=== design 1 ===
$ cat src/rtl/sat_addsub_acc.sv
// sat_addsub_acc: signed add/sub with saturating accumulator, one-deep valid/ready output stage
module sat_addsub_acc #(
  parameter int WIDTH  = 12,
  parameter bit SAT_EN = 1'b1,
  parameter int CNT_W  = 8
) (
  input  logic             clk,
  input  logic             rst,
  input  logic             in_valid,
  output logic             in_ready,
  input  logic [1:0]       op,
  input  logic [WIDTH-1:0] a,
  input  logic [WIDTH-1:0] b,
  input  logic             acc_clr,
  input  logic             ovf_clr,
  output logic             out_valid,
  input  logic             out_ready,
  output logic [WIDTH-1:0] out_data,
  output logic             out_ovf,
  output logic [WIDTH-1:0] acc_q,
  output logic             ovf_sticky,
  output logic [CNT_W-1:0] sat_cnt
);
  localparam logic [WIDTH-1:0] MAX = {1'b0, {(WIDTH-1){1'b1}}};
  localparam logic [WIDTH-1:0] MIN = {1'b1, {(WIDTH-1){1'b0}}};
  logic             accept, ovf;
  logic [WIDTH-1:0] x, y, res;
  logic [WIDTH:0]   raw;
  assign in_ready = !out_valid || out_ready;
  assign accept   = in_valid && in_ready;
  // a same-cycle acc_clr makes the accumulate operate on zero
  always_comb begin
    x   = op[1] ? (acc_clr ? '0 : acc_q) : a;
    y   = op[1] ? a : b;
    raw = op[0] ? {x[WIDTH-1], x} - {y[WIDTH-1], y} : {x[WIDTH-1], x} + {y[WIDTH-1], y};
    ovf = raw[WIDTH] ^ raw[WIDTH-1];
    res = (SAT_EN && ovf) ? (raw[WIDTH] ? MIN : MAX) : raw[WIDTH-1:0];
  end
  always_ff @(posedge clk or posedge rst) begin
    if (rst) begin
      out_valid  <= 1'b0;
      out_data   <= '0;
      out_ovf    <= 1'b0;
      acc_q      <= '0;
      ovf_sticky <= 1'b0;
      sat_cnt    <= '0;
    end else begin
      if (accept) begin
        out_valid <= 1'b1;
        out_data  <= res;
        out_ovf   <= ovf;
      end else if (out_ready) begin
        out_valid <= 1'b0;
      end
      if (accept && op[1]) acc_q <= res;
      else if (acc_clr) acc_q <= '0;
      // a new overflow wins over a simultaneous ovf_clr
      if (accept && ovf) begin
        ovf_sticky <= 1'b1;
        sat_cnt    <= ovf_clr ? CNT_W'(1) : (&sat_cnt ? sat_cnt : sat_cnt + CNT_W'(1));
      end else if (ovf_clr) begin
        ovf_sticky <= 1'b0;
        sat_cnt    <= '0;
      end
    end
  end
endmodule

$ cat config.mk
export PLATFORM = sky130hd
export DESIGN_NAME = sat_addsub_acc
export DESIGN_NICKNAME = d
export VERILOG_FILES = /design/src/rtl/sat_addsub_acc.sv
export SDC_FILE = /design/constraint.sdc
export NUM_CORES = 1
export LEC_CHECK = 0
export CORE_MARGIN = 4
export CORE_UTILIZATION = 40
export DETAILED_ROUTE_END_ITERATION = 7
export GPL_TIMING_DRIVEN = 0
export MAX_ROUTING_LAYER = met4
export PLACE_DENSITY = 0.63
export SYNTH_ARGS = -nofsm -noshare
export SYNTH_HDL_FRONTEND = slang
export SYNTH_SLANG_ARGS = --single-unit
export TNS_END_PERCENT = 20
$ cat constraint.sdc
create_clock -name clk -period 7.3 [get_ports clk]
set_clock_uncertainty 0.05 [all_clocks]
set_input_delay 2.19 -clock clk [delete_from_list [all_inputs] [get_ports clk]]
set_output_delay 2.19 -clock clk [all_outputs]
set_load 0.01 [all_outputs]
==> results.txt <==
R2r setup slk = 3660 ps
Initial antenna violation count = 0
Synth Warn # = 0
Critical Path End = out_data[5]
Max Fclk = 0.147 GHz
DR vias = 2,895
Setup TNS = 0 ps
Most instantiated logic cell after routing = clkdlybuf4s50_1
Status = complete, no violations
DRC viols = 0
GR Util met1 = 27.4%
Maximum vdd drop = 0.156 mV
Metal3 WL = 366 microns
Sw power = 0.353 mW
DR pass1 iterations = 4
Cell Chain, Critical Path = buf_6 -> buf_4 -> clkbuf_1 -> clkbuf_2 -> mux2i_1 -> ha_1 -> o221a_2 -> a31oi_1 -> xor2_1 -> ha_1 -> and3_1 -> nand2_1 -> a211oi_1 -> or3_1 -> clkbuf_1 -> nand2_1 -> maj3_1 -> o21ai_0
FP Util = 40.9%
Top power group = combinational cells
Worst rel slew slack = 46.2%
Hold Crit Class = reg2reg
Placed cells = 533
cells by family (layout without fill, tap and decap cells):
family / after synthesis / after routing / synth area share (%)
compound gates: 95 / 95 / 19.7
xor+xnor: 19 / 19 / 5.90
fa+ha+maj: 20 / 20 / 7.81
buf+inv: 31 / 106 / 4.50
flops: 35 / 35 / 27.9
mux: 37 / 37 / 12.3
simple gates: 127 / 127 / 21.9
sequential cells by signal (all words and copies together) (netlist names):
name,flops
acc_q,12
out_data,12
sat_cnt,8
out_ovf,1
out_valid,1
ovf_sticky,1
**Design 1: the metal 1 layer**

Scale: 4 px per micron. Supply wires on this layer in gray.
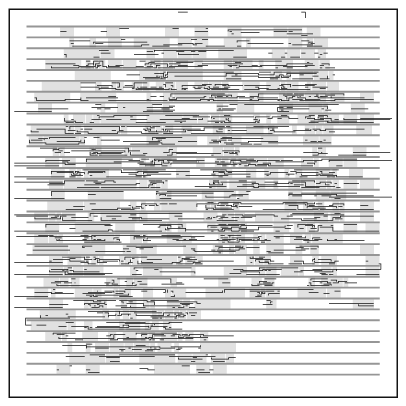
wire length on this layer = 4,270 microns
main direction = horizontal

**Design 1: port wiring**

Scale: 3 px per micron.
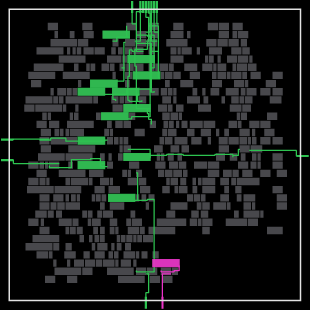
green -> `acc_q`  # direction output, edge 8 top, 2 left, 1 bottom, 1 right, end cells 12, buffers 12, wire 494 microns
magenta -> `out_valid`  # direction output, edge bottom, end cells 1, buffers 1, wire 19.4 microns
IO Port Bufs: 66
IO Count: 68

**Design 1: cell classes on the final placement**

Scale: 4 px per micron.
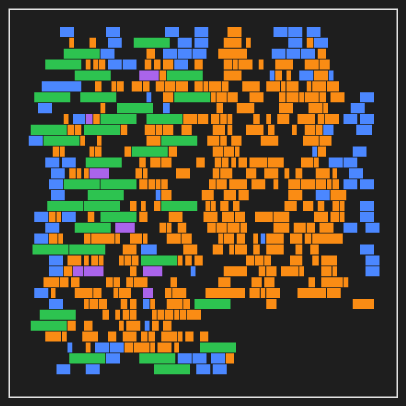
green -> registers  # cells 35, share of their area 22%
blue -> remaining buffers and delay cells  # cells 82, share of their area 20%
orange -> remaining logic cells  # cells 314, share of their area 56%
purple -> clock drivers and dummy loads  # cells 8, share of their area 2.3%


=== design 2 ===
**Design 2: placement density heat map**

Scale: 6 px per micron. The die is cut into 6 by 6 equal tiles; dark blue is low, red is high, 0 to 100% covered.
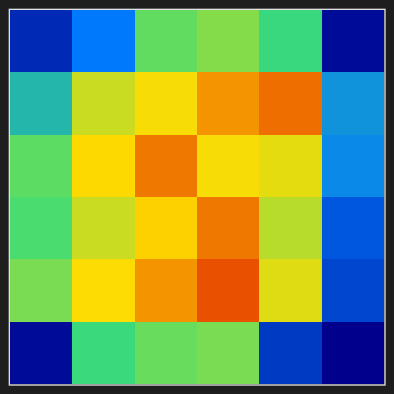
**Design 2: cell classes on the final placement**

Scale: 6 px per micron.
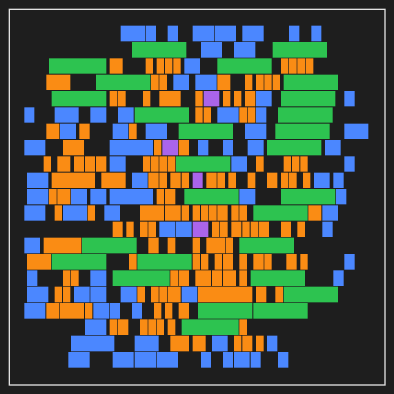
--- config.mk ---
export PLATFORM = sky130hd
export DESIGN_NAME = fetch_unit
export DESIGN_NICKNAME = d
export VERILOG_FILES = /design/src/rtl/fetch_unit.sv
export SDC_FILE = /design/constraint.sdc
export NUM_CORES = 1
export LEC_CHECK = 0
export ABC_AREA = 1
export CAP_MARGIN = 10
export CORE_MARGIN = 2
export CORE_UTILIZATION = 41
export DETAILED_ROUTE_END_ITERATION = 6
export HOLD_SLACK_MARGIN = 0.08
export PLACE_DENSITY = 0.76
export SYNTH_ARGS = -nofsm -noshare
export SYNTH_HDL_FRONTEND = slang
export SYNTH_SLANG_ARGS = --single-unit
export TNS_END_PERCENT = 5
--- constraint.sdc ---
create_clock -name clk -period 1.1 [get_ports clk]
set_input_delay 0.275 -clock clk [delete_from_list [all_inputs] [get_ports clk]]
set_output_delay 0.275 -clock clk [all_outputs]
set_load 0.02 [all_outputs]
--- src/rtl/fetch_unit.sv ---
// fetch_unit: single-slot instruction fetch stage with branch redirect and halt detection.
// Latency: one cycle from pc presented to the byte appearing in ir (ir_valid high).
// Backpressure: ir_valid/ir_ready handshake; when ir is held unconsumed, pc and ir freeze (HOLD).
//
// Ports:
//   clk, reset_n          - clock (rising edge) and asynchronous active-low reset
//   pc                    - fetch address to instruction memory (straight from the PC register)
//   instructions          - byte returned combinationally by memory for pc
//   stall                 - blocks capture of a new byte while high
//   branch_valid/_target  - one-cycle redirect; flushes ir and wins over everything else
//   ir, ir_pc, ir_valid   - captured byte, its address, and its valid flag
//   ir_ready              - decoder consumes ir this cycle when ir_valid is high
//   halted                - high while the HALT_OPCODE byte has stopped fetching
//
// Optional feature: define FETCH_RET_STACK_EN to add call_valid, ret_valid, call_target and a
// 4-entry return-address stack (priority branch > call > ret).
module fetch_unit #(
  parameter logic [7:0] RESET_PC    = 8'h00,
  parameter logic [7:0] HALT_OPCODE = 8'hFF
) (
  input  logic       clk,
  input  logic       reset_n,
  output logic [7:0] pc,
  input  logic [7:0] instructions,
  input  logic       stall,
  input  logic       branch_valid,
  input  logic [7:0] branch_target,
  output logic [7:0] ir,
  output logic [7:0] ir_pc,
  output logic       ir_valid,
  input  logic       ir_ready,
  output logic       halted
`ifdef FETCH_RET_STACK_EN
  ,
  input  logic       call_valid,
  input  logic       ret_valid,
  input  logic [7:0] call_target
`endif
);

  typedef enum logic [1:0] {
    FETCH = 2'd0,
    HOLD  = 2'd1,
    HALT  = 2'd2
  } state_t;

  state_t     state_q, state_d;
  logic [7:0] pc_q, pc_d;
  logic [7:0] ir_q, ir_d;
  logic [7:0] ir_pc_q, ir_pc_d;
  logic       ir_valid_q, ir_valid_d;

  logic       slot_free;
  logic       redirect;
  logic [7:0] redirect_pc;

  assign slot_free = !ir_valid_q || ir_ready;

`ifdef FETCH_RET_STACK_EN
  // Circular buffer: pushing onto a full stack simply wraps and overwrites the oldest entry,
  // while the saturating count keeps pops from running past the surviving entries.
  logic [7:0] rs_q [4];
  logic [1:0] rs_top_q;
  logic [2:0] rs_cnt_q;
  logic       do_call;
  logic       do_ret;
  logic [1:0] push_idx;
  logic [7:0] pop_pc;

  assign do_call  = call_valid && !branch_valid;
  assign do_ret   = ret_valid && !branch_valid && !call_valid;
  assign push_idx = rs_top_q + 2'd1;
  assign pop_pc   = (rs_cnt_q == 3'd0) ? RESET_PC : rs_q[rs_top_q];

  always_comb begin
    redirect    = 1'b0;
    redirect_pc = pc_q;
    if (branch_valid) begin
      redirect    = 1'b1;
      redirect_pc = branch_target;
    end else if (do_call) begin
      redirect    = 1'b1;
      redirect_pc = call_target;
    end else if (do_ret) begin
      redirect    = 1'b1;
      redirect_pc = pop_pc;
    end
  end

  always_ff @(posedge clk or negedge reset_n) begin
    if (!reset_n) begin
      for (int i = 0; i < 4; i++) begin
        rs_q[i] <= 8'h00;
      end
      rs_top_q <= 2'd0;
      rs_cnt_q <= 3'd0;
    end else if (do_call) begin
      // Return address is the byte after the call instruction currently in ir.
      rs_q[push_idx] <= ir_pc_q + 8'd1;
      rs_top_q       <= push_idx;
      rs_cnt_q       <= (rs_cnt_q == 3'd4) ? 3'd4 : rs_cnt_q + 3'd1;
    end else if (do_ret && (rs_cnt_q != 3'd0)) begin
      rs_top_q <= rs_top_q - 2'd1;
      rs_cnt_q <= rs_cnt_q - 3'd1;
    end
  end
`else
  always_comb begin
    redirect    = branch_valid;
    redirect_pc = branch_target;
  end
`endif

  always_comb begin
    state_d    = state_q;
    pc_d       = pc_q;
    ir_d       = ir_q;
    ir_pc_d    = ir_pc_q;
    ir_valid_d = ir_valid_q;

    if (redirect) begin
      // Flush regardless of ir_ready; the byte on instructions this cycle is dropped.
      pc_d       = redirect_pc;
      ir_valid_d = 1'b0;
      state_d    = FETCH;
    end else begin
      unique case (state_q)
        FETCH, HOLD: begin
          if (slot_free) begin
            if (!stall) begin
              ir_d       = instructions;
              ir_pc_d    = pc_q;
              ir_valid_d = 1'b1;
              pc_d       = pc_q + 8'd1;
              state_d    = (instructions == HALT_OPCODE) ? HALT : FETCH;
            end else begin
              // Slot is free, so whatever ir held is either consumed now or was never valid.
              ir_valid_d = 1'b0;
              state_d    = FETCH;
            end
          end else begin
            state_d = HOLD;
          end
        end
        HALT: begin
          // Halt byte stays presented until the decoder takes it; no further captures.
          if (ir_ready) begin
            ir_valid_d = 1'b0;
          end
        end
        default: begin
          state_d = FETCH;
        end
      endcase
    end
  end

  always_ff @(posedge clk or negedge reset_n) begin
    if (!reset_n) begin
      state_q    <= FETCH;
      pc_q       <= RESET_PC;
      ir_q       <= 8'h00;
      ir_pc_q    <= 8'h00;
      ir_valid_q <= 1'b0;
    end else begin
      state_q    <= state_d;
      pc_q       <= pc_d;
      ir_q       <= ir_d;
      ir_pc_q    <= ir_pc_d;
      ir_valid_q <= ir_valid_d;
    end
  end

  assign pc       = pc_q;
  assign ir       = ir_q;
  assign ir_pc    = ir_pc_q;
  assign ir_valid = ir_valid_q;
  assign halted   = (state_q == HALT);

endmodule
==> results.txt <==
Status = finished with violations
Failing checks = setup timing
Routed wl met2 = 1.71 mm
DR vias/cell = 4.54
Antenna cells = 0
Avg Cell Area, Syn = 8.03 sq um
Sw Share = 35.2%
CTS sink count = 27
Max Used Layer = met4
Max stage delay on crit path = 380 ps
Hold Crit Class = in2async
FP Util = 42.2%
Setup ws final = -175 ps
Critical Path RT = 820 ps
Clock buffer count = 3
CP arrival = 1000 ps
Final setup fails = 51
CP Launch Point = state_q[0]
First DRT Iteration DRCs = 56
Global-route wire length before repair = 5.89 mm
Final Power = 2.66 mW
Fillers = 299
Most instantiated logic cell after routing = nand2_1
Met2 Track Usage GR = 33.2%
Clock Latency Late Sink = 320 ps
Top cells by count = 73 x nand2_1, 27 x dfrtp_1, 15 x inv_1
Hold_buf cts = 0
## Picture notes: 'placement density heat map' of design 2
densest ninth of the die = center
nearly empty tiles = 2.8%
tiles over 75% full = 22%
fullest tile = 91%
emptiest ninth of the die = lower right
mean over tiles = 53%

## Picture notes: 'cell classes on the final placement' of design 2
blue -> remaining buffers and delay cells  # cells 80, share of their area 31%
green -> registers  # cells 27, share of their area 33%
purple -> clock drivers and dummy loads  # cells 4, share of their area 1.3%
orange -> remaining logic cells  # cells 142, share of their area 34%

-- metrics by stage --
step / hold WS (ps) / instance area, sq um / setup WS (ps)
detailed placement: 462 / 2140 / -373
floorplan: -20.6 / 1400 / -40.1
finish: 284 / 2120 / -175
CTS: 291 / 2090 / -177
global route: 282 / 2120 / -235
global placement: 454 / 2140 / -345
-- worst register-to-register path, stage by stage (launching register included) --
cell,delay [ps]
dfrtp_2,440
buf_6,130
inv_4,50
nor2_4,30
nor2_2,90
nand3_2,90
buf_12,170
nand2_1,60
o21ai_1,70

=== design 3 ===
==> src/rtl/armleocpu_alu_issue.sv <==
// armleocpu_alu_issue: issue-side front end of the integer ALU.
// Decodes OP / OP-IMM instruction words and queues them in a two-entry
// registered buffer between fetch and execute. Encodings the ALU cannot
// execute are marked illegal at issue time and still travel down the pipe.
// Optional feature macro: ARMLEOCPU_ALU_ISSUE_MULDIV_EN (OP funct7=0000001
// encodings become legal when defined).
module armleocpu_alu_issue (
    input  logic        clk,
    input  logic        rst_n,
    input  logic        flush,
    input  logic        in_valid,
    output logic        in_ready,
    input  logic [31:0] in_instr,
    input  logic [31:0] in_pc,
    output logic        out_valid,
    input  logic        out_ready,
    output logic        out_is_op,
    output logic        out_is_op_imm,
    output logic [4:0]  out_shamt,
    output logic [6:0]  out_funct7,
    output logic [2:0]  out_funct3,
    output logic [31:0] out_simm12,
    output logic [4:0]  out_rs1_addr,
    output logic [4:0]  out_rs2_addr,
    output logic [4:0]  out_rd_addr,
    output logic [31:0] out_pc,
    output logic        out_illegal
);

    typedef struct packed {
        logic        is_op;
        logic        is_op_imm;
        logic [4:0]  shamt;
        logic [6:0]  funct7;
        logic [2:0]  funct3;
        logic [31:0] simm12;
        logic [4:0]  rs1_addr;
        logic [4:0]  rs2_addr;
        logic [4:0]  rd_addr;
        logic [31:0] pc;
        logic        illegal;
    } entry_t;

    localparam logic [6:0] OPC_OP     = 7'b0110011;
    localparam logic [6:0] OPC_OP_IMM = 7'b0010011;
    localparam logic [6:0] F7_ZERO    = 7'b0000000;
    localparam logic [6:0] F7_ALT     = 7'b0100000;
    localparam logic [6:0] F7_MULDIV  = 7'b0000001;

`ifdef ARMLEOCPU_ALU_ISSUE_MULDIV_EN
    localparam logic MULDIV_OK = 1'b1;
`else
    localparam logic MULDIV_OK = 1'b0;
`endif

    entry_t     dec;
    entry_t     mem [2];
    entry_t     head;
    logic       wr_ptr;
    logic       rd_ptr;
    logic [1:0] count;
    logic       push;
    logic       pop;

    // Combinational decode of the incoming word, including legality
    always_comb begin
        dec           = '0;
        dec.is_op     = (in_instr[6:0] == OPC_OP);
        dec.is_op_imm = (in_instr[6:0] == OPC_OP_IMM);
        dec.shamt     = in_instr[24:20];
        dec.funct7    = in_instr[31:25];
        dec.funct3    = in_instr[14:12];
        dec.simm12    = {{20{in_instr[31]}}, in_instr[31:20]};
        dec.rs1_addr  = in_instr[19:15];
        dec.rs2_addr  = in_instr[24:20];
        dec.rd_addr   = in_instr[11:7];
        dec.pc        = in_pc;
        dec.illegal   = 1'b0;
        if (!dec.is_op && !dec.is_op_imm) begin
            dec.illegal = 1'b1;
        end else if (dec.is_op_imm) begin
            // Only the shift forms constrain funct7
            if (dec.funct3 == 3'b001 && dec.funct7 != F7_ZERO)
                dec.illegal = 1'b1;
            if (dec.funct3 == 3'b101 && dec.funct7 != F7_ZERO && dec.funct7 != F7_ALT)
                dec.illegal = 1'b1;
        end else begin
            if (dec.funct7 == F7_ALT && dec.funct3 != 3'b000 && dec.funct3 != 3'b101)
                dec.illegal = 1'b1;
            if (dec.funct7 != F7_ZERO && dec.funct7 != F7_ALT && dec.funct7 != F7_MULDIV)
                dec.illegal = 1'b1;
            if (dec.funct7 == F7_MULDIV && !MULDIV_OK)
                dec.illegal = 1'b1;
        end
    end

    assign in_ready  = (count != 2'd2);
    assign out_valid = (count != 2'd0);
    assign push      = in_valid && in_ready && !flush;
    assign pop       = out_valid && out_ready && !flush;

    // Pointer and occupancy bookkeeping; flush wins over push and pop
    always_ff @(posedge clk or negedge rst_n) begin
        if (!rst_n) begin
            wr_ptr <= 1'b0;
            rd_ptr <= 1'b0;
            count  <= 2'd0;
        end else if (flush) begin
            wr_ptr <= 1'b0;
            rd_ptr <= 1'b0;
            count  <= 2'd0;
        end else begin
            if (push) wr_ptr <= ~wr_ptr;
            if (pop)  rd_ptr <= ~rd_ptr;
            case ({push, pop})
                2'b10:   count <= count + 2'd1;
                2'b01:   count <= count - 2'd1;
                default: count <= count;
            endcase
        end
    end

    // Entry storage; cleared on reset so data outputs start at zero
    always_ff @(posedge clk or negedge rst_n) begin
        if (!rst_n) begin
            mem[0] <= '0;
            mem[1] <= '0;
        end else if (push) begin
            mem[wr_ptr] <= dec;
        end
    end

    assign head          = mem[rd_ptr];
    assign out_is_op     = head.is_op;
    assign out_is_op_imm = head.is_op_imm;
    assign out_shamt     = head.shamt;
    assign out_funct7    = head.funct7;
    assign out_funct3    = head.funct3;
    assign out_simm12    = head.simm12;
    assign out_rs1_addr  = head.rs1_addr;
    assign out_rs2_addr  = head.rs2_addr;
    assign out_rd_addr   = head.rd_addr;
    assign out_pc        = head.pc;
    assign out_illegal   = head.illegal;

endmodule

==> config.mk <==
export PLATFORM = sky130hd
export DESIGN_NAME = armleocpu_alu_issue
export DESIGN_NICKNAME = d
export VERILOG_FILES = /design/src/rtl/armleocpu_alu_issue.sv
export SDC_FILE = /design/constraint.sdc
export NUM_CORES = 1
export LEC_CHECK = 0
export CORE_MARGIN = 1.5
export CORE_UTILIZATION = 53
export DETAILED_ROUTE_END_ITERATION = 7
export PLACE_DENSITY_LB_ADDON = 0.3
export SYNTH_ARGS = -nofsm -noshare
export SYNTH_HDL_FRONTEND = slang
export SYNTH_SLANG_ARGS = --single-unit
==> constraint.sdc <==
create_clock -name clk -period 5.2 [get_ports clk]
set_input_delay 1.04 -clock clk [delete_from_list [all_inputs] [get_ports clk]]
set_output_delay 1.04 -clock clk [all_outputs]
set_load 0.02 [all_outputs]
==> results.txt <==
Post-route ant nets = 0
Hold Crit Start = mem[80]
Synth area leader = dfrtp_1
Sequential fraction of total cell area = 37.7%
IO Count = 168
FP Rows = 39
DR pass1 iterations = 4
Post-Synth Adder-Cell Area = 0%
Worst hold endpoint = mem[80]
Cell Chain, Critical Path = buf_4 -> mux2_2 -> clkdlybuf4s50_1
Final setup fails = 0
Worst slew pin tran = 992 ps
IO Port Bufs = 167
Max stage delay on crit path = 810 ps
Place WS = 1670 ps
GRT overflow = 0
CTS clk-pin slew, worst paths = 50 ps
Post-synth EDFFs = 0
Top non-seq family = multiplexers
Final wirelength = 12.6 mm
Status = complete, no violations
PwrDens = 466 mW/mm^2
[where the power goes]
group | switching [mW] | internal, mW
clock network | 0.407 | 0.667
registers | 0.151 | 1.22
logic | 0.553 | 0.830
total | 1.11 | 2.72
[metal layers]
metal	GRT usage (%)	vias up
li1	-	1652
met4	5.65	0
met1	27.6	1810
met3	7.95	10
met2	32.5	101
met5	0	-
[flip-flops by register name, indices dropped and copies added, names as in the netlist]
name    cells
wr_ptr      1
mem       120
rd_ptr      1
count       2
**Design 3: placement density heat map**

Scale: 3 px per micron. The die is cut into 11 by 11 equal tiles; dark blue is low, red is high, 0 to 100% covered.
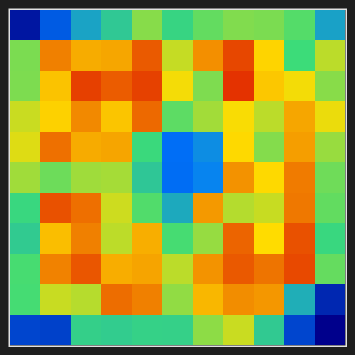
fullest tile = 94%
mean over tiles = 64%
nearly empty tiles = 0.80%
tiles over 75% full = 41%


=== design 4 ===
File: src/rtl/bullet_pool_controller.sv
// Pool of NUM_BULLETS independent projectiles sharing one reload timer and one movement divider.
// Optional macro BULLET_AUTOFIRE_EN: fire acts as a level trigger instead of a rising-edge trigger.
module bullet_pool_controller #(
  parameter int NUM_BULLETS   = 4,
  parameter int COORD_W       = 10,
  parameter int STEP_DIV      = 55000,
  parameter int RELOAD_DIV    = 50000,
  parameter int X_LIMIT       = 774,
  parameter int BULLET_STEP   = 1,
  parameter int SCORE_PER_HIT = 5,
  parameter int SCORE_W       = 16
) (
  input  logic                           clk,
  input  logic                           reset,
  input  logic                           fire,
  input  logic [COORD_W-1:0]             ship_x,
  input  logic [COORD_W-1:0]             ship_y,
  input  logic [NUM_BULLETS-1:0]         hit_mask,
  output logic [NUM_BULLETS*COORD_W-1:0] bullet_x,
  output logic [NUM_BULLETS*COORD_W-1:0] bullet_y,
  output logic [NUM_BULLETS-1:0]         active_mask,
  output logic                           fire_ack,
  output logic [$clog2(NUM_BULLETS+1)-1:0] free_slots,
  output logic [SCORE_W-1:0]             scores
);

  localparam int CNT_W = $clog2(NUM_BULLETS+1);
  localparam int DIV_W = (STEP_DIV > 1) ? $clog2(STEP_DIV) : 1;
  localparam int RL_W  = (RELOAD_DIV > 0) ? $clog2(RELOAD_DIV+1) : 1;
  localparam int SUM_W = SCORE_W + 16;

  localparam logic [DIV_W-1:0]   DIV_LAST = DIV_W'(STEP_DIV-1);
  localparam logic [RL_W-1:0]    RL_MAX   = RL_W'(RELOAD_DIV);
  localparam logic [COORD_W-1:0] X_LIM_C  = COORD_W'(X_LIMIT);
  localparam logic [COORD_W-1:0] STEP_C   = COORD_W'(BULLET_STEP);

  typedef enum logic [1:0] {
    SLOT_IDLE,
    SLOT_FLYING,
    SLOT_HIT
  } slot_state_t;

  slot_state_t              state_q [NUM_BULLETS];
  slot_state_t              state_d [NUM_BULLETS];
  logic [COORD_W-1:0]       x_q [NUM_BULLETS];
  logic [COORD_W-1:0]       x_d [NUM_BULLETS];
  logic [COORD_W-1:0]       y_q [NUM_BULLETS];
  logic [COORD_W-1:0]       y_d [NUM_BULLETS];

  logic [DIV_W-1:0]         div_cnt;
  logic [RL_W-1:0]          reload_cnt;
  logic                     step_tick;
  logic                     ready;
  logic                     trigger;
  logic                     accept;
  logic                     any_idle;
  logic [NUM_BULLETS-1:0]   alloc_sel;
  logic [CNT_W-1:0]         hit_count;
  logic [CNT_W-1:0]         idle_count;
  logic [SUM_W-1:0]         score_sum;
  logic [SCORE_W-1:0]       score_d;
  logic                     fire_ack_q;
  logic [SCORE_W-1:0]       score_q;

  assign step_tick = (div_cnt == DIV_LAST);
  assign ready     = (reload_cnt == RL_MAX);

`ifdef BULLET_AUTOFIRE_EN
  assign trigger = fire;
`else
  logic fire_prev;

  always_ff @(posedge clk) begin
    if (reset) fire_prev <= 1'b0;
    else       fire_prev <= fire;
  end

  assign trigger = fire & ~fire_prev;
`endif

  assign accept = trigger & ready & any_idle;

  // Lowest-index IDLE slot wins allocation; HIT slots are not yet free.
  always_comb begin
    any_idle   = 1'b0;
    alloc_sel  = '0;
    idle_count = '0;
    hit_count  = '0;
    for (int i = 0; i < NUM_BULLETS; i++) begin
      if (state_q[i] == SLOT_IDLE) begin
        idle_count = idle_count + CNT_W'(1);
        if (!any_idle) begin
          alloc_sel[i] = 1'b1;
          any_idle     = 1'b1;
        end
      end
      if (state_q[i] == SLOT_HIT) hit_count = hit_count + CNT_W'(1);
    end
  end

  always_comb begin
    for (int i = 0; i < NUM_BULLETS; i++) begin
      state_d[i] = state_q[i];
      x_d[i]     = x_q[i];
      y_d[i]     = y_q[i];
      case (state_q[i])
        SLOT_IDLE: begin
          if (accept && alloc_sel[i]) begin
            state_d[i] = SLOT_FLYING;
            x_d[i]     = ship_x;
            y_d[i]     = ship_y;
          end
        end
        SLOT_FLYING: begin
          if (hit_mask[i]) begin
            state_d[i] = SLOT_HIT;
          end else if (step_tick) begin
            if (x_q[i] >= X_LIM_C) state_d[i] = SLOT_IDLE;
            else                   x_d[i]     = x_q[i] + STEP_C;
          end
        end
        SLOT_HIT: state_d[i] = SLOT_IDLE;
        default:  state_d[i] = SLOT_IDLE;
      endcase
    end
  end

  // Score is wide-summed so any overflow past SCORE_W shows up as upper bits.
  always_comb begin
    score_sum = {{(SUM_W-SCORE_W){1'b0}}, score_q}
              + SUM_W'(SCORE_PER_HIT) * SUM_W'(hit_count);
    score_d   = (score_sum[SUM_W-1:SCORE_W] != '0) ? {SCORE_W{1'b1}}
                                                   : score_sum[SCORE_W-1:0];
  end

  always_ff @(posedge clk) begin
    if (reset) begin
      for (int i = 0; i < NUM_BULLETS; i++) begin
        state_q[i] <= SLOT_IDLE;
        x_q[i]     <= '0;
        y_q[i]     <= '0;
      end
      div_cnt    <= '0;
      reload_cnt <= RL_MAX;
      fire_ack_q <= 1'b0;
      score_q    <= '0;
    end else begin
      for (int i = 0; i < NUM_BULLETS; i++) begin
        state_q[i] <= state_d[i];
        x_q[i]     <= x_d[i];
        y_q[i]     <= y_d[i];
      end
      div_cnt <= step_tick ? '0 : div_cnt + DIV_W'(1);
      if (accept)           reload_cnt <= '0;
      else if (!ready)      reload_cnt <= reload_cnt + RL_W'(1);
      fire_ack_q <= accept;
      score_q    <= score_d;
    end
  end

  always_comb begin
    bullet_x    = '0;
    bullet_y    = '0;
    active_mask = '0;
    for (int i = 0; i < NUM_BULLETS; i++) begin
      bullet_x[i*COORD_W +: COORD_W] = x_q[i];
      bullet_y[i*COORD_W +: COORD_W] = y_q[i];
      active_mask[i]                 = (state_q[i] == SLOT_FLYING);
    end
  end

  assign fire_ack   = fire_ack_q;
  assign free_slots = idle_count;
  assign scores     = score_q;

endmodule
File: config.mk
export PLATFORM = sky130hd
export DESIGN_NAME = bullet_pool_controller
export DESIGN_NICKNAME = d
export VERILOG_FILES = /design/src/rtl/bullet_pool_controller.sv
export SDC_FILE = /design/constraint.sdc
export NUM_CORES = 1
export LEC_CHECK = 0
export CORE_MARGIN = 4
export CORE_UTILIZATION = 35
export DETAILED_ROUTE_END_ITERATION = 6
export PLACE_DENSITY = 0.56
export SYNTH_ARGS = -nofsm -noshare
export SYNTH_HDL_FRONTEND = slang
export SYNTH_SLANG_ARGS = --single-unit
File: constraint.sdc
create_clock -name clk -period 11.3 [get_ports clk]
set_input_delay 1.13 -clock clk [delete_from_list [all_inputs] [get_ports clk]]
set_output_delay 1.13 -clock clk [all_outputs]
set_load 0.1 [all_outputs]
**Design 4: port wiring**

Scale: 2 px per micron.
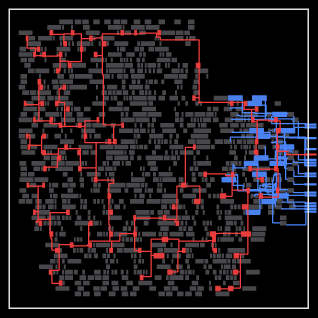
red -> `reset`  # direction input, edge right, end cells 103, buffers 2, wire 1,160 microns
blue -> `scores`  # direction output, edge right, end cells 16, buffers 16, wire 770 microns
IO Port Bufs: 130
IO Count: 131

**Design 4: placement density heat map**

Scale: 2 px per micron. The die is cut into 15 by 15 equal tiles; dark blue is low, red is high, 0 to 100% covered.
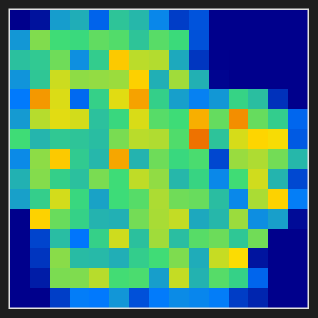
nearly empty tiles = 16%
emptiest ninth of the die = upper right
mean over tiles = 39%
densest ninth of the die = center

**Design 4: placed standard cells**

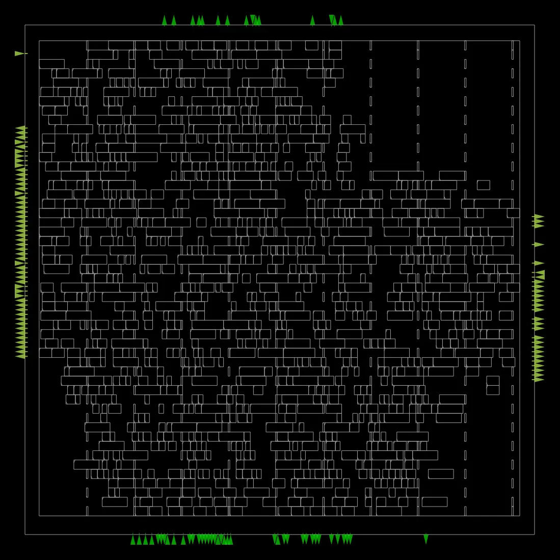
core area: 0.0195 sq mm
Tap Cells: 265

==> results.txt <==
Initial antenna violation count = 0
Avg Cell Area, Syn = 7.97 sq um
Largest class = multi-input combinational cells
Gate power share = 31.8%
Clock-cell share = 6.37%
Final hold violation count = 0
Hold path cells = 1
Maxcap violations = 0
RSZ-0062 raised after global routing = no
DRC viols = 0
Status = complete, no violations
Comb area share = 43.1%
Pleak = 3.22 nW
Area of placed instances = 0.00844 sq mm
Die width = 149 microns
Die height = 149 microns
Main synth FF type = dfxtp_1
CP Depth = 8
Synth area leader = dfxtp_1
Top cells, area = dfxtp_1 40%, nand2_1 7.6%, a21oi_1 7.3%
Buf+Inv Stages, Crit Path = 2
==> cells by family after synthesis <==
family                   synth area share [%]
buffers and inverters                    4.15
multiplexers                             1.91
AND-OR/OR-AND                            19.1
XOR/XNOR                                 5.18
AND/OR/NAND/NOR                          24.0
flip-flops                               39.8
adder cells (fa/ha/maj)                  5.81
==> through the flow <==
step           power, mW  setup WS [ps]  std cells
6_report            1.63           6940       1265
2_1_floorplan      0.969           7330        870
4_1_cts             1.64           6900       1265
3_5_place_dp        1.09           7340       1233
5_1_grt             1.70           6710       1265
3_3_place_gp        1.10           7400       1233

=== design 5 ===
**Design 5: cell classes on the final placement**

Scale: 4 px per micron.
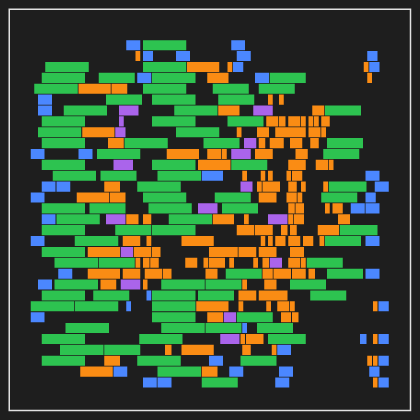
**Design 5: port wiring**

Scale: 3 px per micron.
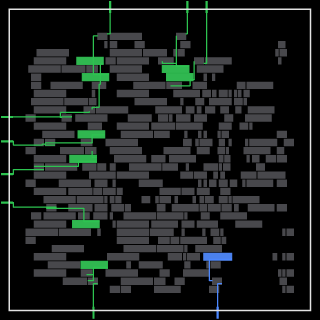
**src/rtl/k007232_host.sv**
```systemverilog
// k007232_host: queued host-side register write/read cycle generator.
// Read cycles are built only when K007232_HOST_READ_EN is defined.
module k007232_host #(
    parameter int FIFO_DEPTH = 4,
    parameter int SETUP_CYC  = 1,
    parameter int STROBE_CYC = 2,
    parameter int HOLD_CYC   = 1
) (
    input  logic       CLK,
    input  logic       NRES,
    input  logic       cmd_valid,
    output logic       cmd_ready,
    input  logic [3:0] cmd_reg,
    input  logic [7:0] cmd_data,
    input  logic       cmd_rd,
    output logic [3:0] AB,
    output logic [7:0] DB,
    output logic       DB_OE,
    input  logic [7:0] DB_IN,
    output logic       DACS,
    output logic       NRCS,
    output logic       NRD,
    output logic [7:0] rd_data,
    output logic       rd_valid,
    output logic       busy,
    output logic       err
);

    localparam int AW = (FIFO_DEPTH > 1) ? $clog2(FIFO_DEPTH) : 1;

    typedef enum logic [1:0] {IDLE, SETUP, STROBE, HOLD} state_t;

    typedef struct packed {
        logic       rd;
        logic [3:0] rg;
        logic [7:0] data;
    } entry_t;

    entry_t        mem [FIFO_DEPTH];
    entry_t        head;
    entry_t        wr_entry;
    logic [AW-1:0] wr_ptr;
    logic [AW-1:0] rd_ptr;
    logic [AW:0]   count;
    logic [AW:0]   count_n;
    logic          accept;
    logic          illegal;
    logic          push;
    logic          ill_push;
    logic          pop;
    logic          empty;
    logic          avail;

    state_t        state;
    state_t        state_n;
    logic [7:0]    cnt;
    logic [7:0]    cnt_n;
    logic          cur_rd;
    logic          cur_rd_n;
    logic          capture;
    logic [3:0]    ab_n;
    logic [7:0]    db_n;
    logic          db_oe_n;
    logic          dacs_n;
    logic          rstb_n;
    logic          rstb;

    assign illegal  = cmd_reg[3:1] == 3'b111;
    assign accept   = cmd_valid && cmd_ready;
    assign push     = accept && !illegal;
    assign ill_push = accept && illegal;
    assign empty    = count == '0;
    assign head     = mem[rd_ptr];
    assign count_n  = count + (AW+1)'(push) - (AW+1)'(pop);

`ifdef K007232_HOST_READ_EN
    assign wr_entry = '{rd: cmd_rd, rg: cmd_reg, data: cmd_data};
`else
    assign wr_entry = '{rd: 1'b0, rg: cmd_reg, data: cmd_data};
`endif

    always_ff @(posedge CLK) begin
        if (push) mem[wr_ptr] <= wr_entry;
    end

    // avail lags the FIFO by one cycle so an idle issue never
    // reads an entry on the same edge it was written
    always_ff @(posedge CLK or negedge NRES) begin
        if (!NRES) begin
            wr_ptr    <= '0;
            rd_ptr    <= '0;
            count     <= '0;
            avail     <= 1'b0;
            cmd_ready <= 1'b1;
            busy      <= 1'b0;
        end else begin
            if (push) wr_ptr <= wr_ptr + AW'(1);
            if (pop)  rd_ptr <= rd_ptr + AW'(1);
            count     <= count_n;
            avail     <= !empty;
            cmd_ready <= count_n != (AW+1)'(FIFO_DEPTH);
            busy      <= (count_n != '0) || (state_n != IDLE);
        end
    end

    always_ff @(posedge CLK or negedge NRES) begin
        if (!NRES) begin
            state  <= IDLE;
            cnt    <= '0;
            cur_rd <= 1'b0;
        end else begin
            state  <= state_n;
            cnt    <= cnt_n;
            cur_rd <= cur_rd_n;
        end
    end

    always_comb begin
        state_n  = state;
        cnt_n    = cnt + 8'd1;
        pop      = 1'b0;
        capture  = 1'b0;
        cur_rd_n = cur_rd;
        ab_n     = AB;
        db_n     = DB;
        unique case (state)
            IDLE: begin
                cnt_n = '0;
                if (avail && !empty) begin
                    pop     = 1'b1;
                    state_n = SETUP;
                end
            end
            SETUP: begin
                if (cnt == 8'(SETUP_CYC - 1)) begin
                    cnt_n   = '0;
                    state_n = STROBE;
                end
            end
            STROBE: begin
                if (cnt == 8'(STROBE_CYC - 1)) begin
                    cnt_n   = '0;
                    capture = cur_rd;
                    state_n = HOLD;
                end
            end
            HOLD: begin
                if (cnt == 8'(HOLD_CYC - 1)) begin
                    cnt_n = '0;
                    if (!empty) begin
                        pop     = 1'b1;
                        state_n = SETUP;
                    end else begin
                        state_n = IDLE;
                    end
                end
            end
            default: state_n = IDLE;
        endcase
        if (pop) begin
            cur_rd_n = head.rd;
            ab_n     = head.rg ^ 4'b0001;
            db_n     = head.data;
        end
        db_oe_n = (state_n != IDLE) && !cur_rd_n;
        dacs_n  = !((state_n == STROBE) && !cur_rd_n);
        rstb_n  = !((state_n == STROBE) && cur_rd_n);
    end

    always_ff @(posedge CLK or negedge NRES) begin
        if (!NRES) begin
            AB    <= '0;
            DB    <= '0;
            DB_OE <= 1'b0;
            DACS  <= 1'b1;
            rstb  <= 1'b1;
        end else begin
            AB    <= ab_n;
            DB    <= db_n;
            DB_OE <= db_oe_n;
            DACS  <= dacs_n;
            rstb  <= rstb_n;
        end
    end

    assign NRCS = rstb;
    assign NRD  = rstb;

`ifdef K007232_HOST_READ_EN
    logic [1:0] err_pend;
    logic [1:0] err_pend_n;
    logic [2:0] err_tot;
    logic       err_n;

    // an error that would land on a rd_valid cycle is deferred
    always_comb begin
        err_tot = {1'b0, err_pend} + 3'(ill_push);
        if (capture) begin
            err_n      = 1'b0;
            err_pend_n = (err_tot > 3'd3) ? 2'd3 : err_tot[1:0];
        end else begin
            err_n      = err_tot != '0;
            err_pend_n = (err_tot != '0) ? 2'(err_tot - 3'd1) : 2'd0;
        end
    end

    always_ff @(posedge CLK or negedge NRES) begin
        if (!NRES) begin
            rd_data  <= '0;
            rd_valid <= 1'b0;
            err      <= 1'b0;
            err_pend <= '0;
        end else begin
            if (capture) rd_data <= DB_IN;
            rd_valid <= capture;
            err      <= err_n;
            err_pend <= err_pend_n;
        end
    end
`else
    logic unused_rd;
    assign unused_rd = ^{cmd_rd, DB_IN, capture};
    assign rd_data   = '0;
    assign rd_valid  = 1'b0;

    always_ff @(posedge CLK or negedge NRES) begin
        if (!NRES) err <= 1'b0;
        else       err <= ill_push;
    end
`endif

endmodule

```
**config.mk**
```make
export PLATFORM = sky130hd
export DESIGN_NAME = k007232_host
export DESIGN_NICKNAME = d
export VERILOG_FILES = /design/src/rtl/k007232_host.sv
export SDC_FILE = /design/constraint.sdc
export NUM_CORES = 1
export LEC_CHECK = 0
export CORE_MARGIN = 5
export CORE_UTILIZATION = 45
export DETAILED_ROUTE_END_ITERATION = 12
export GPL_TIMING_DRIVEN = 0
export PLACE_DENSITY = 0.66
export SYNTH_ARGS = -nofsm -noshare
export SYNTH_HDL_FRONTEND = slang
export SYNTH_SLANG_ARGS = --single-unit
```
**constraint.sdc**
```tcl
create_clock -name CLK -period 7.65 [get_ports CLK]
set_clock_uncertainty 0.15 [all_clocks]
set_input_delay 0.765 -clock CLK [delete_from_list [all_inputs] [get_ports CLK]]
set_output_delay 0.765 -clock CLK [all_outputs]
set_load 0.02 [all_outputs]
```
==> results.txt <==
Worst Reg-to-Reg Cells = 15
Reg with most FFs = mem
First DRT Iteration DRCs = 28
DR vias = 1,897
Crit end category = register
Non-clk bufs = 47
Worst setup SP type = register
CTS Buffer Depth = 2
Clock-cell share = 4.16%
Antenna cells = 0
Worst reg2reg path startpoint = cnt[0]
Seq cells = 85
Min Hold Slack = 313 ps
Core area = 0.00781 sq mm
Comb area share = 26.2%
R2r setup slk = 3860 ps
Maximum vdd drop = 0.175 mV
Seq. pwr = 0.676 mW
Most common logic cells in the final layout = 48 x edfxtp_1, 34 x dfrtp_1, 32 x clkdlybuf4s50_1
Worst rel slew slack = 43.8%
Sequential fraction of total cell area = 55.1%
Comb pwr = 0.656 mW
Worst slew pin tran = 843 ps
Status = complete, no violations
Final wirelength = 5.94 mm
Largest net degree at the start of global routing = 38
DR vias/cell = 4.93
Notes on 'cell classes on the final placement' of design 5 above:
purple -> clock drivers and dummy loads  # cells 16, share of their area 4.3%
orange -> remaining logic cells  # cells 135, share of their area 29%
green -> registers  # cells 85, share of their area 57%
blue -> remaining buffers and delay cells  # cells 47, share of their area 10%

Notes on 'port wiring' of design 5 above:
blue -> `cmd_ready`  # direction output, edge bottom, end cells 1, buffers 1, wire 25.5 microns
green -> `DB`  # direction output, edge 4 left, 3 top, 1 bottom, end cells 8, buffers 8, wire 280 microns
IO Count: 52
IO Port Bufs: 33

==> metrics by stage <==
stage	std cells	setup slack (ps)	util (%)
global placement	369	3890	52.9
floorplan	234	4380	-
detailed placement	369	3800	52.8
finish	385	3860	55.1
CTS	385	3790	55.1
global route	385	3610	55.1
==> worst max path at each step <==
stage	from	endpoint	slack (ps)	cells past startpoint
2_1_floorplan	cnt[0]	busy	4380	15
3_3_place_gp	cnt[0]	busy	3890	15
3_5_place_dp	cnt[0]	busy	3800	15
4_1_cts	cnt[0]	busy	3790	15
5_1_grt	cnt[0]	busy	3610	15
6_report	cnt[0]	busy	3860	15

=== design 6 ===
===== config.mk =====
export PLATFORM = sky130hd
export DESIGN_NAME = tdc_hit_sequencer
export DESIGN_NICKNAME = d
export VERILOG_FILES = /design/src/rtl/tdc_hit_sequencer.sv
export SDC_FILE = /design/constraint.sdc
export NUM_CORES = 1
export LEC_CHECK = 0
export CAP_MARGIN = 20
export CELL_PAD_IN_SITES_DETAIL_PLACEMENT = 0
export CELL_PAD_IN_SITES_GLOBAL_PLACEMENT = 2
export CORE_MARGIN = 3
export CORE_UTILIZATION = 38
export CTS_CLUSTER_DIAMETER = 50
export CTS_CLUSTER_SIZE = 20
export DETAILED_ROUTE_END_ITERATION = 10
export GPL_TIMING_DRIVEN = 0
export PLACE_DENSITY = 0.82
export SYNTH_ARGS = -nofsm -noshare
export SYNTH_HDL_FRONTEND = slang
export SYNTH_SLANG_ARGS = --single-unit

===== constraint.sdc =====
create_clock -name clk -period 2.7 [get_ports clk]
set_clock_uncertainty 0.05 [all_clocks]
set_input_delay 0.405 -clock clk [delete_from_list [all_inputs] [get_ports clk]]
set_output_delay 0.405 -clock clk [all_outputs]
set_load 0.1 [all_outputs]

===== src/rtl/tdc_hit_sequencer.sv =====
// Arm/gate/readout sequencer for one tapped-delay-line TDC channel.
// Optional `TDC_BUBBLE_CORR_EN selects a popcount fine decode instead of leading-ones.
module tdc_hit_sequencer #(
  parameter int unsigned NTAPS    = 32,
  parameter int unsigned COARSE_W = 16,
  parameter int unsigned FINE_W   = 6,
  parameter int unsigned DEADTIME = 4,
  parameter int unsigned TIMEOUT  = 1000
) (
  input  logic                clk,
  input  logic                rst_n,
  input  logic                arm,
  input  logic [NTAPS-1:0]    tap_in,
  output logic                dl_gate,
  output logic                meas_valid,
  input  logic                meas_ready,
  output logic [COARSE_W-1:0] meas_coarse,
  output logic [FINE_W-1:0]   meas_fine,
  output logic                meas_timeout,
  output logic                busy
);

  localparam int unsigned CntW = $clog2(TIMEOUT + DEADTIME + 2);

  typedef enum logic [2:0] {
    StIdle, StFlush, StArmed, StCapture, StEncode, StOutput, StDead
  } state_e;

  state_e              state_q;
  logic [COARSE_W-1:0] coarse_q, csnap_q, meas_coarse_q;
  logic [NTAPS-1:0]    tap_q1, tap_q2, snap_q;
  logic [CntW-1:0]     cnt_q;
  logic [FINE_W-1:0]   fine_d, meas_fine_q;
  logic                dl_gate_q, valid_q, timeout_q, busy_q;

  always_ff @(posedge clk or negedge rst_n) begin
    if (!rst_n) begin
      coarse_q <= '0;
      tap_q1   <= '0;
      tap_q2   <= '0;
    end else begin
      coarse_q <= coarse_q + COARSE_W'(1);
      tap_q1   <= tap_in;
      tap_q2   <= tap_q1;
    end
  end

  always_comb begin
    fine_d = '0;
`ifdef TDC_BUBBLE_CORR_EN
    for (int i = 0; i < int'(NTAPS); i++) begin
      fine_d = fine_d + FINE_W'(snap_q[i]);
    end
`else
    // Scan downwards so the lowest-index zero wins.
    fine_d = FINE_W'(NTAPS);
    for (int i = int'(NTAPS) - 1; i >= 0; i--) begin
      if (!snap_q[i]) fine_d = FINE_W'(i);
    end
`endif
  end

  always_ff @(posedge clk or negedge rst_n) begin
    if (!rst_n) begin
      state_q       <= StIdle;
      cnt_q         <= '0;
      snap_q        <= '0;
      csnap_q       <= '0;
      dl_gate_q     <= 1'b0;
      valid_q       <= 1'b0;
      timeout_q     <= 1'b0;
      busy_q        <= 1'b0;
      meas_coarse_q <= '0;
      meas_fine_q   <= '0;
    end else begin
      unique case (state_q)
        StIdle: begin
          if (arm) begin
            state_q   <= StFlush;
            cnt_q     <= '0;
            dl_gate_q <= 1'b1;
            busy_q    <= 1'b1;
          end
        end
        StFlush: begin
          if (cnt_q == CntW'(1)) begin
            state_q <= StArmed;
            cnt_q   <= '0;
          end else begin
            cnt_q <= cnt_q + CntW'(1);
          end
        end
        StArmed: begin
          if (tap_q2[0]) begin
            state_q   <= StCapture;
            snap_q    <= tap_q2;
            // tap_q2 lags the gate input by two clocks.
            csnap_q   <= coarse_q - COARSE_W'(2);
            dl_gate_q <= 1'b0;
          end else if (!arm) begin
            state_q   <= StIdle;
            dl_gate_q <= 1'b0;
            busy_q    <= 1'b0;
          end else if (cnt_q == CntW'(TIMEOUT - 1)) begin
            state_q       <= StOutput;
            dl_gate_q     <= 1'b0;
            valid_q       <= 1'b1;
            timeout_q     <= 1'b1;
            meas_fine_q   <= '0;
            meas_coarse_q <= coarse_q;
          end else begin
            cnt_q <= cnt_q + CntW'(1);
          end
        end
        StCapture: state_q <= StEncode;
        StEncode: begin
          state_q       <= StOutput;
          valid_q       <= 1'b1;
          timeout_q     <= 1'b0;
          meas_fine_q   <= fine_d;
          meas_coarse_q <= csnap_q;
        end
        StOutput: begin
          if (meas_ready) begin
            state_q <= StDead;
            valid_q <= 1'b0;
            cnt_q   <= '0;
          end
        end
        StDead: begin
          if (cnt_q == CntW'(DEADTIME - 1)) begin
            cnt_q <= '0;
            if (arm) begin
              state_q   <= StFlush;
              dl_gate_q <= 1'b1;
            end else begin
              state_q <= StIdle;
              busy_q  <= 1'b0;
            end
          end else begin
            cnt_q <= cnt_q + CntW'(1);
          end
        end
        default: state_q <= StIdle;
      endcase
    end
  end

  assign dl_gate      = dl_gate_q;
  assign meas_valid   = valid_q;
  assign meas_coarse  = meas_coarse_q;
  assign meas_fine    = meas_fine_q;
  assign meas_timeout = timeout_q;
  assign busy         = busy_q;

endmodule


**Design 6: placement density heat map**

Scale: 3 px per micron. The die is cut into 14 by 14 equal tiles; dark blue is low, red is high, 0 to 100% covered.
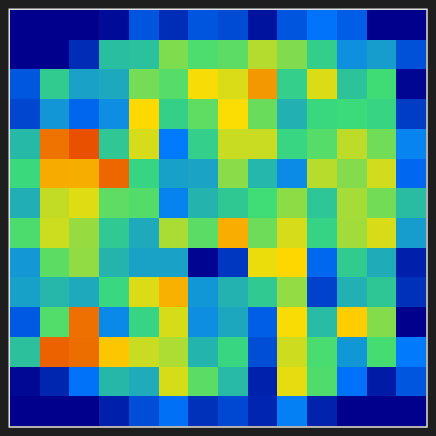
fullest tile = 91%
densest ninth of the die = middle left
mean over tiles = 41%

**Design 6: placed standard cells**

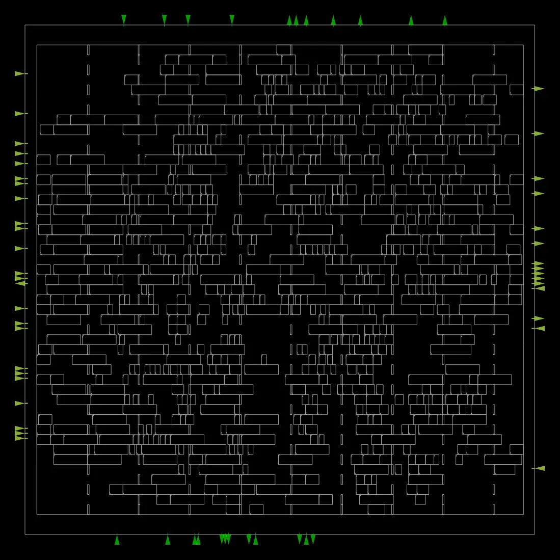
final std cells w/o fill: 928
FP Rows: 47
post-layout util: 48.6%
core area: 0.0169 sq mm
fillers: 1,534

## sequential cells by signal, indices dropped and copies added, names as in the netlist
name,cells
meas_fine,6
tap_q1,32
dl_gate,1
meas_timeout,1
busy,1
meas_coarse,16
snap_q,32
state_q,3
csnap_q,16
meas_valid,1
tap_q2,32
cnt_q,10
coarse_q,16
## logic make-up after synthesis
family | synth area share [%]
flops | 62.4
mux | 2.39
xor+xnor | 3.93
fa+ha+maj | 0.935
simple gates | 17.1
compound gates | 10.6
buf+inv | 2.62
==> results.txt <==
Max stage delay on crit path = 1160 ps
Status = complete, no violations
Die height = 139 microns
Crit end category = primary output
Multi-input gates = 401
CP Launch Point = meas_fine[1]
Hold Crit Class = reg2reg
Clock buffer count = 20
Seq. pwr = 3.33 mW
DR vias/cell = 4.96
Register area = 0.00418 sq mm
Most instantiated logic cell after routing = dfrtp_1
Count leader, synth = dfrtp_1
Ys flops = 167
CP arrival = 1990 ps
Worst rel slew slack = 34.0%
Critical path's top delay family = buffers and inverters
Maximum vdd drop = 0.582 mV
Post_cts resized = 0
Post-synth seq share = 62.4%
Sequential fraction of total cell area = 50.7%
Pleak = 3.65 nW
Log Warnings = 30
Seq cells = 167
Postcts setup bufs = 0
Wire per inst = 15.1 microns
Placer Congestion = 0.814

=== design 7 ===
**Design 7: placement density heat map**

Scale: 1 px per micron. The die is cut into 29 by 29 equal tiles; dark blue is low, red is high, 0 to 100% covered.
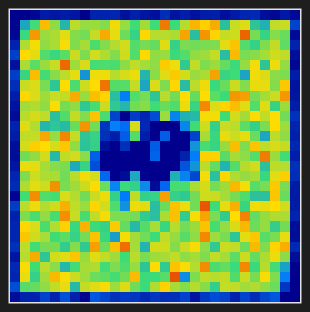
## src/rtl/cacheline_adapter_pkg.sv

```systemverilog
// Shared types and constants for the cache / burst-memory adapter.
package cache_types;

  localparam int BEATS            = 4;
  localparam int LINE_OFFSET_BITS = 5;

  typedef enum logic [2:0] {
    IDLE,
    RD_REQ,
    RD_DATA,
    WR_BURST,
    RESP,
    COOL
  } adapter_state_t;

endpackage

```

## src/rtl/cacheline_adapter.sv

```systemverilog
// Converts one cache-line read/write into a multi-beat burst on the
// banked burst memory. One request in flight; every output is a register.
module cacheline_adapter
  import cache_types::*;
#(
  parameter int LINE_W = 256,
  parameter int BEAT_W = 64
) (
  input  logic              clk,
  input  logic              rst,
  input  logic [31:0]       dfp_addr,
  input  logic              dfp_read,
  input  logic              dfp_write,
  input  logic [LINE_W-1:0] dfp_wdata,
  output logic [LINE_W-1:0] dfp_rdata,
  output logic              dfp_resp,
  output logic [31:0]       bmem_addr,
  output logic              bmem_read,
  output logic              bmem_write,
  output logic [BEAT_W-1:0] bmem_wdata,
  input  logic              bmem_ready,
  input  logic [31:0]       bmem_raddr,
  input  logic [BEAT_W-1:0] bmem_rdata,
  input  logic              bmem_rvalid
);

  localparam int NBEATS = LINE_W / BEAT_W;
  localparam int BW     = (NBEATS > 1) ? $clog2(NBEATS) : 1;
  localparam logic [BW-1:0] LAST_BEAT = BW'(NBEATS - 1);
  localparam logic [31:0]   ADDR_MASK = ~((32'd1 << LINE_OFFSET_BITS) - 32'd1);

  adapter_state_t                  r_state;
  logic [BW-1:0]                   r_beat;
  logic [NBEATS-1:0][BEAT_W-1:0]   r_wline;
  logic [NBEATS-1:0][BEAT_W-1:0]   r_rbuf;

  logic [NBEATS-1:0][BEAT_W-1:0]   w_wbeats;
  logic [NBEATS-1:0][BEAT_W-1:0]   w_rline;
  logic                            w_beat_hit;

  assign w_wbeats = dfp_wdata;

  // bmem_addr holds the latched line address for the whole request, so it
  // doubles as the tag that returning beats must match.
  assign w_beat_hit = bmem_rvalid && (bmem_raddr == bmem_addr);

  // Read line as it will look once the current beat is merged in; used to
  // publish the finished line in the same edge that accepts the last beat.
  always_comb begin
    w_rline         = r_rbuf;
    w_rline[r_beat] = bmem_rdata;
  end

  // Request FSM: outputs are computed for the next state and registered.
  always_ff @(posedge clk) begin
    if (rst) begin
      r_state    <= IDLE;
      r_beat     <= '0;
      r_wline    <= '0;
      r_rbuf     <= '0;
      dfp_rdata  <= '0;
      dfp_resp   <= 1'b0;
      bmem_addr  <= '0;
      bmem_read  <= 1'b0;
      bmem_write <= 1'b0;
      bmem_wdata <= '0;
    end else begin
      case (r_state)
        IDLE: begin
          // Write takes priority so an illegal read+write still completes.
          if (dfp_write) begin
            bmem_addr  <= dfp_addr & ADDR_MASK;
            r_wline    <= w_wbeats;
            bmem_wdata <= w_wbeats[0];
            bmem_write <= 1'b1;
            r_beat     <= '0;
            r_state    <= WR_BURST;
          end else if (dfp_read) begin
            bmem_addr <= dfp_addr & ADDR_MASK;
            bmem_read <= 1'b1;
            r_state   <= RD_REQ;
          end
        end

        RD_REQ: begin
          if (bmem_ready) begin
            bmem_read <= 1'b0;
            r_beat    <= '0;
            r_state   <= RD_DATA;
          end
        end

        RD_DATA: begin
          // Beats tagged with a foreign address are silently dropped.
          if (w_beat_hit) begin
            r_rbuf[r_beat] <= bmem_rdata;
            r_beat         <= r_beat + 1'b1;
            if (r_beat == LAST_BEAT) begin
              dfp_rdata <= w_rline;
              dfp_resp  <= 1'b1;
              r_state   <= RESP;
            end
          end
        end

        WR_BURST: begin
          // Current beat stays on the bus until memory takes it.
          if (bmem_ready) begin
            if (r_beat == LAST_BEAT) begin
              bmem_write <= 1'b0;
              dfp_resp   <= 1'b1;
              r_state    <= RESP;
            end else begin
              r_beat     <= r_beat + 1'b1;
              bmem_wdata <= r_wline[r_beat + 1'b1];
            end
          end
        end

        RESP: begin
          dfp_resp <= 1'b0;
          r_state  <= COOL;
        end

        // The cache drops its request a cycle after seeing resp; skip that cycle.
        COOL: r_state <= IDLE;

        default: r_state <= IDLE;
      endcase
    end
  end

endmodule
```

## config.mk

```make
export PLATFORM = sky130hd
export DESIGN_NAME = cacheline_adapter
export DESIGN_NICKNAME = d
export VERILOG_FILES = /design/src/rtl/cacheline_adapter_pkg.sv /design/src/rtl/cacheline_adapter.sv
export SDC_FILE = /design/constraint.sdc
export NUM_CORES = 2
export LEC_CHECK = 0
export CORE_AREA = 8 8 282 284
export CTS_CLUSTER_SIZE = 12
export DETAILED_ROUTE_END_ITERATION = 8
export DIE_AREA = 0 0 290 292
export PLACE_DENSITY_LB_ADDON = 0.1
export SYNTH_ARGS = -nofsm -noshare
export SYNTH_HDL_FRONTEND = slang
export SYNTH_SLANG_ARGS = --single-unit
```

## constraint.sdc

```tcl
create_clock -name clk -period 3.63 [get_ports clk]
set_input_delay 0.9075 -clock clk [delete_from_list [all_inputs] [get_ports clk]]
set_output_delay 0.9075 -clock clk [all_outputs]
set_load 0.02 [all_outputs]
```

==> results.txt <==
Worst hold endpoint = dfp_rdata[242]
Setup TNS = 0 ps
Layout cells sized above 1 = 10.8%
Gate power share = 11.6%
DRT met1 WL = 45.7 mm
Reg-to-reg endpoint = dfp_rdata[175]
Worst reg2reg path startpoint = bmem_addr[7]
Synth Cell Area = 0.0329 sq mm
Status = complete, no violations
Final Power = 20.3 mW
FP Rows = 101
Clock root cell = clkbuf_16
Yosys cell types = 38
Layout area overhead = 33.7%
DRC viols = 0
P_int = 15.3 mW
Crit end category = register
Final wirelength = 105 mm
Buf+Inv Stages, Crit Path = 4
Min Hold Slack = 451 ps
RSZ-0062 raised after global routing = no
## Picture notes: 'placement density heat map' of design 7
emptiest ninth of the die = center
fullest tile = 91%
nearly empty tiles = 5.7%
tiles over 75% full = 11%
post-layout util: 58.4%
core area: 0.0752 sq mm

sequential cells by signal, indices dropped and copies added (netlist names):
name / flops
r_rbuf: 192
r_beat: 2
r_wline: 256
bmem_read: 1
r_state: 3
bmem_addr: 27
bmem_wdata: 64
dfp_resp: 1
dfp_rdata: 256
bmem_write: 1
layout make-up:
type,count,area (sq um),share of cell area [%]
multi-input cells,2356,15500,35.2
well taps,978,1220,2.78
flip-flops and latches,803,16100,36.6
clock inverters,18,171,0.390
repair buffers,809,8350,19.0
clock buffers,132,2610,5.94
diodes,11,27.5,0.0626
inverters,5,18.8,0.0427

=== design 8 ===
$ cat src/rtl/output_channel_ctrl.sv
// Output port controller: one single-flit buffer per VC, written in the internal phase and drained onto the link in the other.
// Optional build macro OUTPUT_CTRL_VC_CHECK_EN drops accepted writes whose VC bit disagrees with the target buffer.
module output_channel_ctrl #(
  parameter int DATA_W = 64
) (
  input  logic              clk,
  input  logic              reset,
  input  logic              even_out_enable,
  input  logic [DATA_W-1:0] even_out_data,
  input  logic              odd_out_enable,
  input  logic [DATA_W-1:0] odd_out_data,
  input  logic              ri,
  output logic              polarity,
  output logic              even_out_empty,
  output logic              odd_out_empty,
  output logic              so,
  output logic [DATA_W-1:0] do_data,
  output logic [15:0]       sent_count,
  output logic              vc_err
);

  typedef enum logic {PH_EVEN = 1'b0, PH_ODD = 1'b1} phase_t;

  phase_t            phase_reg, phase_next;
  logic [1:0]        internal_sel;
  logic [1:0]        wr_req;
  logic [DATA_W-1:0] wr_data [2];
  logic [1:0]        full_flag;
  logic [DATA_W-1:0] buf_word [2];
  logic [1:0]        wr_accept;
  logic [1:0]        rd_hit;
`ifdef OUTPUT_CTRL_VC_CHECK_EN
  logic [1:0]        wr_bad;
`endif

  logic              so_reg, so_next;
  logic [DATA_W-1:0] do_reg, do_next;
  logic [15:0]       cnt_reg, cnt_next;

  assign wr_req     = {odd_out_enable, even_out_enable};
  assign wr_data[0] = even_out_data;
  assign wr_data[1] = odd_out_data;

  always_ff @(posedge clk or negedge reset) begin
    if (!reset) phase_reg <= PH_EVEN;
    else        phase_reg <= phase_next;
  end

  // Phase flips every edge; internal_sel marks the VC that may be written this cycle.
  always_comb begin
    phase_next   = phase_reg;
    internal_sel = 2'b00;
    case (phase_reg)
      PH_EVEN: begin
        phase_next   = PH_ODD;
        internal_sel = 2'b01;
      end
      PH_ODD: begin
        phase_next   = PH_EVEN;
        internal_sel = 2'b10;
      end
    endcase
  end

  genvar gi;
  generate
    for (gi = 0; gi < 2; gi++) begin : g_vc
      logic              full_reg, full_next;
      logic [DATA_W-1:0] buf_reg, buf_next;
      logic              wr_hit;
      logic              vc_ok;

      assign wr_hit = wr_req[gi] && internal_sel[gi] && !full_reg;
`ifdef OUTPUT_CTRL_VC_CHECK_EN
      assign vc_ok      = (wr_data[gi][DATA_W-1] == 1'(gi));
      assign wr_bad[gi] = wr_hit && !vc_ok;
`else
      assign vc_ok = 1'b1;
`endif
      assign wr_accept[gi] = wr_hit && vc_ok;
      // A buffer is only drained while it is the link VC, so write and drain never coincide.
      assign rd_hit[gi]    = full_reg && !internal_sel[gi] && ri;

      always_comb begin
        full_next = full_reg;
        buf_next  = buf_reg;
        if (wr_accept[gi]) begin
          full_next = 1'b1;
          buf_next  = wr_data[gi];
        end else if (rd_hit[gi]) begin
          full_next = 1'b0;
        end
      end

      always_ff @(posedge clk or negedge reset) begin
        if (!reset) begin
          full_reg <= 1'b0;
          buf_reg  <= '0;
        end else begin
          full_reg <= full_next;
          buf_reg  <= buf_next;
        end
      end

      assign full_flag[gi] = full_reg;
      assign buf_word[gi]  = buf_reg;
    end
  endgenerate

  always_comb begin
    so_next  = 1'b0;
    do_next  = do_reg;
    cnt_next = cnt_reg;
    if (|rd_hit) begin
      so_next  = 1'b1;
      do_next  = rd_hit[1] ? buf_word[1] : buf_word[0];
      cnt_next = cnt_reg + 16'd1;
    end
  end

  always_ff @(posedge clk or negedge reset) begin
    if (!reset) begin
      so_reg  <= 1'b0;
      do_reg  <= '0;
      cnt_reg <= '0;
    end else begin
      so_reg  <= so_next;
      do_reg  <= do_next;
      cnt_reg <= cnt_next;
    end
  end

`ifdef OUTPUT_CTRL_VC_CHECK_EN
  logic err_reg;

  always_ff @(posedge clk or negedge reset) begin
    if (!reset)       err_reg <= 1'b0;
    else if (|wr_bad) err_reg <= 1'b1;
  end

  assign vc_err = err_reg;
`else
  assign vc_err = 1'b0;
`endif

  assign polarity       = (phase_reg == PH_ODD);
  assign even_out_empty = ~full_flag[0];
  assign odd_out_empty  = ~full_flag[1];
  assign so             = so_reg;
  assign do_data        = do_reg;
  assign sent_count     = cnt_reg;

endmodule

$ cat config.mk
export PLATFORM = sky130hd
export DESIGN_NAME = output_channel_ctrl
export DESIGN_NICKNAME = d
export VERILOG_FILES = /design/src/rtl/output_channel_ctrl.sv
export SDC_FILE = /design/constraint.sdc
export NUM_CORES = 1
export LEC_CHECK = 0
export CORE_MARGIN = 2
export CORE_UTILIZATION = 40
export CTS_CLUSTER_DIAMETER = 50
export DETAILED_ROUTE_END_ITERATION = 7
export PLACE_DENSITY = 0.75
export SLEW_MARGIN = 5
export SYNTH_ARGS = -nofsm -noshare
export SYNTH_HDL_FRONTEND = slang
export SYNTH_SLANG_ARGS = --single-unit
$ cat constraint.sdc
create_clock -name clk -period 1.54 [get_ports clk]
set_clock_uncertainty 0.2 [all_clocks]
set_input_delay 0.231 -clock clk [delete_from_list [all_inputs] [get_ports clk]]
set_output_delay 0.231 -clock clk [all_outputs]
set_load 0.02 [all_outputs]
**Design 8: placed standard cells**

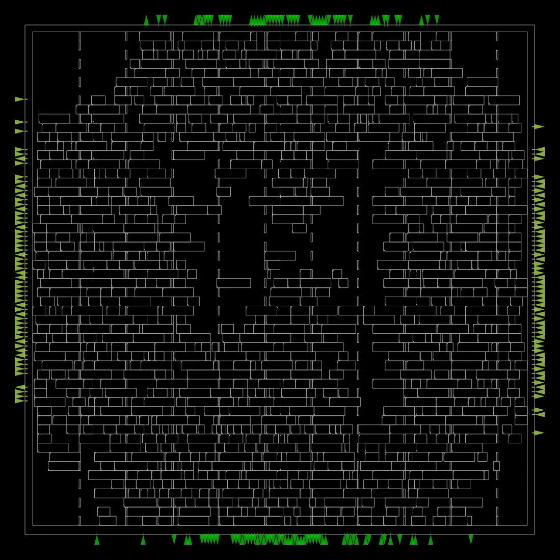
sequential fraction of total cell area: 38.6%
FP Rows: 54
post-layout util: 63.7%
fillers: 1,616
Tap Cells: 280

**Design 8: the metal 1 layer**

Scale: 3 px per micron. Supply wires on this layer in gray.
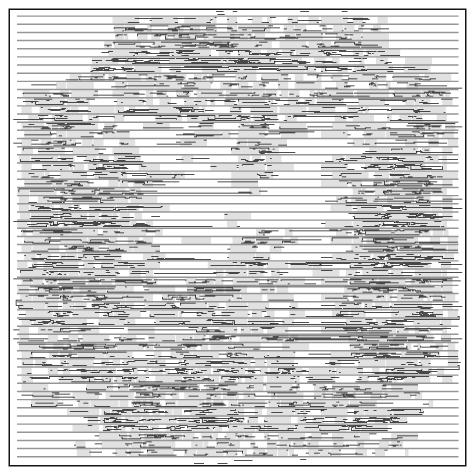
longest straight run = 86.9 microns
main direction = horizontal
wire length on this layer = 9,930 microns
share of all routed wire = 41%
nets with wire on the layer = 972
GR Util met1: 23.0%
DR vias: 6,221
final wirelength: 24.5 mm

## logic make-up (layout without fill, tap and decap cells)
group	after synthesis	after routing	synth area share [%]
buffers and inverters	41	400	3.56
AND/OR/NAND/NOR	98	99	5.07
AND-OR/OR-AND	65	65	4.61
adder cells (fa/ha/maj)	1	1	0.143
XOR/XNOR	15	15	1.59
flip-flops	212	212	60.8
multiplexers	193	193	24.1
other	1	2	0.0430
## worst max-delay path, cell delays in order, from the launching register on
cell	delay, ps
dfrtp_2	460
inv_1	90
and3_4	320
clkbuf_16	240
mux2_2	330
==> results.txt <==
Sw power = 7.31 mW
Post-synth EDFFs = 0
Met2 Track Usage GR = 32.5%
Status = finished with violations
RSZ-0062 raised after global routing = yes
Final setup fails = 213
Min Hold Slack = -19.5 ps
Final hold violation count = 25
Failing checks = hold timing, setup timing
Setup ws final = -234 ps
Combinational gate area = 0.00347 sq mm
Final Power = 23.0 mW
Post_cts resized = 445
Count leader, synth = dfrtp_1
Routed wl met2 = 12.2 mm
DRT met1 WL = 9.93 mm
GRT Util Overall = 18.8%
FP Util = 40.3%

=== design 9 ===
**Design 9: port wiring**

Scale: 1 px per micron.
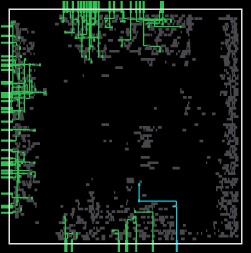
**Design 9: the metal 1 layer**

Scale: 2 px per micron. Supply wires on this layer in gray.
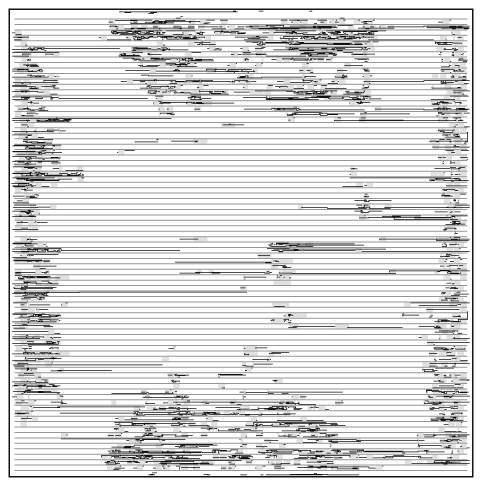
[src/rtl/dmem_port_arbiter.sv]
// dmem_port_arbiter: shares the data-memory port between the CPU MEM stage and a debug port, sequencing 1-cycle read returns.
// Optional starvation guard for the debug port is enabled by defining DMEM_ARB_STARVE_GUARD_EN.
module dmem_port_arbiter #(
  parameter int ADDR_W      = 64,
  parameter int DATA_W      = 64,
  parameter int MAX_CPU_RUN = 8
) (
  input  logic              clk_i,
  input  logic              reset_i,
  input  logic              cpu_req_i,
  input  logic              cpu_we_i,
  input  logic [ADDR_W-1:0] cpu_addr_i,
  input  logic [DATA_W-1:0] cpu_wdata_i,
  output logic [DATA_W-1:0] cpu_rdata_o,
  output logic              cpu_stall_o,
  input  logic              dbg_req_i,
  input  logic              dbg_we_i,
  input  logic [ADDR_W-1:0] dbg_addr_i,
  input  logic [DATA_W-1:0] dbg_wdata_i,
  output logic              dbg_gnt_o,
  output logic              dbg_rvalid_o,
  output logic [DATA_W-1:0] dbg_rdata_o,
  output logic              mem_en_o,
  output logic              mem_we_o,
  output logic [ADDR_W-1:0] mem_addr_o,
  output logic [DATA_W-1:0] mem_wdata_o,
  input  logic [DATA_W-1:0] mem_rdata_i
);
  typedef enum logic [1:0] {IDLE, CPU_RD, DBG_RD} state_e;
  state_e state_q, state_d;
  logic cpu_elig, dbg_force, cpu_win, dbg_win;
`ifdef DMEM_ARB_STARVE_GUARD_EN
  localparam int RUN_W = $clog2(MAX_CPU_RUN + 1);
  logic [RUN_W-1:0] cnt_q, cnt_d;
  assign dbg_force = cnt_q == RUN_W'(MAX_CPU_RUN);
  assign cnt_d = (!dbg_req_i || dbg_win) ? '0 : cpu_win ? cnt_q + 1'b1 : cnt_q;
  always_ff @(posedge clk_i) cnt_q <= !reset_i ? '0 : cnt_d;
`else
  assign dbg_force = MAX_CPU_RUN < 0;
`endif
  always_ff @(posedge clk_i) state_q <= !reset_i ? IDLE : state_d;
  // In CPU_RD the held cpu_req belongs to the returning load, so it is not eligible again.
  always_comb begin
    cpu_elig     = reset_i && cpu_req_i && state_q != CPU_RD;
    dbg_win      = reset_i && dbg_req_i && (!cpu_elig || dbg_force);
    cpu_win      = cpu_elig && !dbg_win;
    mem_en_o     = cpu_win || dbg_win;
    mem_we_o     = cpu_win ? cpu_we_i : dbg_win && dbg_we_i;
    mem_addr_o   = cpu_win ? cpu_addr_i : dbg_win ? dbg_addr_i : '0;
    mem_wdata_o  = cpu_win ? cpu_wdata_i : dbg_win ? dbg_wdata_i : '0;
    dbg_gnt_o    = dbg_win;
    cpu_stall_o  = cpu_elig && !(cpu_win && cpu_we_i);
    cpu_rdata_o  = (reset_i && state_q == CPU_RD) ? mem_rdata_i : '0;
    dbg_rvalid_o = reset_i && state_q == DBG_RD;
    dbg_rdata_o  = dbg_rvalid_o ? mem_rdata_i : '0;
    state_d      = (cpu_win && !cpu_we_i) ? CPU_RD : (dbg_win && !dbg_we_i) ? DBG_RD : IDLE;
  end
endmodule

[config.mk]
export PLATFORM = sky130hd
export DESIGN_NAME = dmem_port_arbiter
export DESIGN_NICKNAME = d
export VERILOG_FILES = /design/src/rtl/dmem_port_arbiter.sv
export SDC_FILE = /design/constraint.sdc
export NUM_CORES = 1
export LEC_CHECK = 0
export ABC_AREA = 1
export CORE_AREA = 2 2 229 231
export CTS_CLUSTER_DIAMETER = 40
export DETAILED_ROUTE_END_ITERATION = 10
export DIE_AREA = 0 0 231 233
export GPL_ROUTABILITY_DRIVEN = 1
export MAX_ROUTING_LAYER = met4
export PLACE_DENSITY = 0.37
export SYNTH_ARGS = -nofsm -noshare
export SYNTH_HDL_FRONTEND = slang
export SYNTH_SLANG_ARGS = --single-unit
[constraint.sdc]
create_clock -name clk_i -period 3.4 [get_ports clk_i]
set_input_delay 0.68 -clock clk_i [delete_from_list [all_inputs] [get_ports clk_i]]
set_output_delay 0.68 -clock clk_i [all_outputs]
set_load 0.01 [all_outputs]
==> results.txt <==
CTS Buffer Depth = 2
FP Util = 5.43%
Post-synth seq share = 1.44%
DRC viols = 0
Status = complete, no violations
DRT met1 WL = 10.5 mm
Final Power = 1.25 mW
Die height = 233 microns
Postcts setup bufs = 0
Metal3 WL = 2.33 mm
Worst Reg-to-Reg Cells = 5
Met2 Track Usage GR = 18.5%
Placer Congestion = 0.867
Most instantiated logic cell after routing = clkdlybuf4s50_1
IO Port Bufs = 586
About 'port wiring' of design 9:
cyan -> `dbg_we_i`  # direction input, edge bottom, end cells 2, buffers 1, wire 98.9 microns
green -> `dbg_addr_i`  # direction input, edge 33 left, 23 top, 8 bottom, end cells 64, buffers 64, wire 1,860 microns

About 'the metal 1 layer' of design 9:
share of all routed wire = 37%
longest straight run = 84.0 microns
nets with wire on the layer = 1,314
GR Util met1: 10.3%
final wirelength: 28.1 mm
DR vias: 6,245

## cells in the mapped netlist
master    number
a21oi_2        1
buf_2         26
buf_4         17
buf_6          1
clkbuf_1      11
dfxtp_1        2
inv_1         73
nand2_1      264
nand2_2        1
nand3_1      131
nor2_1       130
## critical path: stages
cell	delay [ps]
clkdlybuf4s50_1	520
nand2_1	110
a21oi_4	200
buf_12	170
buf_4	200
nand2_1	60
nand2_1	110
clkdlybuf4s50_1	540
## where the power goes
part | switching, mW | internal (mW) | total, mW
Clock | 0.0277 | 0.150 | 0.177
Sequential | 0.00100 | 0.0246 | 0.0256
Combinational | 0.404 | 0.647 | 1.05

=== design 10 ===
<file path="src/rtl/csa_word_sequencer.sv">
// csa_word_sequencer: adds two WIDTH-bit operands using one shared 4-bit carry-select slice.
// The slice handles one nibble per clock, least significant nibble first, and its
// carry-out is registered and fed back as the carry-in of the next nibble.
//
// Ports:
//   clk        rising-edge clock
//   rst        synchronous active-high reset
//   in_valid   operands present           in_ready   block can accept operands (IDLE)
//   a, b       WIDTH-bit operands         cin        carry-in to nibble 0
//   out_valid  result valid, held         out_ready  consumer accepts result
//   sum        a+b+cin, low WIDTH bits    cout       carry out of the MSB nibble
//   ovf        two's-complement overflow  busy       high while in RUN or DONE
//
// carry_select: 4-bit slice. Both candidate sums (carry-in 0 and 1) are formed up
// front and the incoming carry only drives the final select.
//   x, y   4-bit addends    carry  carry-in
//   s      4-bit sum        cout   carry-out

module carry_select (
    input  logic [3:0] x,
    input  logic [3:0] y,
    input  logic       carry,
    output logic [3:0] s,
    output logic       cout
);

    logic [4:0] sum0;
    logic [4:0] sum1;

    always_comb begin
        sum0 = {1'b0, x} + {1'b0, y};
        sum1 = sum0 + 5'd1;
        {cout, s} = carry ? sum1 : sum0;
    end

endmodule

module csa_word_sequencer #(
    parameter int unsigned WIDTH = 16
) (
    input  logic             clk,
    input  logic             rst,
    input  logic             in_valid,
    output logic             in_ready,
    input  logic [WIDTH-1:0] a,
    input  logic [WIDTH-1:0] b,
    input  logic             cin,
    output logic             out_valid,
    input  logic             out_ready,
    output logic [WIDTH-1:0] sum,
    output logic             cout,
    output logic             ovf,
    output logic             busy
);

    localparam int unsigned NSLICE = WIDTH / 4;
    localparam int unsigned IW     = (NSLICE > 1) ? $clog2(NSLICE) : 1;
    localparam logic [IW-1:0] LastIdx = IW'(NSLICE - 1);

    if (((WIDTH % 4) != 0) || (WIDTH < 4)) begin : g_bad_width
        $error("csa_word_sequencer: WIDTH must be a multiple of 4 and >= 4");
    end

    typedef enum logic [1:0] {StIdle, StRun, StDone} state_e;

    state_e           state_q, state_d;
    logic [WIDTH-1:0] a_q, a_d;
    logic [WIDTH-1:0] b_q, b_d;
    logic [WIDTH-1:0] sum_q, sum_d;
    logic [IW-1:0]    idx_q, idx_d;
    logic             carry_q, carry_d;
    logic             cout_q, cout_d;
    logic             ovf_q, ovf_d;
    logic             out_valid_q, out_valid_d;

    logic [3:0] slice_x;
    logic [3:0] slice_y;
    logic [3:0] slice_s;
    logic       slice_cout;

    assign slice_x = a_q[4*idx_q +: 4];
    assign slice_y = b_q[4*idx_q +: 4];

    carry_select u_slice (
        .x     (slice_x),
        .y     (slice_y),
        .carry (carry_q),
        .s     (slice_s),
        .cout  (slice_cout)
    );

    always_comb begin
        state_d     = state_q;
        a_d         = a_q;
        b_d         = b_q;
        sum_d       = sum_q;
        idx_d       = idx_q;
        carry_d     = carry_q;
        cout_d      = cout_q;
        ovf_d       = ovf_q;
        out_valid_d = out_valid_q;

        unique case (state_q)
            StIdle: begin
                if (in_valid) begin
                    state_d = StRun;
                    a_d     = a;
                    b_d     = b;
                    carry_d = cin;
                    idx_d   = '0;
                    sum_d   = '0;
                end
            end
            StRun: begin
                sum_d[4*idx_q +: 4] = slice_s;
                carry_d             = slice_cout;
                if (idx_q == LastIdx) begin
                    // Index parks at 0 so it never points past the operand in DONE.
                    idx_d       = '0;
                    state_d     = StDone;
                    cout_d      = slice_cout;
                    // Same-sign operands producing an opposite-sign result.
                    ovf_d       = (a_q[WIDTH-1] ~^ b_q[WIDTH-1]) & (slice_s[3] ^ a_q[WIDTH-1]);
                    out_valid_d = 1'b1;
                end else begin
                    idx_d = idx_q + 1'b1;
                end
            end
            StDone: begin
                if (out_ready) begin
                    state_d     = StIdle;
                    out_valid_d = 1'b0;
                end
            end
            default: begin
                state_d = StIdle;
            end
        endcase
    end

    always_ff @(posedge clk) begin
        if (rst) begin
            state_q     <= StIdle;
            a_q         <= '0;
            b_q         <= '0;
            sum_q       <= '0;
            idx_q       <= '0;
            carry_q     <= 1'b0;
            cout_q      <= 1'b0;
            ovf_q       <= 1'b0;
            out_valid_q <= 1'b0;
        end else begin
            state_q     <= state_d;
            a_q         <= a_d;
            b_q         <= b_d;
            sum_q       <= sum_d;
            idx_q       <= idx_d;
            carry_q     <= carry_d;
            cout_q      <= cout_d;
            ovf_q       <= ovf_d;
            out_valid_q <= out_valid_d;
        end
    end

    assign in_ready  = (state_q == StIdle);
    assign busy      = (state_q != StIdle);
    assign out_valid = out_valid_q;
    assign sum       = sum_q;
    assign cout      = cout_q;
    assign ovf       = ovf_q;

endmodule

</file>
<file path="config.mk">
export PLATFORM = sky130hd
export DESIGN_NAME = csa_word_sequencer
export DESIGN_NICKNAME = d
export VERILOG_FILES = /design/src/rtl/csa_word_sequencer.sv
export SDC_FILE = /design/constraint.sdc
export NUM_CORES = 1
export LEC_CHECK = 0
export CAP_MARGIN = 10
export CORE_ASPECT_RATIO = 0.8
export CORE_MARGIN = 10
export CORE_UTILIZATION = 50
export DETAILED_ROUTE_END_ITERATION = 8
export MAX_ROUTING_LAYER = met4
export PLACE_DENSITY = 0.78
export SYNTH_ARGS = -nofsm -noshare
export SYNTH_HDL_FRONTEND = slang
export SYNTH_SLANG_ARGS = --single-unit
</file>
<file path="constraint.sdc">
create_clock -name clk -period 3.6 [get_ports clk]
set_input_delay 0.54 -clock clk [delete_from_list [all_inputs] [get_ports clk]]
set_output_delay 0.54 -clock clk [all_outputs]
set_load 0.005 [all_outputs]
</file>
**Design 10: the metal 1 layer**

Scale: 4 px per micron. Supply wires on this layer in gray.
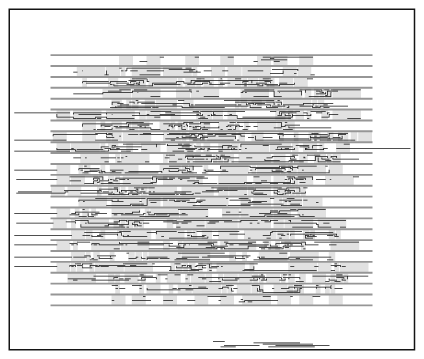
main direction = horizontal
wire length on this layer = 3,050 microns
nets with wire on the layer = 376
share of all routed wire = 48%
longest straight run = 28.5 microns

**Design 10: placed standard cells**

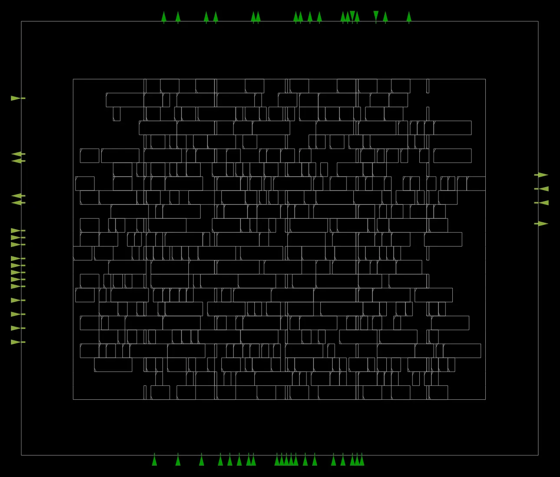
core area: 0.00504 sq mm
Tap Cells: 62
post-layout util: 65.3%

-- worst min-delay path: stages, from the launching register on --
cell and delay [ps]:
dfxtp_1 320, nand2_1 50, a21oi_1 50
-- area by class of cell --
cell class / count / area share (%)
multi-input cells: 223 / 42.1
flip-flops and latches: 56 / 34.1
well taps: 62 / 2.36
clock inverters: 3 / 0.646
inverters: 10 / 1.14
repair buffers: 59 / 17.6
clock buffers: 5 / 2.09
-- stage by stage --
stage	instance area, sq um	instances	worst slack (ps)
floorplan	2620	307	526
global placement	3200	410	671
detailed placement	3200	410	494
CTS	3290	418	491
global route	3290	418	311
finish	3290	418	493
==> results.txt <==
Max Used Layer = met4
Hold_buf cts = 0
Simple-Gate Fraction of Synth Area = 21.6%
Clock skew = 6.32 ps
Post_cts resized = 0
Status = complete, no violations
Clock share of power = 28.4%
Yosys top cell area share = 42.8%
Combinational gate area = 0.00138 sq mm
Clock root cell = clkbuf_8
Main synth FF type = dfxtp_1
Die width = 101 microns
Post-synthesis async set-or-reset flop share = 0%
Maxcap violations = 0
DR pass1 iterations = 4
Fillers = 412

=== design 11 ===
[config.mk]
export PLATFORM = sky130hd
export DESIGN_NAME = minsec_stop_uart_reporter
export DESIGN_NICKNAME = d
export VERILOG_FILES = /design/src/rtl/minsec_stop_pkg.sv /design/src/rtl/minsec_stop_uart_tx_byte.sv /design/src/rtl/minsec_stop_uart_reporter.sv
export SDC_FILE = /design/constraint.sdc
export NUM_CORES = 1
export LEC_CHECK = 0
export CAP_MARGIN = 20
export CORE_AREA = 10 10 109 111
export DETAILED_ROUTE_END_ITERATION = 7
export DIE_AREA = 0 0 119 121
export HOLD_SLACK_MARGIN = 0.03
export PLACE_DENSITY = 0.69
export SETUP_SLACK_MARGIN = 0.2
export SLEW_MARGIN = 20
export SYNTH_ARGS = -nofsm -noshare
export SYNTH_HDL_FRONTEND = slang
export SYNTH_SLANG_ARGS = --single-unit
[constraint.sdc]
create_clock -name clk -period 6.16 [get_ports clk]
set_clock_uncertainty 0.2 [all_clocks]
set_input_delay 1.848 -clock clk [delete_from_list [all_inputs] [get_ports clk]]
set_output_delay 1.848 -clock clk [all_outputs]
set_load 0.1 [all_outputs]
[src/rtl/minsec_stop_pkg.sv]
// Shared constants, FSM state type and BCD/ASCII helpers for the stopwatch UART reporter.
package minsec_stop_pkg;

  localparam logic [7:0] ASCII_ZERO  = 8'h30;
  localparam logic [7:0] ASCII_COLON = 8'h3A;
  localparam logic [7:0] ASCII_DOT   = 8'h2E;
  localparam logic [7:0] ASCII_CR    = 8'h0D;
  localparam logic [7:0] ASCII_LF    = 8'h0A;

  localparam int MSG_LEN = 10;

  typedef enum logic [1:0] {
    ST_IDLE = 2'd0,
    ST_LOAD = 2'd1,
    ST_SEND = 2'd2,
    ST_FIN  = 2'd3
  } state_t;

  // Only the 7-bit centisecond count can exceed two decimal digits.
  function automatic logic [6:0] sat99(input logic [6:0] v);
    return (v > 7'd99) ? 7'd99 : v;
  endfunction

  function automatic logic [7:0] ascii_tens(input logic [6:0] v);
    logic [6:0] w_q;
    w_q = sat99(v) / 7'd10;
    return ASCII_ZERO + {1'b0, w_q};
  endfunction

  function automatic logic [7:0] ascii_ones(input logic [6:0] v);
    logic [6:0] w_r;
    w_r = sat99(v) % 7'd10;
    return ASCII_ZERO + {1'b0, w_r};
  endfunction

endpackage

[src/rtl/minsec_stop_uart_tx_byte.sv]
// 8N1 byte serialiser: a 10-bit frame shifter timed by a 0..DIV-1 baud counter.
module minsec_stop_uart_tx_byte #(
  parameter int DIV = 10
) (
  input  logic       clk,
  input  logic       reset,
  input  logic       load,
  input  logic [7:0] data,
  output logic       tx,
  output logic       bit_done_last
);

  localparam int            CW       = (DIV > 1) ? $clog2(DIV) : 1;
  localparam logic [CW-1:0] CNT_LAST = CW'(DIV - 1);

  logic [CW-1:0] r_cnt;
  logic [9:0]    r_shift;
  logic [3:0]    r_bit;
  logic          r_active;
  logic          w_tick;

  assign w_tick = r_active && (r_cnt == CNT_LAST);

  // Ones shift in behind the stop bit, so the line idles high once the frame drains.
  always_ff @(posedge clk or posedge reset) begin
    if (reset) begin
      r_cnt    <= '0;
      r_shift  <= '1;
      r_bit    <= '0;
      r_active <= 1'b0;
    end else if (load) begin
      r_cnt    <= '0;
      r_shift  <= {1'b1, data, 1'b0};
      r_bit    <= '0;
      r_active <= 1'b1;
    end else if (r_active) begin
      if (w_tick) begin
        r_cnt   <= '0;
        r_shift <= {1'b1, r_shift[9:1]};
        r_bit   <= r_bit + 4'd1;
        if (r_bit == 4'd9) begin
          r_active <= 1'b0;
        end
      end else begin
        r_cnt <= r_cnt + CW'(1);
      end
    end
  end

  assign tx            = r_shift[0];
  assign bit_done_last = w_tick && (r_bit == 4'd9);

endmodule

[src/rtl/minsec_stop_uart_reporter.sv]
// Sends a snapshot of the stopwatch as "MM:SS.CC\r\n" over an 8N1 UART.
//   state | meaning
//   IDLE  | line high, waiting for start (ignored while busy is still high)
//   LOAD  | present character idx to the byte shifter
//   SEND  | byte on the wire; advance idx or finish after the stop bit
//   FIN   | frame complete; done is registered out of this state
module minsec_stop_uart_reporter #(
  parameter int CLK_HZ = 100_000_000,
  parameter int BAUD   = 9600
) (
  input  logic       clk,
  input  logic       reset,
  input  logic       start,
  input  logic [5:0] min_count,
  input  logic [5:0] sec_count,
  input  logic [6:0] cs_count,
  output logic       tx,
  output logic       busy,
  output logic       done
);

  import minsec_stop_pkg::*;

  localparam int         DIV      = CLK_HZ / BAUD;
  localparam logic [3:0] IDX_LAST = 4'(MSG_LEN - 1);

  state_t     r_state;
  state_t     w_state_nxt;
  logic [3:0] r_idx;
  logic [5:0] r_min;
  logic [5:0] r_sec;
  logic [6:0] r_cs;
  logic       r_busy;
  logic       r_done;

  logic       w_accept;
  logic       w_load;
  logic       w_bit_done_last;
  logic       w_busy_nxt;
  logic       w_done_nxt;
  logic [7:0] w_char;

  assign w_accept = (r_state == ST_IDLE) && start && !r_busy;

  always_ff @(posedge clk or posedge reset) begin
    if (reset) begin
      r_state <= ST_IDLE;
    end else begin
      r_state <= w_state_nxt;
    end
  end

  always_comb begin
    w_state_nxt = r_state;
    case (r_state)
      ST_IDLE: if (w_accept) w_state_nxt = ST_LOAD;
      ST_LOAD: w_state_nxt = ST_SEND;
      ST_SEND: begin
        if (w_bit_done_last) begin
          w_state_nxt = (r_idx == IDX_LAST) ? ST_FIN : ST_LOAD;
        end
      end
      ST_FIN:  w_state_nxt = ST_IDLE;
      default: w_state_nxt = ST_IDLE;
    endcase
  end

  // busy stays high through the done cycle so a start there is dropped.
  always_comb begin
    w_load     = (r_state == ST_LOAD);
    w_busy_nxt = (w_state_nxt != ST_IDLE) || (r_state == ST_FIN);
    w_done_nxt = (r_state == ST_FIN);
  end

  always_ff @(posedge clk or posedge reset) begin
    if (reset) begin
      r_idx  <= '0;
      r_min  <= '0;
      r_sec  <= '0;
      r_cs   <= '0;
      r_busy <= 1'b0;
      r_done <= 1'b0;
    end else begin
      r_busy <= w_busy_nxt;
      r_done <= w_done_nxt;
      if (w_accept) begin
        r_idx <= '0;
        r_min <= min_count;
        r_sec <= sec_count;
        r_cs  <= cs_count;
      end else if ((r_state == ST_SEND) && w_bit_done_last && (r_idx != IDX_LAST)) begin
        r_idx <= r_idx + 4'd1;
      end
    end
  end

  always_comb begin
    w_char = ASCII_LF;
    case (r_idx)
      4'd0:    w_char = ascii_tens({1'b0, r_min});
      4'd1:    w_char = ascii_ones({1'b0, r_min});
      4'd2:    w_char = ASCII_COLON;
      4'd3:    w_char = ascii_tens({1'b0, r_sec});
      4'd4:    w_char = ascii_ones({1'b0, r_sec});
      4'd5:    w_char = ASCII_DOT;
      4'd6:    w_char = ascii_tens(r_cs);
      4'd7:    w_char = ascii_ones(r_cs);
      4'd8:    w_char = ASCII_CR;
      default: w_char = ASCII_LF;
    endcase
  end

  minsec_stop_uart_tx_byte #(
    .DIV(DIV)
  ) u_tx_byte (
    .clk          (clk),
    .reset        (reset),
    .load         (w_load),
    .data         (w_char),
    .tx           (tx),
    .bit_done_last(w_bit_done_last)
  );

  assign busy = r_busy;
  assign done = r_done;

endmodule

**Design 11: the metal 1 layer**

Scale: 4 px per micron. Supply wires on this layer in gray.
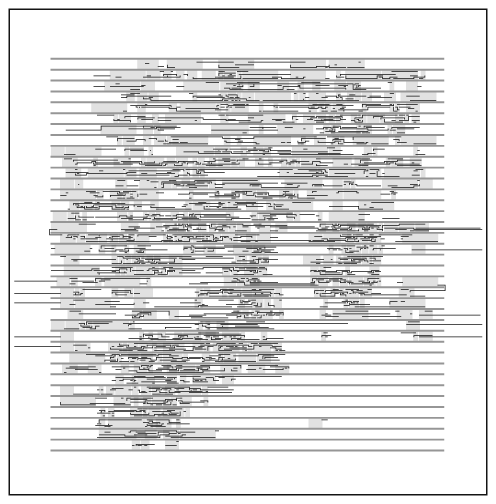
share of all routed wire = 49%
longest straight run = 56.1 microns
main direction = horizontal
wire length on this layer = 5,040 microns
DR vias: 3,783
final wirelength: 10.3 mm
GR Util met1: 19.9%

==> results.txt <==
Status = complete, no violations
Clock buffer count = 5
Top non-seq family = AND-OR/OR-AND gates
Final std cells w/o fill = 642
IO Port Bufs = 24
P_int = 0.555 mW
Die height = 121 microns
Global Route met3 Usage = 3.12%
Count leader, synth = nand2_1
Layout area overhead = 9.87%
Sw power = 0.278 mW
GRT Util Overall = 14.5%
Critical Path End = u_tx_byte.r_shift[7]
Yosys top cell area share = 27.1%
Hold Crit Class = reg2reg
Worst slew pin tran = 979 ps
Placer Congestion = 0.923
Worst setup SP type = register
Cell Chain, Critical Path = nand2_1 -> and2_1 -> ha_1 -> nor3_1 -> a311o_1 -> ha_1 -> or4b_4 -> a211oi_2 -> a211o_2 -> nor3_1 -> or3_1 -> inv_1 -> ha_1 -> o21ai_1 -> a221oi_2 -> a211oi_1 -> a211o_1 -> or3b_1 -> a31oi_1
Log Warnings = 33
Most instantiated logic cell after routing = nand2_1
DR vias/cell = 5.89
Post-synth mux share = 4.86%
Post-synthesis async set-or-reset flop share = 100%
Core area = 0.00964 sq mm
H-tree Lvls = 2
Place WS = 577 ps
Sequential fraction of total cell area = 29.8%
Non-clk buf share = 5.79%
[power groups by stage]
stage,Combinational (mW),Sequential (mW),Clock (mW)
after global placement,0.217,0.405,0
final,0.224,0.400,0.209
after CTS,0.220,0.399,0.221
after floorplan,0.175,0.392,0
after detailed placement,0.220,0.406,0
after global routing,0.246,0.403,0.235
[worst min-delay path, cell delays in order (launching register included)]
cell,delay [ps]
dfstp_2,380
inv_1,40
o22ai_1,50

=== design 12 ===
### src/rtl/param_decode_stage.sv
// Decode stage: turns one instruction per cycle into the ID/EX register and resolves BZ in ID.
// Latency 1 cycle accept->out_valid; holds everything while execute stalls, interlocks on load-use.
module param_decode_stage #(
  parameter int DATA_WIDTH     = 16,
  parameter int REG_ADDR_WIDTH = 3,
  parameter int SQUASH_SLOTS   = 1
) (
  input  logic                          clk,
  input  logic                          rst,
  input  logic [4+4*REG_ADDR_WIDTH-1:0] instruction,
  input  logic                          in_valid,
  output logic                          id_ready,
  output logic [REG_ADDR_WIDTH-1:0]     reg_addr1,
  output logic [REG_ADDR_WIDTH-1:0]     reg_addr2,
  input  logic [DATA_WIDTH-1:0]         reg_data1,
  input  logic [DATA_WIDTH-1:0]         reg_data2,
  input  logic                          ex_ready,
  output logic                          out_valid,
  output logic [2:0]                    alu_opcode,
  output logic [DATA_WIDTH-1:0]         ex_src1,
  output logic [DATA_WIDTH-1:0]         ex_src2,
  output logic                          memory_we,
  output logic [DATA_WIDTH-1:0]         memory_data,
  output logic                          writeback_en,
  output logic                          writeback_src,
  output logic [REG_ADDR_WIDTH-1:0]     writeback_address,
  output logic                          branch_en,
  output logic [2*REG_ADDR_WIDTH-1:0]   branch_offset,
  output logic                          illegal_instr
);

  localparam int RAW = REG_ADDR_WIDTH;
  localparam int IW  = 4 + 4 * RAW;
  localparam int OW  = 2 * RAW;
  localparam int SXW = DATA_WIDTH - OW;
  localparam logic [2:0] SQ_INIT = 3'(SQUASH_SLOTS);

  localparam logic [3:0] OP_LD = 4'hA;
  localparam logic [3:0] OP_ST = 4'hB;
  localparam logic [3:0] OP_BZ = 4'hC;

  typedef enum logic {RUN, SQUASH} state_t;

  state_t state, state_d;
  logic [2:0] sq_cnt, sq_cnt_d;
  logic       ld_q;

  logic [3:0]            opcode;
  logic [RAW-1:0]        rd, rs1, rs2;
  logic [OW-1:0]         offset;
  logic [DATA_WIDTH-1:0] offset_ext;

  assign opcode     = instruction[IW-1 -: 4];
  assign rd         = instruction[IW-5 -: RAW];
  assign rs1        = instruction[IW-5-RAW -: RAW];
  assign rs2        = instruction[IW-5-2*RAW -: RAW];
  assign offset     = instruction[OW-1:0];
  assign offset_ext = {{SXW{offset[OW-1]}}, offset};

  logic is_rtype, is_illegal, reads_rs1, reads_rs2, reads_rd;
  logic hazard, advance, accept, taken, discard;

  assign is_rtype   = (opcode >= 4'h1) && (opcode <= 4'h8);
  assign is_illegal = (opcode >= 4'hD);
  assign reads_rs1  = is_rtype || (opcode == OP_LD) || (opcode == OP_ST) || (opcode == OP_BZ);
  assign reads_rs2  = is_rtype;
  assign reads_rd   = (opcode == OP_ST);

  // A load sitting in ID/EX has not produced its data yet; no register is exempt.
  assign hazard = in_valid && out_valid && ld_q &&
                  ((reads_rs1 && (rs1 == writeback_address)) ||
                   (reads_rs2 && (rs2 == writeback_address)) ||
                   (reads_rd  && (rd  == writeback_address)));

  assign advance   = !out_valid || ex_ready;
  assign id_ready  = advance && !hazard;
  assign accept    = in_valid && id_ready;
  assign taken     = (opcode == OP_BZ) && (reg_data1 == '0);
  assign branch_en = accept && (state == RUN) && taken;
  assign discard   = (state == SQUASH) || (opcode == OP_BZ) || is_illegal;

  assign reg_addr1     = rs1;
  assign reg_addr2     = (opcode == OP_ST) ? rd : rs2;
  assign branch_offset = offset;

  always_comb begin
    state_d  = state;
    sq_cnt_d = sq_cnt;
    if (accept) begin
      if (state == SQUASH) begin
        sq_cnt_d = sq_cnt - 3'd1;
        if (sq_cnt <= 3'd1) state_d = RUN;
      end else if (branch_en && (SQ_INIT != 3'd0)) begin
        state_d  = SQUASH;
        sq_cnt_d = SQ_INIT;
      end
    end
  end

  logic                  d_valid, d_mwe, d_wbe, d_wbs, d_ld;
  logic [2:0]            d_alu;
  logic [DATA_WIDTH-1:0] d_src1, d_src2;
  logic [RAW-1:0]        d_wba;

  // Defaults describe a bubble; only a live, non-discarded instruction overrides them.
  always_comb begin
    d_valid = 1'b1;
    d_alu   = 3'd0;
    d_src1  = '0;
    d_src2  = '0;
    d_mwe   = 1'b0;
    d_wbe   = 1'b0;
    d_wbs   = 1'b0;
    d_wba   = '0;
    d_ld    = 1'b0;
    if (!in_valid) begin
      d_valid = 1'b0;
    end else if (!hazard && !discard) begin
      d_src1 = reg_data1;
      d_src2 = reg_data2;
      if (is_rtype) begin
        d_alu = 3'(opcode - 4'h1);
        d_wbe = 1'b1;
        d_wba = rd;
      end else if (opcode == OP_LD) begin
        d_src1 = offset_ext;
        d_wbe  = 1'b1;
        d_wbs  = 1'b1;
        d_wba  = rd;
        d_ld   = 1'b1;
      end else if (opcode == OP_ST) begin
        d_src1 = offset_ext;
        d_src2 = reg_data1;
        d_mwe  = 1'b1;
      end
    end
  end

  always_ff @(posedge clk) begin
    if (rst) begin
      state             <= RUN;
      sq_cnt            <= 3'd0;
      ld_q              <= 1'b0;
      out_valid         <= 1'b0;
      alu_opcode        <= 3'd0;
      ex_src1           <= '0;
      ex_src2           <= '0;
      memory_we         <= 1'b0;
      memory_data       <= '0;
      writeback_en      <= 1'b0;
      writeback_src     <= 1'b0;
      writeback_address <= '0;
      illegal_instr     <= 1'b0;
    end else begin
      state         <= state_d;
      sq_cnt        <= sq_cnt_d;
      illegal_instr <= accept && (state == RUN) && is_illegal;
      if (advance) begin
        out_valid         <= d_valid;
        ld_q              <= d_ld;
        alu_opcode        <= d_alu;
        ex_src1           <= d_src1;
        ex_src2           <= d_src2;
        memory_we         <= d_mwe;
        memory_data       <= reg_data2;
        writeback_en      <= d_wbe;
        writeback_src     <= d_wbs;
        writeback_address <= d_wba;
      end
    end
  end

endmodule

### config.mk
export PLATFORM = sky130hd
export DESIGN_NAME = param_decode_stage
export DESIGN_NICKNAME = d
export VERILOG_FILES = /design/src/rtl/param_decode_stage.sv
export SDC_FILE = /design/constraint.sdc
export NUM_CORES = 1
export LEC_CHECK = 0
export CORE_ASPECT_RATIO = 1.25
export CORE_MARGIN = 1.5
export CORE_UTILIZATION = 46
export DETAILED_ROUTE_END_ITERATION = 7
export PLACE_DENSITY = 0.88
export SKIP_LAST_GASP = 1
export SLEW_MARGIN = 40
export SYNTH_ARGS = -nofsm -noshare
export SYNTH_HDL_FRONTEND = slang
export SYNTH_SLANG_ARGS = --single-unit
export TNS_END_PERCENT = 30
### constraint.sdc
create_clock -name clk -period 3.7 [get_ports clk]
set_clock_uncertainty 0.15 [all_clocks]
set_input_delay 0.74 -clock clk [delete_from_list [all_inputs] [get_ports clk]]
set_output_delay 0.74 -clock clk [all_outputs]
set_load 0.03 [all_outputs]
**Design 12: cell classes on the final placement**

Scale: 4 px per micron.
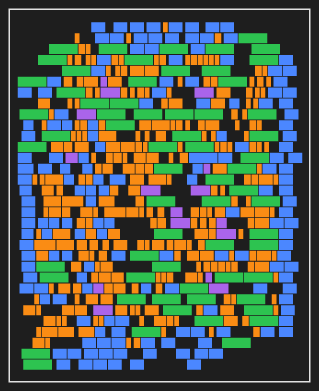
blue -> remaining buffers and delay cells  # cells 160, share of their area 34%
orange -> remaining logic cells  # cells 260, share of their area 35%
green -> registers  # cells 63, share of their area 28%
purple -> clock drivers and dummy loads  # cells 16, share of their area 3.8%
FP Rows: 32
sequential fraction of total cell area: 27.3%

==> results.txt <==
Postcts setup bufs = 1
CTS sink count = 63
Ys flops = 63
XOR/XNOR Area Share = 2.96%
Yosys stat chip area = 0.00296 sq mm
Status = complete, no violations
Worst rel slew slack = 53.0%
Worst hold endpoint = ex_src2[15]
CTS buffer count = 9
Post_cts resized = 10
Combinational gate area = 0.00153 sq mm
GRT Util Overall = 27.4%
CP arrival = 2710 ps
DR pass1 iterations = 4
Main synth FF type = dfxtp_1
CTS Buffer Depth = 2
CTS tree = built
First DRT Iteration DRCs = 201
Initial antenna violation count = 0
Largest class = multi-input combinational cells
Crit Path Class = in2out
Synthesized Nets = 410
Layout area overhead = 56.1%
[worst max path at each step]
stage	slack [ps]	end	startpoint
after global routing	2	branch_en	reg_data1[1]
after global placement	-330	id_ready	instruction[12]
final	100	branch_en	instruction[14]
after floorplan	330	branch_en	instruction[12]
after CTS	50	branch_en	reg_data1[1]
after detailed placement	-360	id_ready	instruction[12]
[power by group through the flow]
stage               clock network, mW  registers [mW]  logic (mW)
floorplan                           0           0.800       0.121
global placement                    0           0.741       0.359
detailed placement                  0           0.742       0.364
CTS                             0.532           0.727       0.367
global route                    0.555           0.730       0.389
finish                          0.522           0.727       0.368

=== design 13 ===
==> src/rtl/multdiv.sv <==
// multdiv: iterative signed 32-bit multiply/divide unit; define MULTDIV_BOOTH_EN for radix-4 Booth multiply
module multdiv #(
  parameter int WIDTH = 32
) (
  input  logic             clock,
  input  logic             reset,
  input  logic [WIDTH-1:0] data_operandA,
  input  logic [WIDTH-1:0] data_operandB,
  input  logic             ctrl_MULT,
  input  logic             ctrl_DIV,
  output logic [WIDTH-1:0] data_result,
  output logic             data_exception,
  output logic             data_resultRDY,
  output logic             busy
);
  typedef enum logic [1:0] {IDLE, MUL, DIV, DONE} state_t;
`ifdef MULTDIV_BOOTH_EN
  localparam logic [5:0] MUL_TC = 6'd16;
  localparam int MUL_SH = 2;
`else
  localparam logic [5:0] MUL_TC = 6'd32;
  localparam int MUL_SH = 1;
`endif
  state_t      state_q, state_d;
  logic [63:0] a_q, a_d, acc_q, acc_d;
  logic [32:0] b_q, b_d;
  logic [5:0]  cnt_q, cnt_d;
  logic        neg_q, neg_d, ovf_q, ovf_d;
  logic [31:0] res_q, res_d;
  logic        exc_q, exc_d, rdy_q, rdy_d, busy_q, busy_d;
  logic [31:0] abs_a, abs_b, quo;
  logic [63:0] prod, sh, addend, mul_a0;
  logic [32:0] diff, hi, mul_b0;
  assign abs_a = data_operandA[31] ? -data_operandA : data_operandA;
  assign abs_b = data_operandB[31] ? -data_operandB : data_operandB;
  assign sh    = {acc_q[62:0], 1'b0};
  assign diff  = {1'b0, sh[63:32]} - {1'b0, b_q[31:0]};
  assign quo   = neg_q ? -acc_q[31:0] : acc_q[31:0];
  assign hi    = prod[63:31];
`ifdef MULTDIV_BOOTH_EN
  // Booth digit from the current bit triple scales the sign-extended multiplicand
  assign addend = b_q[2:0] == 3'b011 ? a_q << 1 :
                  b_q[2:0] == 3'b100 ? -(a_q << 1) :
                  (b_q[1] ^ b_q[0]) ? (b_q[2] ? -a_q : a_q) : 64'd0;
  assign prod   = acc_q;
  assign mul_a0 = {{32{data_operandA[31]}}, data_operandA};
  assign mul_b0 = {data_operandB, 1'b0};
`else
  // Shift-add on magnitudes; the sign is applied once the product is complete
  assign addend = b_q[0] ? a_q : 64'd0;
  assign prod   = neg_q ? -acc_q : acc_q;
  assign mul_a0 = {32'd0, abs_a};
  assign mul_b0 = {1'b0, abs_b};
`endif
  assign data_result    = res_q;
  assign data_exception = exc_q;
  assign data_resultRDY = rdy_q;
  assign busy           = busy_q;
  // Next-state: a start pulse always wins and aborts any op in flight
  always_comb begin
    state_d = state_q;
    a_d     = a_q;
    b_d     = b_q;
    acc_d   = acc_q;
    cnt_d   = cnt_q;
    neg_d   = neg_q;
    ovf_d   = ovf_q;
    res_d   = res_q;
    exc_d   = exc_q;
    rdy_d   = 1'b0;
    busy_d  = busy_q;
    if (ctrl_MULT || ctrl_DIV) begin
      state_d = ctrl_MULT ? MUL : DIV;
      a_d     = ctrl_MULT ? mul_a0 : 64'd0;
      b_d     = ctrl_MULT ? mul_b0 : {1'b0, abs_b};
      acc_d   = ctrl_MULT ? 64'd0 : {32'd0, abs_a};
      cnt_d   = 6'd0;
      neg_d   = data_operandA[31] ^ data_operandB[31];
      ovf_d   = !ctrl_MULT && data_operandA == 32'h8000_0000 && data_operandB == 32'hFFFF_FFFF;
      busy_d  = 1'b1;
    end else begin
      case (state_q)
        MUL: begin
          if (cnt_q == MUL_TC) begin
            state_d = DONE;
            res_d   = prod[31:0];
            exc_d   = (|hi) && !(&hi);
            rdy_d   = 1'b1;
            busy_d  = 1'b0;
          end else begin
            acc_d = acc_q + addend;
            a_d   = a_q << MUL_SH;
            b_d   = b_q >> MUL_SH;
            cnt_d = cnt_q + 6'd1;
          end
        end
        DIV: begin
          if (b_q[31:0] == 32'd0 || cnt_q == 6'd32) begin
            state_d = DONE;
            res_d   = b_q[31:0] == 32'd0 ? 32'd0 : quo;
            exc_d   = b_q[31:0] == 32'd0 || ovf_q;
            rdy_d   = 1'b1;
            busy_d  = 1'b0;
          end else begin
            acc_d = diff[32] ? sh : {diff[31:0], sh[31:1], 1'b1};
            cnt_d = cnt_q + 6'd1;
          end
        end
        DONE:    state_d = IDLE;
        default: state_d = IDLE;
      endcase
    end
  end
  // State and registered outputs
  always_ff @(posedge clock) begin
    if (reset) begin
      state_q <= IDLE;
      a_q     <= '0;
      b_q     <= '0;
      acc_q   <= '0;
      cnt_q   <= '0;
      neg_q   <= 1'b0;
      ovf_q   <= 1'b0;
      res_q   <= '0;
      exc_q   <= 1'b0;
      rdy_q   <= 1'b0;
      busy_q  <= 1'b0;
    end else begin
      state_q <= state_d;
      a_q     <= a_d;
      b_q     <= b_d;
      acc_q   <= acc_d;
      cnt_q   <= cnt_d;
      neg_q   <= neg_d;
      ovf_q   <= ovf_d;
      res_q   <= res_d;
      exc_q   <= exc_d;
      rdy_q   <= rdy_d;
      busy_q  <= busy_d;
    end
  end
endmodule

==> config.mk <==
export PLATFORM = sky130hd
export DESIGN_NAME = multdiv
export DESIGN_NICKNAME = d
export VERILOG_FILES = /design/src/rtl/multdiv.sv
export SDC_FILE = /design/constraint.sdc
export NUM_CORES = 1
export LEC_CHECK = 0
export CAP_MARGIN = 20
export CORE_ASPECT_RATIO = 0.7
export CORE_MARGIN = 4
export CORE_UTILIZATION = 45
export DETAILED_ROUTE_END_ITERATION = 8
export GPL_TIMING_DRIVEN = 0
export PLACE_DENSITY = 0.69
export SYNTH_ARGS = -nofsm -noshare
export SYNTH_HDL_FRONTEND = slang
export SYNTH_SLANG_ARGS = --single-unit
==> constraint.sdc <==
create_clock -name clock -period 3.6 [get_ports clock]
set_input_delay 0.36 -clock clock [delete_from_list [all_inputs] [get_ports clock]]
set_output_delay 0.36 -clock clock [all_outputs]
set_load 0.02 [all_outputs]
**Design 13: placed standard cells**

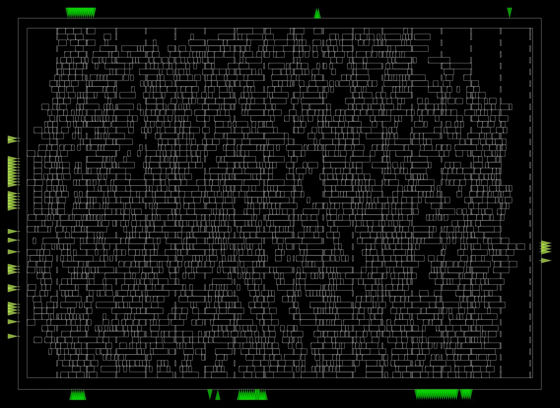
FP Rows: 60
Seq cells: 205
Tap Cells: 527
core area: 0.0385 sq mm
fillers: 3,685

**Design 13: port wiring**

Scale: 1 px per micron.
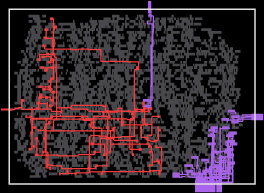
red -> `reset`  # direction input, edge left, end cells 109, buffers 12, wire 2,160 microns
purple -> `data_result`  # direction output, edge 26 bottom, 4 right, 2 top, end cells 32, buffers 32, wire 1,550 microns
IO Count: 103
IO Port Bufs: 100

**Design 13: cell classes on the final placement**

Scale: 1.5 px per micron.
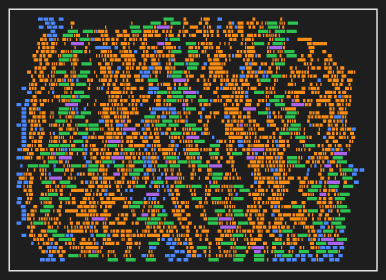
blue -> remaining buffers and delay cells  # cells 299, share of their area 10%
green -> registers  # cells 205, share of their area 20%
orange -> remaining logic cells  # cells 2,110, share of their area 66%
purple -> clock drivers and dummy loads  # cells 41, share of their area 3.8%

kinds of logic after synthesis:
group	count (synthesis)	synth area share, %
xor gates and xnor gates	200	9.97
and+or+nand+nor	923	24.5
DFF	205	23.4
buffers and inverters	243	5.21
adders and majority gates	105	7.56
AOI/OAI and AO/OA	770	27.6
muxes	31	1.84
worst max-delay path: cells and delay by family, from the launching register on:
family                 cells  cell delay, ps
AND-OR/OR-AND              2             460
XOR/XNOR                   1             210
buffers and inverters      1             180
flip-flops                 1             400
AND/OR/NAND/NOR            7            2580
==> results.txt <==
Status = finished with violations
Failing checks = setup timing
Ys flops = 205
Seq. pwr = 2.52 mW
Setup ws final = -393 ps
First DRT Iteration DRCs = 2,522
Largest net degree at the start of global routing = 14
DR pass1 iterations = 6
Yosys stat chip area = 0.0176 sq mm
CP Launch Point = acc_q[14]
Largest class = multi-input combinational cells
Maximum vdd drop = 0.306 mV
Final setup fails = 11
Hold Crit Class = in2reg
Final hold violation count = 0
Die area = 0.0423 sq mm
Post-synth EDFFs = 0
Yosys top cell area share = 23.4%
Worst slew pin tran = 1050 ps
CTS buffer count = 24
Post-synthesis async set-or-reset flop share = 0%
DRT met1 WL = 32.8 mm
Global Route met3 Usage = 11.2%
Area of placed instances = 0.0193 sq mm
Gate power share = 25.8%
Synth area leader = dfxtp_1
Post-route ant nets = 0
Crit path max fanout = 10

=== design 14 ===
[config.mk]
export PLATFORM = sky130hd
export DESIGN_NAME = sat_sched
export DESIGN_NICKNAME = d
export VERILOG_FILES = /design/src/rtl/sat_sched_pkg.sv /design/src/rtl/sat_sched_rr_arbiter.sv /design/src/rtl/sat_sched.sv
export SDC_FILE = /design/constraint.sdc
export NUM_CORES = 1
export LEC_CHECK = 0
export ABC_CLOCK_PERIOD_IN_PS = 5130
export CAP_MARGIN = 30
export CORE_MARGIN = 1.5
export CORE_UTILIZATION = 46
export DETAILED_ROUTE_END_ITERATION = 7
export GPL_ROUTABILITY_DRIVEN = 1
export PLACE_DENSITY = 0.82
export REMOVE_ABC_BUFFERS = 1
export SYNTH_ARGS = -nofsm -noshare
export SYNTH_HDL_FRONTEND = slang
export SYNTH_HIERARCHICAL = 1
export SYNTH_SLANG_ARGS = --single-unit
[constraint.sdc]
create_clock -name clk_i -period 5.13 [get_ports clk_i]
set_input_delay 0.7695 -clock clk_i [delete_from_list [all_inputs] [get_ports clk_i]]
set_output_delay 0.7695 -clock clk_i [all_outputs]
set_load 0.03 [all_outputs]
[src/rtl/sat_sched_pkg.sv]
// Shared types and constant helpers for the sat_sched requantizing scheduler.
package sat_sched_pkg;

  typedef enum logic {
    ST_EMPTY = 1'b0,
    ST_FULL  = 1'b1
  } ost_e;

  // Largest positive two's-complement code of width w: {0, 1...1}
  function automatic logic [63:0] sat_hi_f(input int w);
    return (64'd1 << (w - 1)) - 64'd1;
  endfunction

  // Most negative two's-complement code of width w: {1, 0...0}
  function automatic logic [63:0] sat_lo_f(input int w);
    return 64'd1 << (w - 1);
  endfunction

endpackage

[src/rtl/sat_sched_rr_arbiter.sv]
// Round-robin arbiter: grants the first requester at or after ptr, wrapping.
module rr_arbiter #(
  parameter int NCH = 4,
  localparam int PW = $clog2(NCH)
) (
  input  logic [NCH-1:0] req,
  input  logic [PW-1:0]  ptr,
  input  logic           en,
  output logic [NCH-1:0] grant,
  output logic [PW-1:0]  idx
);

  int          j;
  logic [PW-1:0] k;
  logic        found;

  // Scan from ptr upward, taking the first active request
  always_comb begin
    grant = '0;
    idx   = '0;
    found = 1'b0;
    j     = 0;
    k     = '0;
    for (int i = 0; i < NCH; i++) begin
      j = int'(ptr) + i;
      if (j >= NCH) j = j - NCH;
      k = PW'(j);
      if (en && !found && req[k]) begin
        found    = 1'b1;
        grant[k] = 1'b1;
        idx      = k;
      end
    end
  end

endmodule

[src/rtl/sat_sched.sv]
// Round-robin scheduler feeding one shared saturating requantizer with a
// single-entry output register and per-channel saturation counters.
// Optional build macro: SAT_SCHED_ROUND_EN (round half-up before truncation).
module sat_sched
  import sat_sched_pkg::*;
#(
  parameter int NCH   = 4,
  parameter int M_I   = 2,
  parameter int N_I   = 24,
  parameter int M_O   = 1,
  parameter int N_O   = 20,
  parameter int CNT_W = 16
) (
  input  logic                       clk_i,
  input  logic                       rst_i,
  input  logic [NCH-1:0]             req_valid_i,
  input  logic [NCH*(M_I+N_I)-1:0]   req_data_i,
  output logic [NCH-1:0]             req_ready_o,
  output logic                       out_valid_o,
  input  logic                       out_ready_i,
  output logic [M_O+N_O-1:0]         out_data_o,
  output logic [$clog2(NCH)-1:0]     out_ch_o,
  output logic                       out_sat_o,
  input  logic                       clr_cnt_i,
  output logic [NCH*CNT_W-1:0]       sat_cnt_o
);

  localparam int IW = M_I + N_I;
  localparam int OW = M_O + N_O;
  localparam int PW = $clog2(NCH);
`ifdef SAT_SCHED_ROUND_EN
  localparam int SW = IW + 1;
  localparam logic [SW-1:0] RND = SW'(1) << (N_I - N_O - 1);
`else
  localparam int SW = IW;
`endif
  localparam logic [OW-1:0] SAT_HI = OW'(sat_hi_f(OW));
  localparam logic [OW-1:0] SAT_LO = OW'(sat_lo_f(OW));

  ost_e                  state;
  logic [PW-1:0]         ptr;
  logic                  load;
  logic                  en;
  logic                  xfer;
  logic [NCH-1:0]        grant;
  logic [PW-1:0]         gidx;
  logic signed [IW-1:0]  sample;
  logic signed [SW-1:0]  ext;
  logic [SW-N_I-M_O:0]   top;
  logic [OW-1:0]         q_res;
  logic                  q_sat;
  logic                  unused_lsb;
  logic [CNT_W-1:0]      cnt [NCH];

  assign out_valid_o = (state == ST_FULL);
  assign load        = !out_valid_o || out_ready_i;
  assign en          = load && !rst_i;
  assign xfer        = |grant;
  assign req_ready_o = grant;

  rr_arbiter #(.NCH(NCH)) u_arb (
    .req   (req_valid_i),
    .ptr   (ptr),
    .en    (en),
    .grant (grant),
    .idx   (gidx)
  );

  // One-hot mux of the granted channel's sample
  always_comb begin
    sample = '0;
    for (int i = 0; i < NCH; i++)
      if (grant[i]) sample = req_data_i[i*IW +: IW];
  end

`ifdef SAT_SCHED_ROUND_EN
  assign ext = {sample[IW-1], sample} + RND;
`else
  assign ext = sample;
`endif
  assign top        = ext[SW-1:N_I+M_O-1];
  assign unused_lsb = ^ext[N_I-N_O-1:0];

  // Range check on the discarded integer bits, saturate on overflow
  always_comb begin
    q_res = ext[N_I+M_O-1:N_I-N_O];
    q_sat = 1'b0;
    if (!((&top) || !(|top))) begin
      q_sat = 1'b1;
      q_res = ext[SW-1] ? SAT_LO : SAT_HI;
    end
  end

  // Output register and pointer: load on transfer, empty on drain
  always_ff @(posedge clk_i or posedge rst_i) begin
    if (rst_i) begin
      state      <= ST_EMPTY;
      out_data_o <= '0;
      out_ch_o   <= '0;
      out_sat_o  <= 1'b0;
      ptr        <= '0;
    end else if (xfer) begin
      state      <= ST_FULL;
      out_data_o <= q_res;
      out_ch_o   <= gidx;
      out_sat_o  <= q_sat;
      ptr        <= (gidx == PW'(NCH - 1)) ? '0 : gidx + PW'(1);
    end else if (out_ready_i) begin
      state      <= ST_EMPTY;
    end
  end

  // Sticky saturation counters; clear beats a same-cycle increment
  always_ff @(posedge clk_i or posedge rst_i) begin
    if (rst_i) begin
      for (int i = 0; i < NCH; i++) cnt[i] <= '0;
    end else if (clr_cnt_i) begin
      for (int i = 0; i < NCH; i++) cnt[i] <= '0;
    end else if (xfer && q_sat && (cnt[gidx] != {CNT_W{1'b1}})) begin
      cnt[gidx] <= cnt[gidx] + CNT_W'(1);
    end
  end

  for (genvar i = 0; i < NCH; i++) begin : g_cnt
    assign sat_cnt_o[i*CNT_W +: CNT_W] = cnt[i];
  end

endmodule

**Design 14: port wiring**

Scale: 2 px per micron.
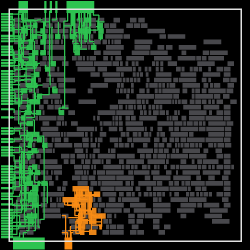
green -> `req_data_i`  # direction input, edge 64 left, 23 top, 17 bottom, end cells 66, buffers 88, wire 1,730 microns
orange -> `req_valid_i`  # direction input, edge bottom, end cells 25, buffers 4, wire 279 microns

==> results.txt <==
Log Warnings = 51
CP arrival = 4950 ps
Top cells by count = 91 x dfrtp_1, 68 x a211oi_1, 62 x a21oi_1
Yosys stat chip area = 0.00579 sq mm
Yosys cell types = 49
Final setup fails = 0
Period utilization = 92.0%
Status = complete, no violations
DR vias/cell = 6.13
Cell Chain, Critical Path = clkdlybuf4s50_1 -> mux4_2 -> nand4_1 -> o31ai_1 -> nor3_2 -> buf_12 -> mux4_2 -> ha_1 -> nand3_1 -> nor4_2 -> buf_4 -> nor2_1 -> buf_4 -> a211oi_1
Combinational gate area = 0.00312 sq mm
Yosys top cell area share = 39.3%
Largest class = multi-input combinational cells
Fillers = 952
Clock buffer count = 15
Critical path's top delay family = buffers and inverters
Post_cts resized = 0
Ys flops = 91
Setup TNS = 0 ps
Sw Share = 45.5%
Worst slew pin tran = 808 ps
[sequential cells by signal, indices dropped and copies added, names as in the netlist]
name         count
out_sat_o        1
sat_cnt_o       64
out_data_o      21
out_valid_o      1
ptr              2
out_ch_o         2
[cells by family after synthesis]
group,share of synthesized area (%)
mux,8.29
fa+ha+maj,3.02
xor+xnor,2.12
buf+inv,7.17
simple gates,15.8
compound gates,24.3
flops,39.3
[layer usage]
metal	track usage, %	up-vias	part of all wire [%]	routed length, microns
met1	33.2	2740	39	6860
li1	-	2622	-	-
met5	0	-	0	0
met2	46.8	333	50	8910
met3	5.17	38	8.6	1520
met4	10.9	0	2.2	387

=== design 15 ===
===== src/rtl/rr_mux_4x1.sv =====
// rr_mux_4x1: four-lane round-robin collector onto one registered stream.
// Each output word carries the index of the lane it came from.
module rr_mux_4x1 #(
  parameter int DATA_W = 8
) (
  input  logic                clk,
  input  logic                rst_n,
  input  logic [3:0]          in_valid,
  input  logic [4*DATA_W-1:0] in_data,
  output logic [3:0]          in_ready,
  output logic                out_valid,
  output logic [DATA_W-1:0]   out_data,
  output logic [1:0]          out_sel,
  input  logic                out_ready
);

  logic [1:0]        r_ptr;
  logic              r_valid;
  logic [DATA_W-1:0] r_data;
  logic [1:0]        r_sel;

  logic [7:0]        w_dbl;
  logic [3:0]        w_rot;
  logic [1:0]        w_off;
  logic              w_any;
  logic [1:0]        w_idx;
  logic              w_load_ok;
  logic [3:0]        w_gnt;
  logic              w_fire;

  // bit k of w_rot is lane (ptr+k) mod 4, so the lowest set bit wins
  assign w_dbl = {in_valid, in_valid};
  assign w_rot = w_dbl[r_ptr +: 4];

  // priority-encode the rotated request vector
  always_comb begin
    w_off = 2'd0;
    w_any = 1'b0;
    if (w_rot[0]) begin
      w_off = 2'd0;
      w_any = 1'b1;
    end else if (w_rot[1]) begin
      w_off = 2'd1;
      w_any = 1'b1;
    end else if (w_rot[2]) begin
      w_off = 2'd2;
      w_any = 1'b1;
    end else if (w_rot[3]) begin
      w_off = 2'd3;
      w_any = 1'b1;
    end
  end

  // out_ready reaches the grant only through load_ok
  assign w_idx     = r_ptr + w_off;
  assign w_load_ok = ~r_valid | out_ready;

  // one-hot grant, forced idle while reset is held
  always_comb begin
    w_gnt = 4'b0000;
    if (rst_n && w_load_ok && w_any) begin
      w_gnt = 4'b0001 << w_idx;
    end
  end

  // the granted lane is valid by construction, so grant means transfer
  assign w_fire   = |w_gnt;
  assign in_ready = w_gnt;

  // output register and round-robin pointer
  always_ff @(posedge clk) begin
    if (!rst_n) begin
      r_ptr   <= 2'd0;
      r_valid <= 1'b0;
      r_data  <= '0;
      r_sel   <= 2'd0;
    end else if (w_fire) begin
      r_ptr   <= w_idx + 2'd1;
      r_valid <= 1'b1;
      r_data  <= in_data[w_idx*DATA_W +: DATA_W];
      r_sel   <= w_idx;
    end else if (r_valid && out_ready) begin
      r_valid <= 1'b0;
    end
  end

  assign out_valid = r_valid;
  assign out_data  = r_data;
  assign out_sel   = r_sel;

endmodule


===== config.mk =====
export PLATFORM = sky130hd
export DESIGN_NAME = rr_mux_4x1
export DESIGN_NICKNAME = d
export VERILOG_FILES = /design/src/rtl/rr_mux_4x1.sv
export SDC_FILE = /design/constraint.sdc
export NUM_CORES = 1
export LEC_CHECK = 0
export CAP_MARGIN = 10
export CORE_ASPECT_RATIO = 1.1
export CORE_UTILIZATION = 61
export DETAILED_ROUTE_END_ITERATION = 8
export DONT_BUFFER_PORTS = 1
export PLACE_DENSITY = 0.77
export REMOVE_ABC_BUFFERS = 1
export SETUP_SLACK_MARGIN = 0.02
export SLEW_MARGIN = 20
export SYNTH_ARGS = -nofsm -noshare
export SYNTH_HDL_FRONTEND = slang
export SYNTH_SLANG_ARGS = --single-unit

===== constraint.sdc =====
create_clock -name clk -period 3.45 [get_ports clk]
set_clock_uncertainty 0.1 [all_clocks]
set_input_delay 0.5175 -clock clk [delete_from_list [all_inputs] [get_ports clk]]
set_output_delay 0.5175 -clock clk [all_outputs]
set_load 0.1 [all_outputs]

**Design 15: cell classes on the final placement**

Scale: 8 px per micron.
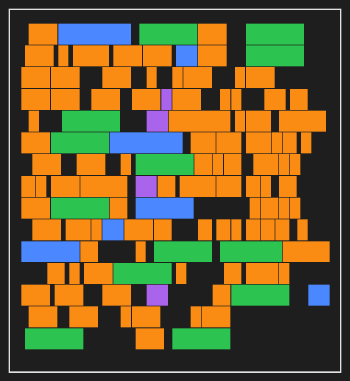
blue -> remaining buffers and delay cells  # cells 7, share of their area 10%
green -> registers  # cells 13, share of their area 23%
orange -> remaining logic cells  # cells 95, share of their area 64%
purple -> clock drivers and dummy loads  # cells 4, share of their area 2.4%

**Design 15: placed standard cells**

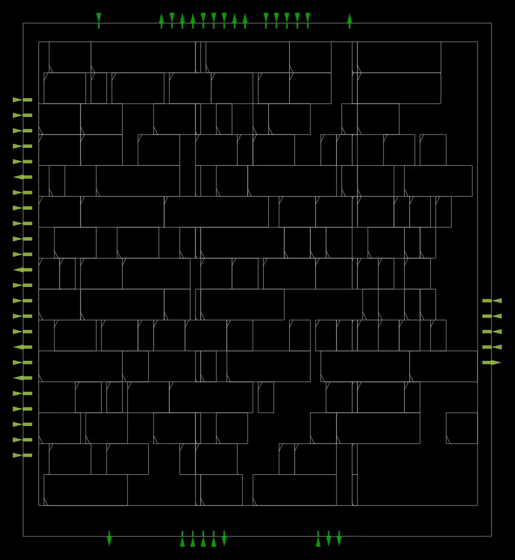
fillers: 129
Tap Cells: 17
post-layout util: 72.1%
Seq cells: 13
core area: 0.00158 sq mm

-- final timing paths --
check	start	to	slack, ps	cells past startpoint
max	r_ptr[0]	in_ready[2]	230	9
min	rst_n	r_ptr[0]	260	2
max reg2reg	r_ptr[0]	out_data[2]	770	8
min reg2reg	out_valid	out_valid	420	2
-- cells by family after synthesis --
group	count (synthesis)	share of synthesized area (%)
adders and majority gates	1	1.21
buffers and inverters	14	8.60
xor gates and xnor gates	2	1.70
DFF	13	25.2
muxes	18	17.4
AOI/OAI and AO/OA	22	20.1
and+or+nand+nor	47	25.8
==> results.txt <==
Combinational gate area = 697 sq um
Sequential share of power = 45.3%
Ys cells = 117
Sequential fraction of total cell area = 23.0%
Setup TNS = 0 ps
Die height = 45.2 microns
Status = complete, no violations
Fin area = 0.00114 sq mm
Clock Latency Late Sink = 280 ps
Routed wl met2 = 1.09 mm
IO Port Bufs = 0
CP arrival = 2600 ps
First DRT Iteration DRCs = 23
GRT overflow = 0
RSZ-0062 raised after global routing = no
Max Used Layer = met4


==> screenshots <==
Placed standard cells.
image #1
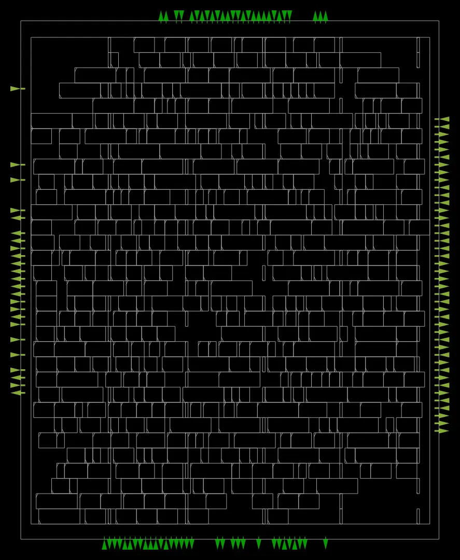
image #2
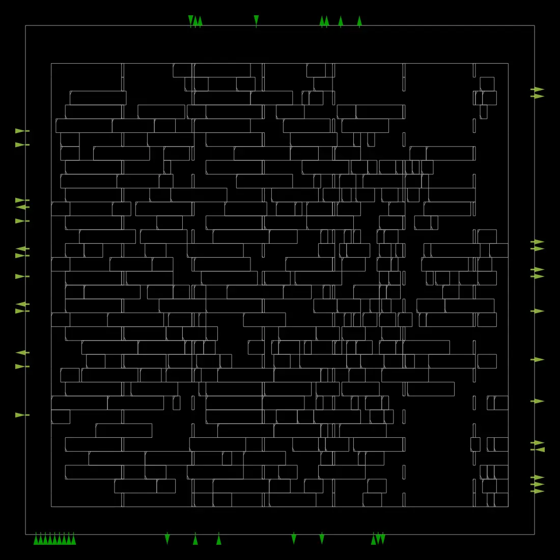
image #3
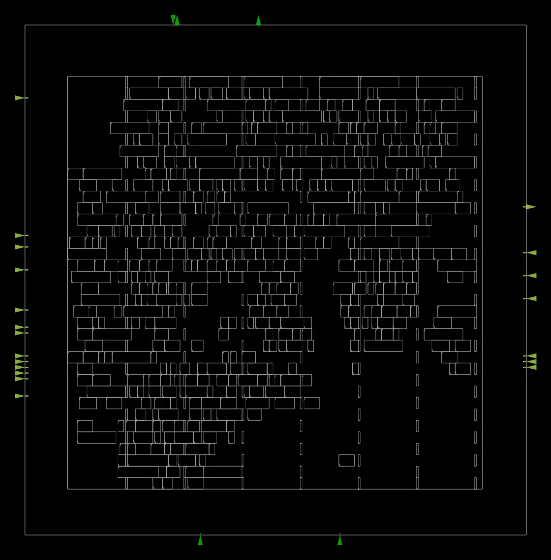
image #4
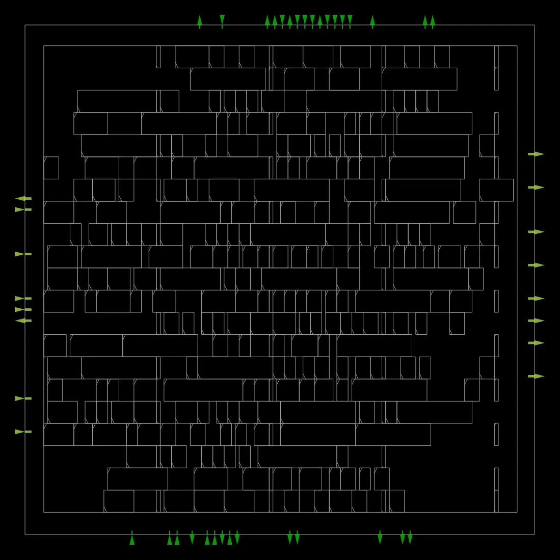
image #5
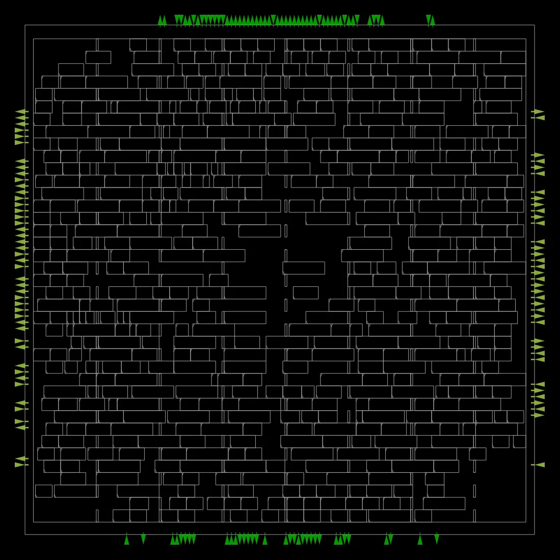
image #6
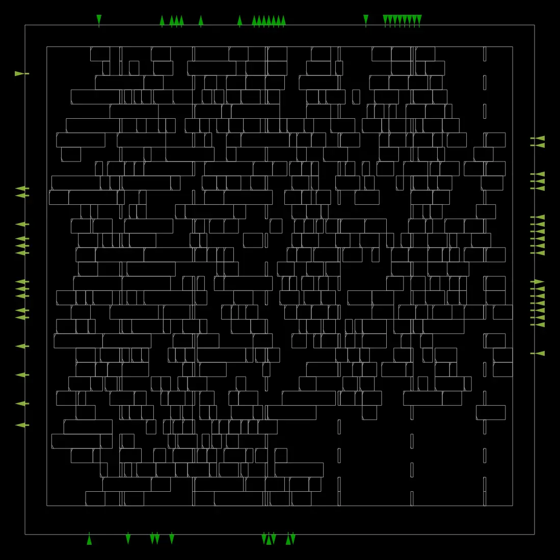
- design 2 = image #4
- design 5 = image #2
- design 3 = image #5
- design 12 = image #1
- design 11 = image #3
- design 1 = image #6
- fewest cells: image #4
- most sequential cells: image #5


==> layout pictures side by side <==
Cell classes on the final placement.
Plate I
Scale: 3 px per micron.
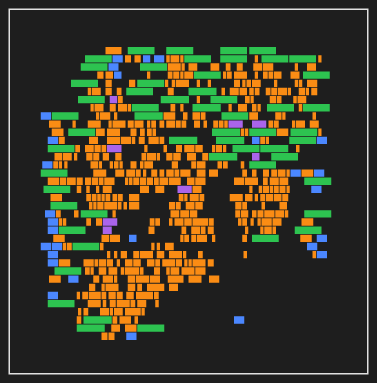
Plate II
Scale: 1 px per micron.
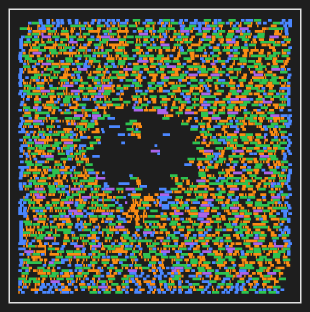
Plate III
Scale: 2 px per micron.
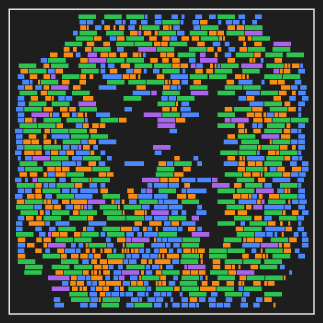
Plate IV
Scale: 2 px per micron.
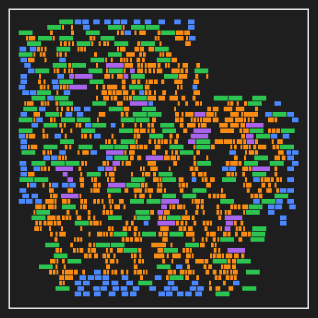
Plate V
Scale: 4 px per micron.
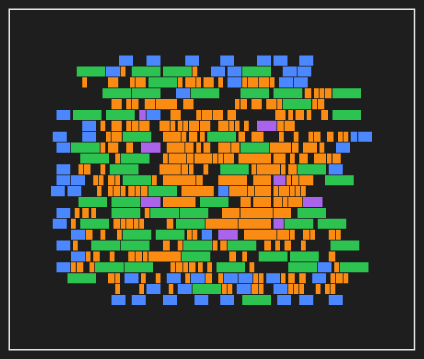
Plate VI
Scale: 3 px per micron.
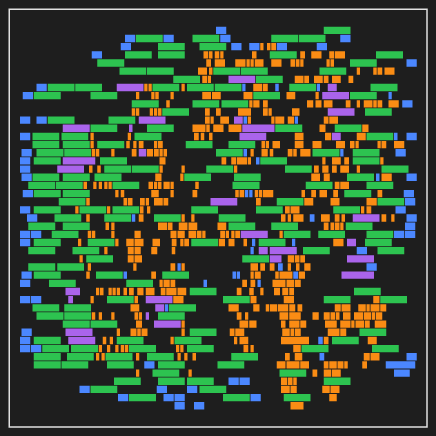
For design 4, see Plate IV.
For design 7, see Plate II.
For design 11, see Plate I.
For design 8, see Plate III.
For design 10, see Plate V.
For design 6, see Plate VI.
- most sequential cells: Plate II
- most cells: Plate II

Power and IR drop assume default switching activity.
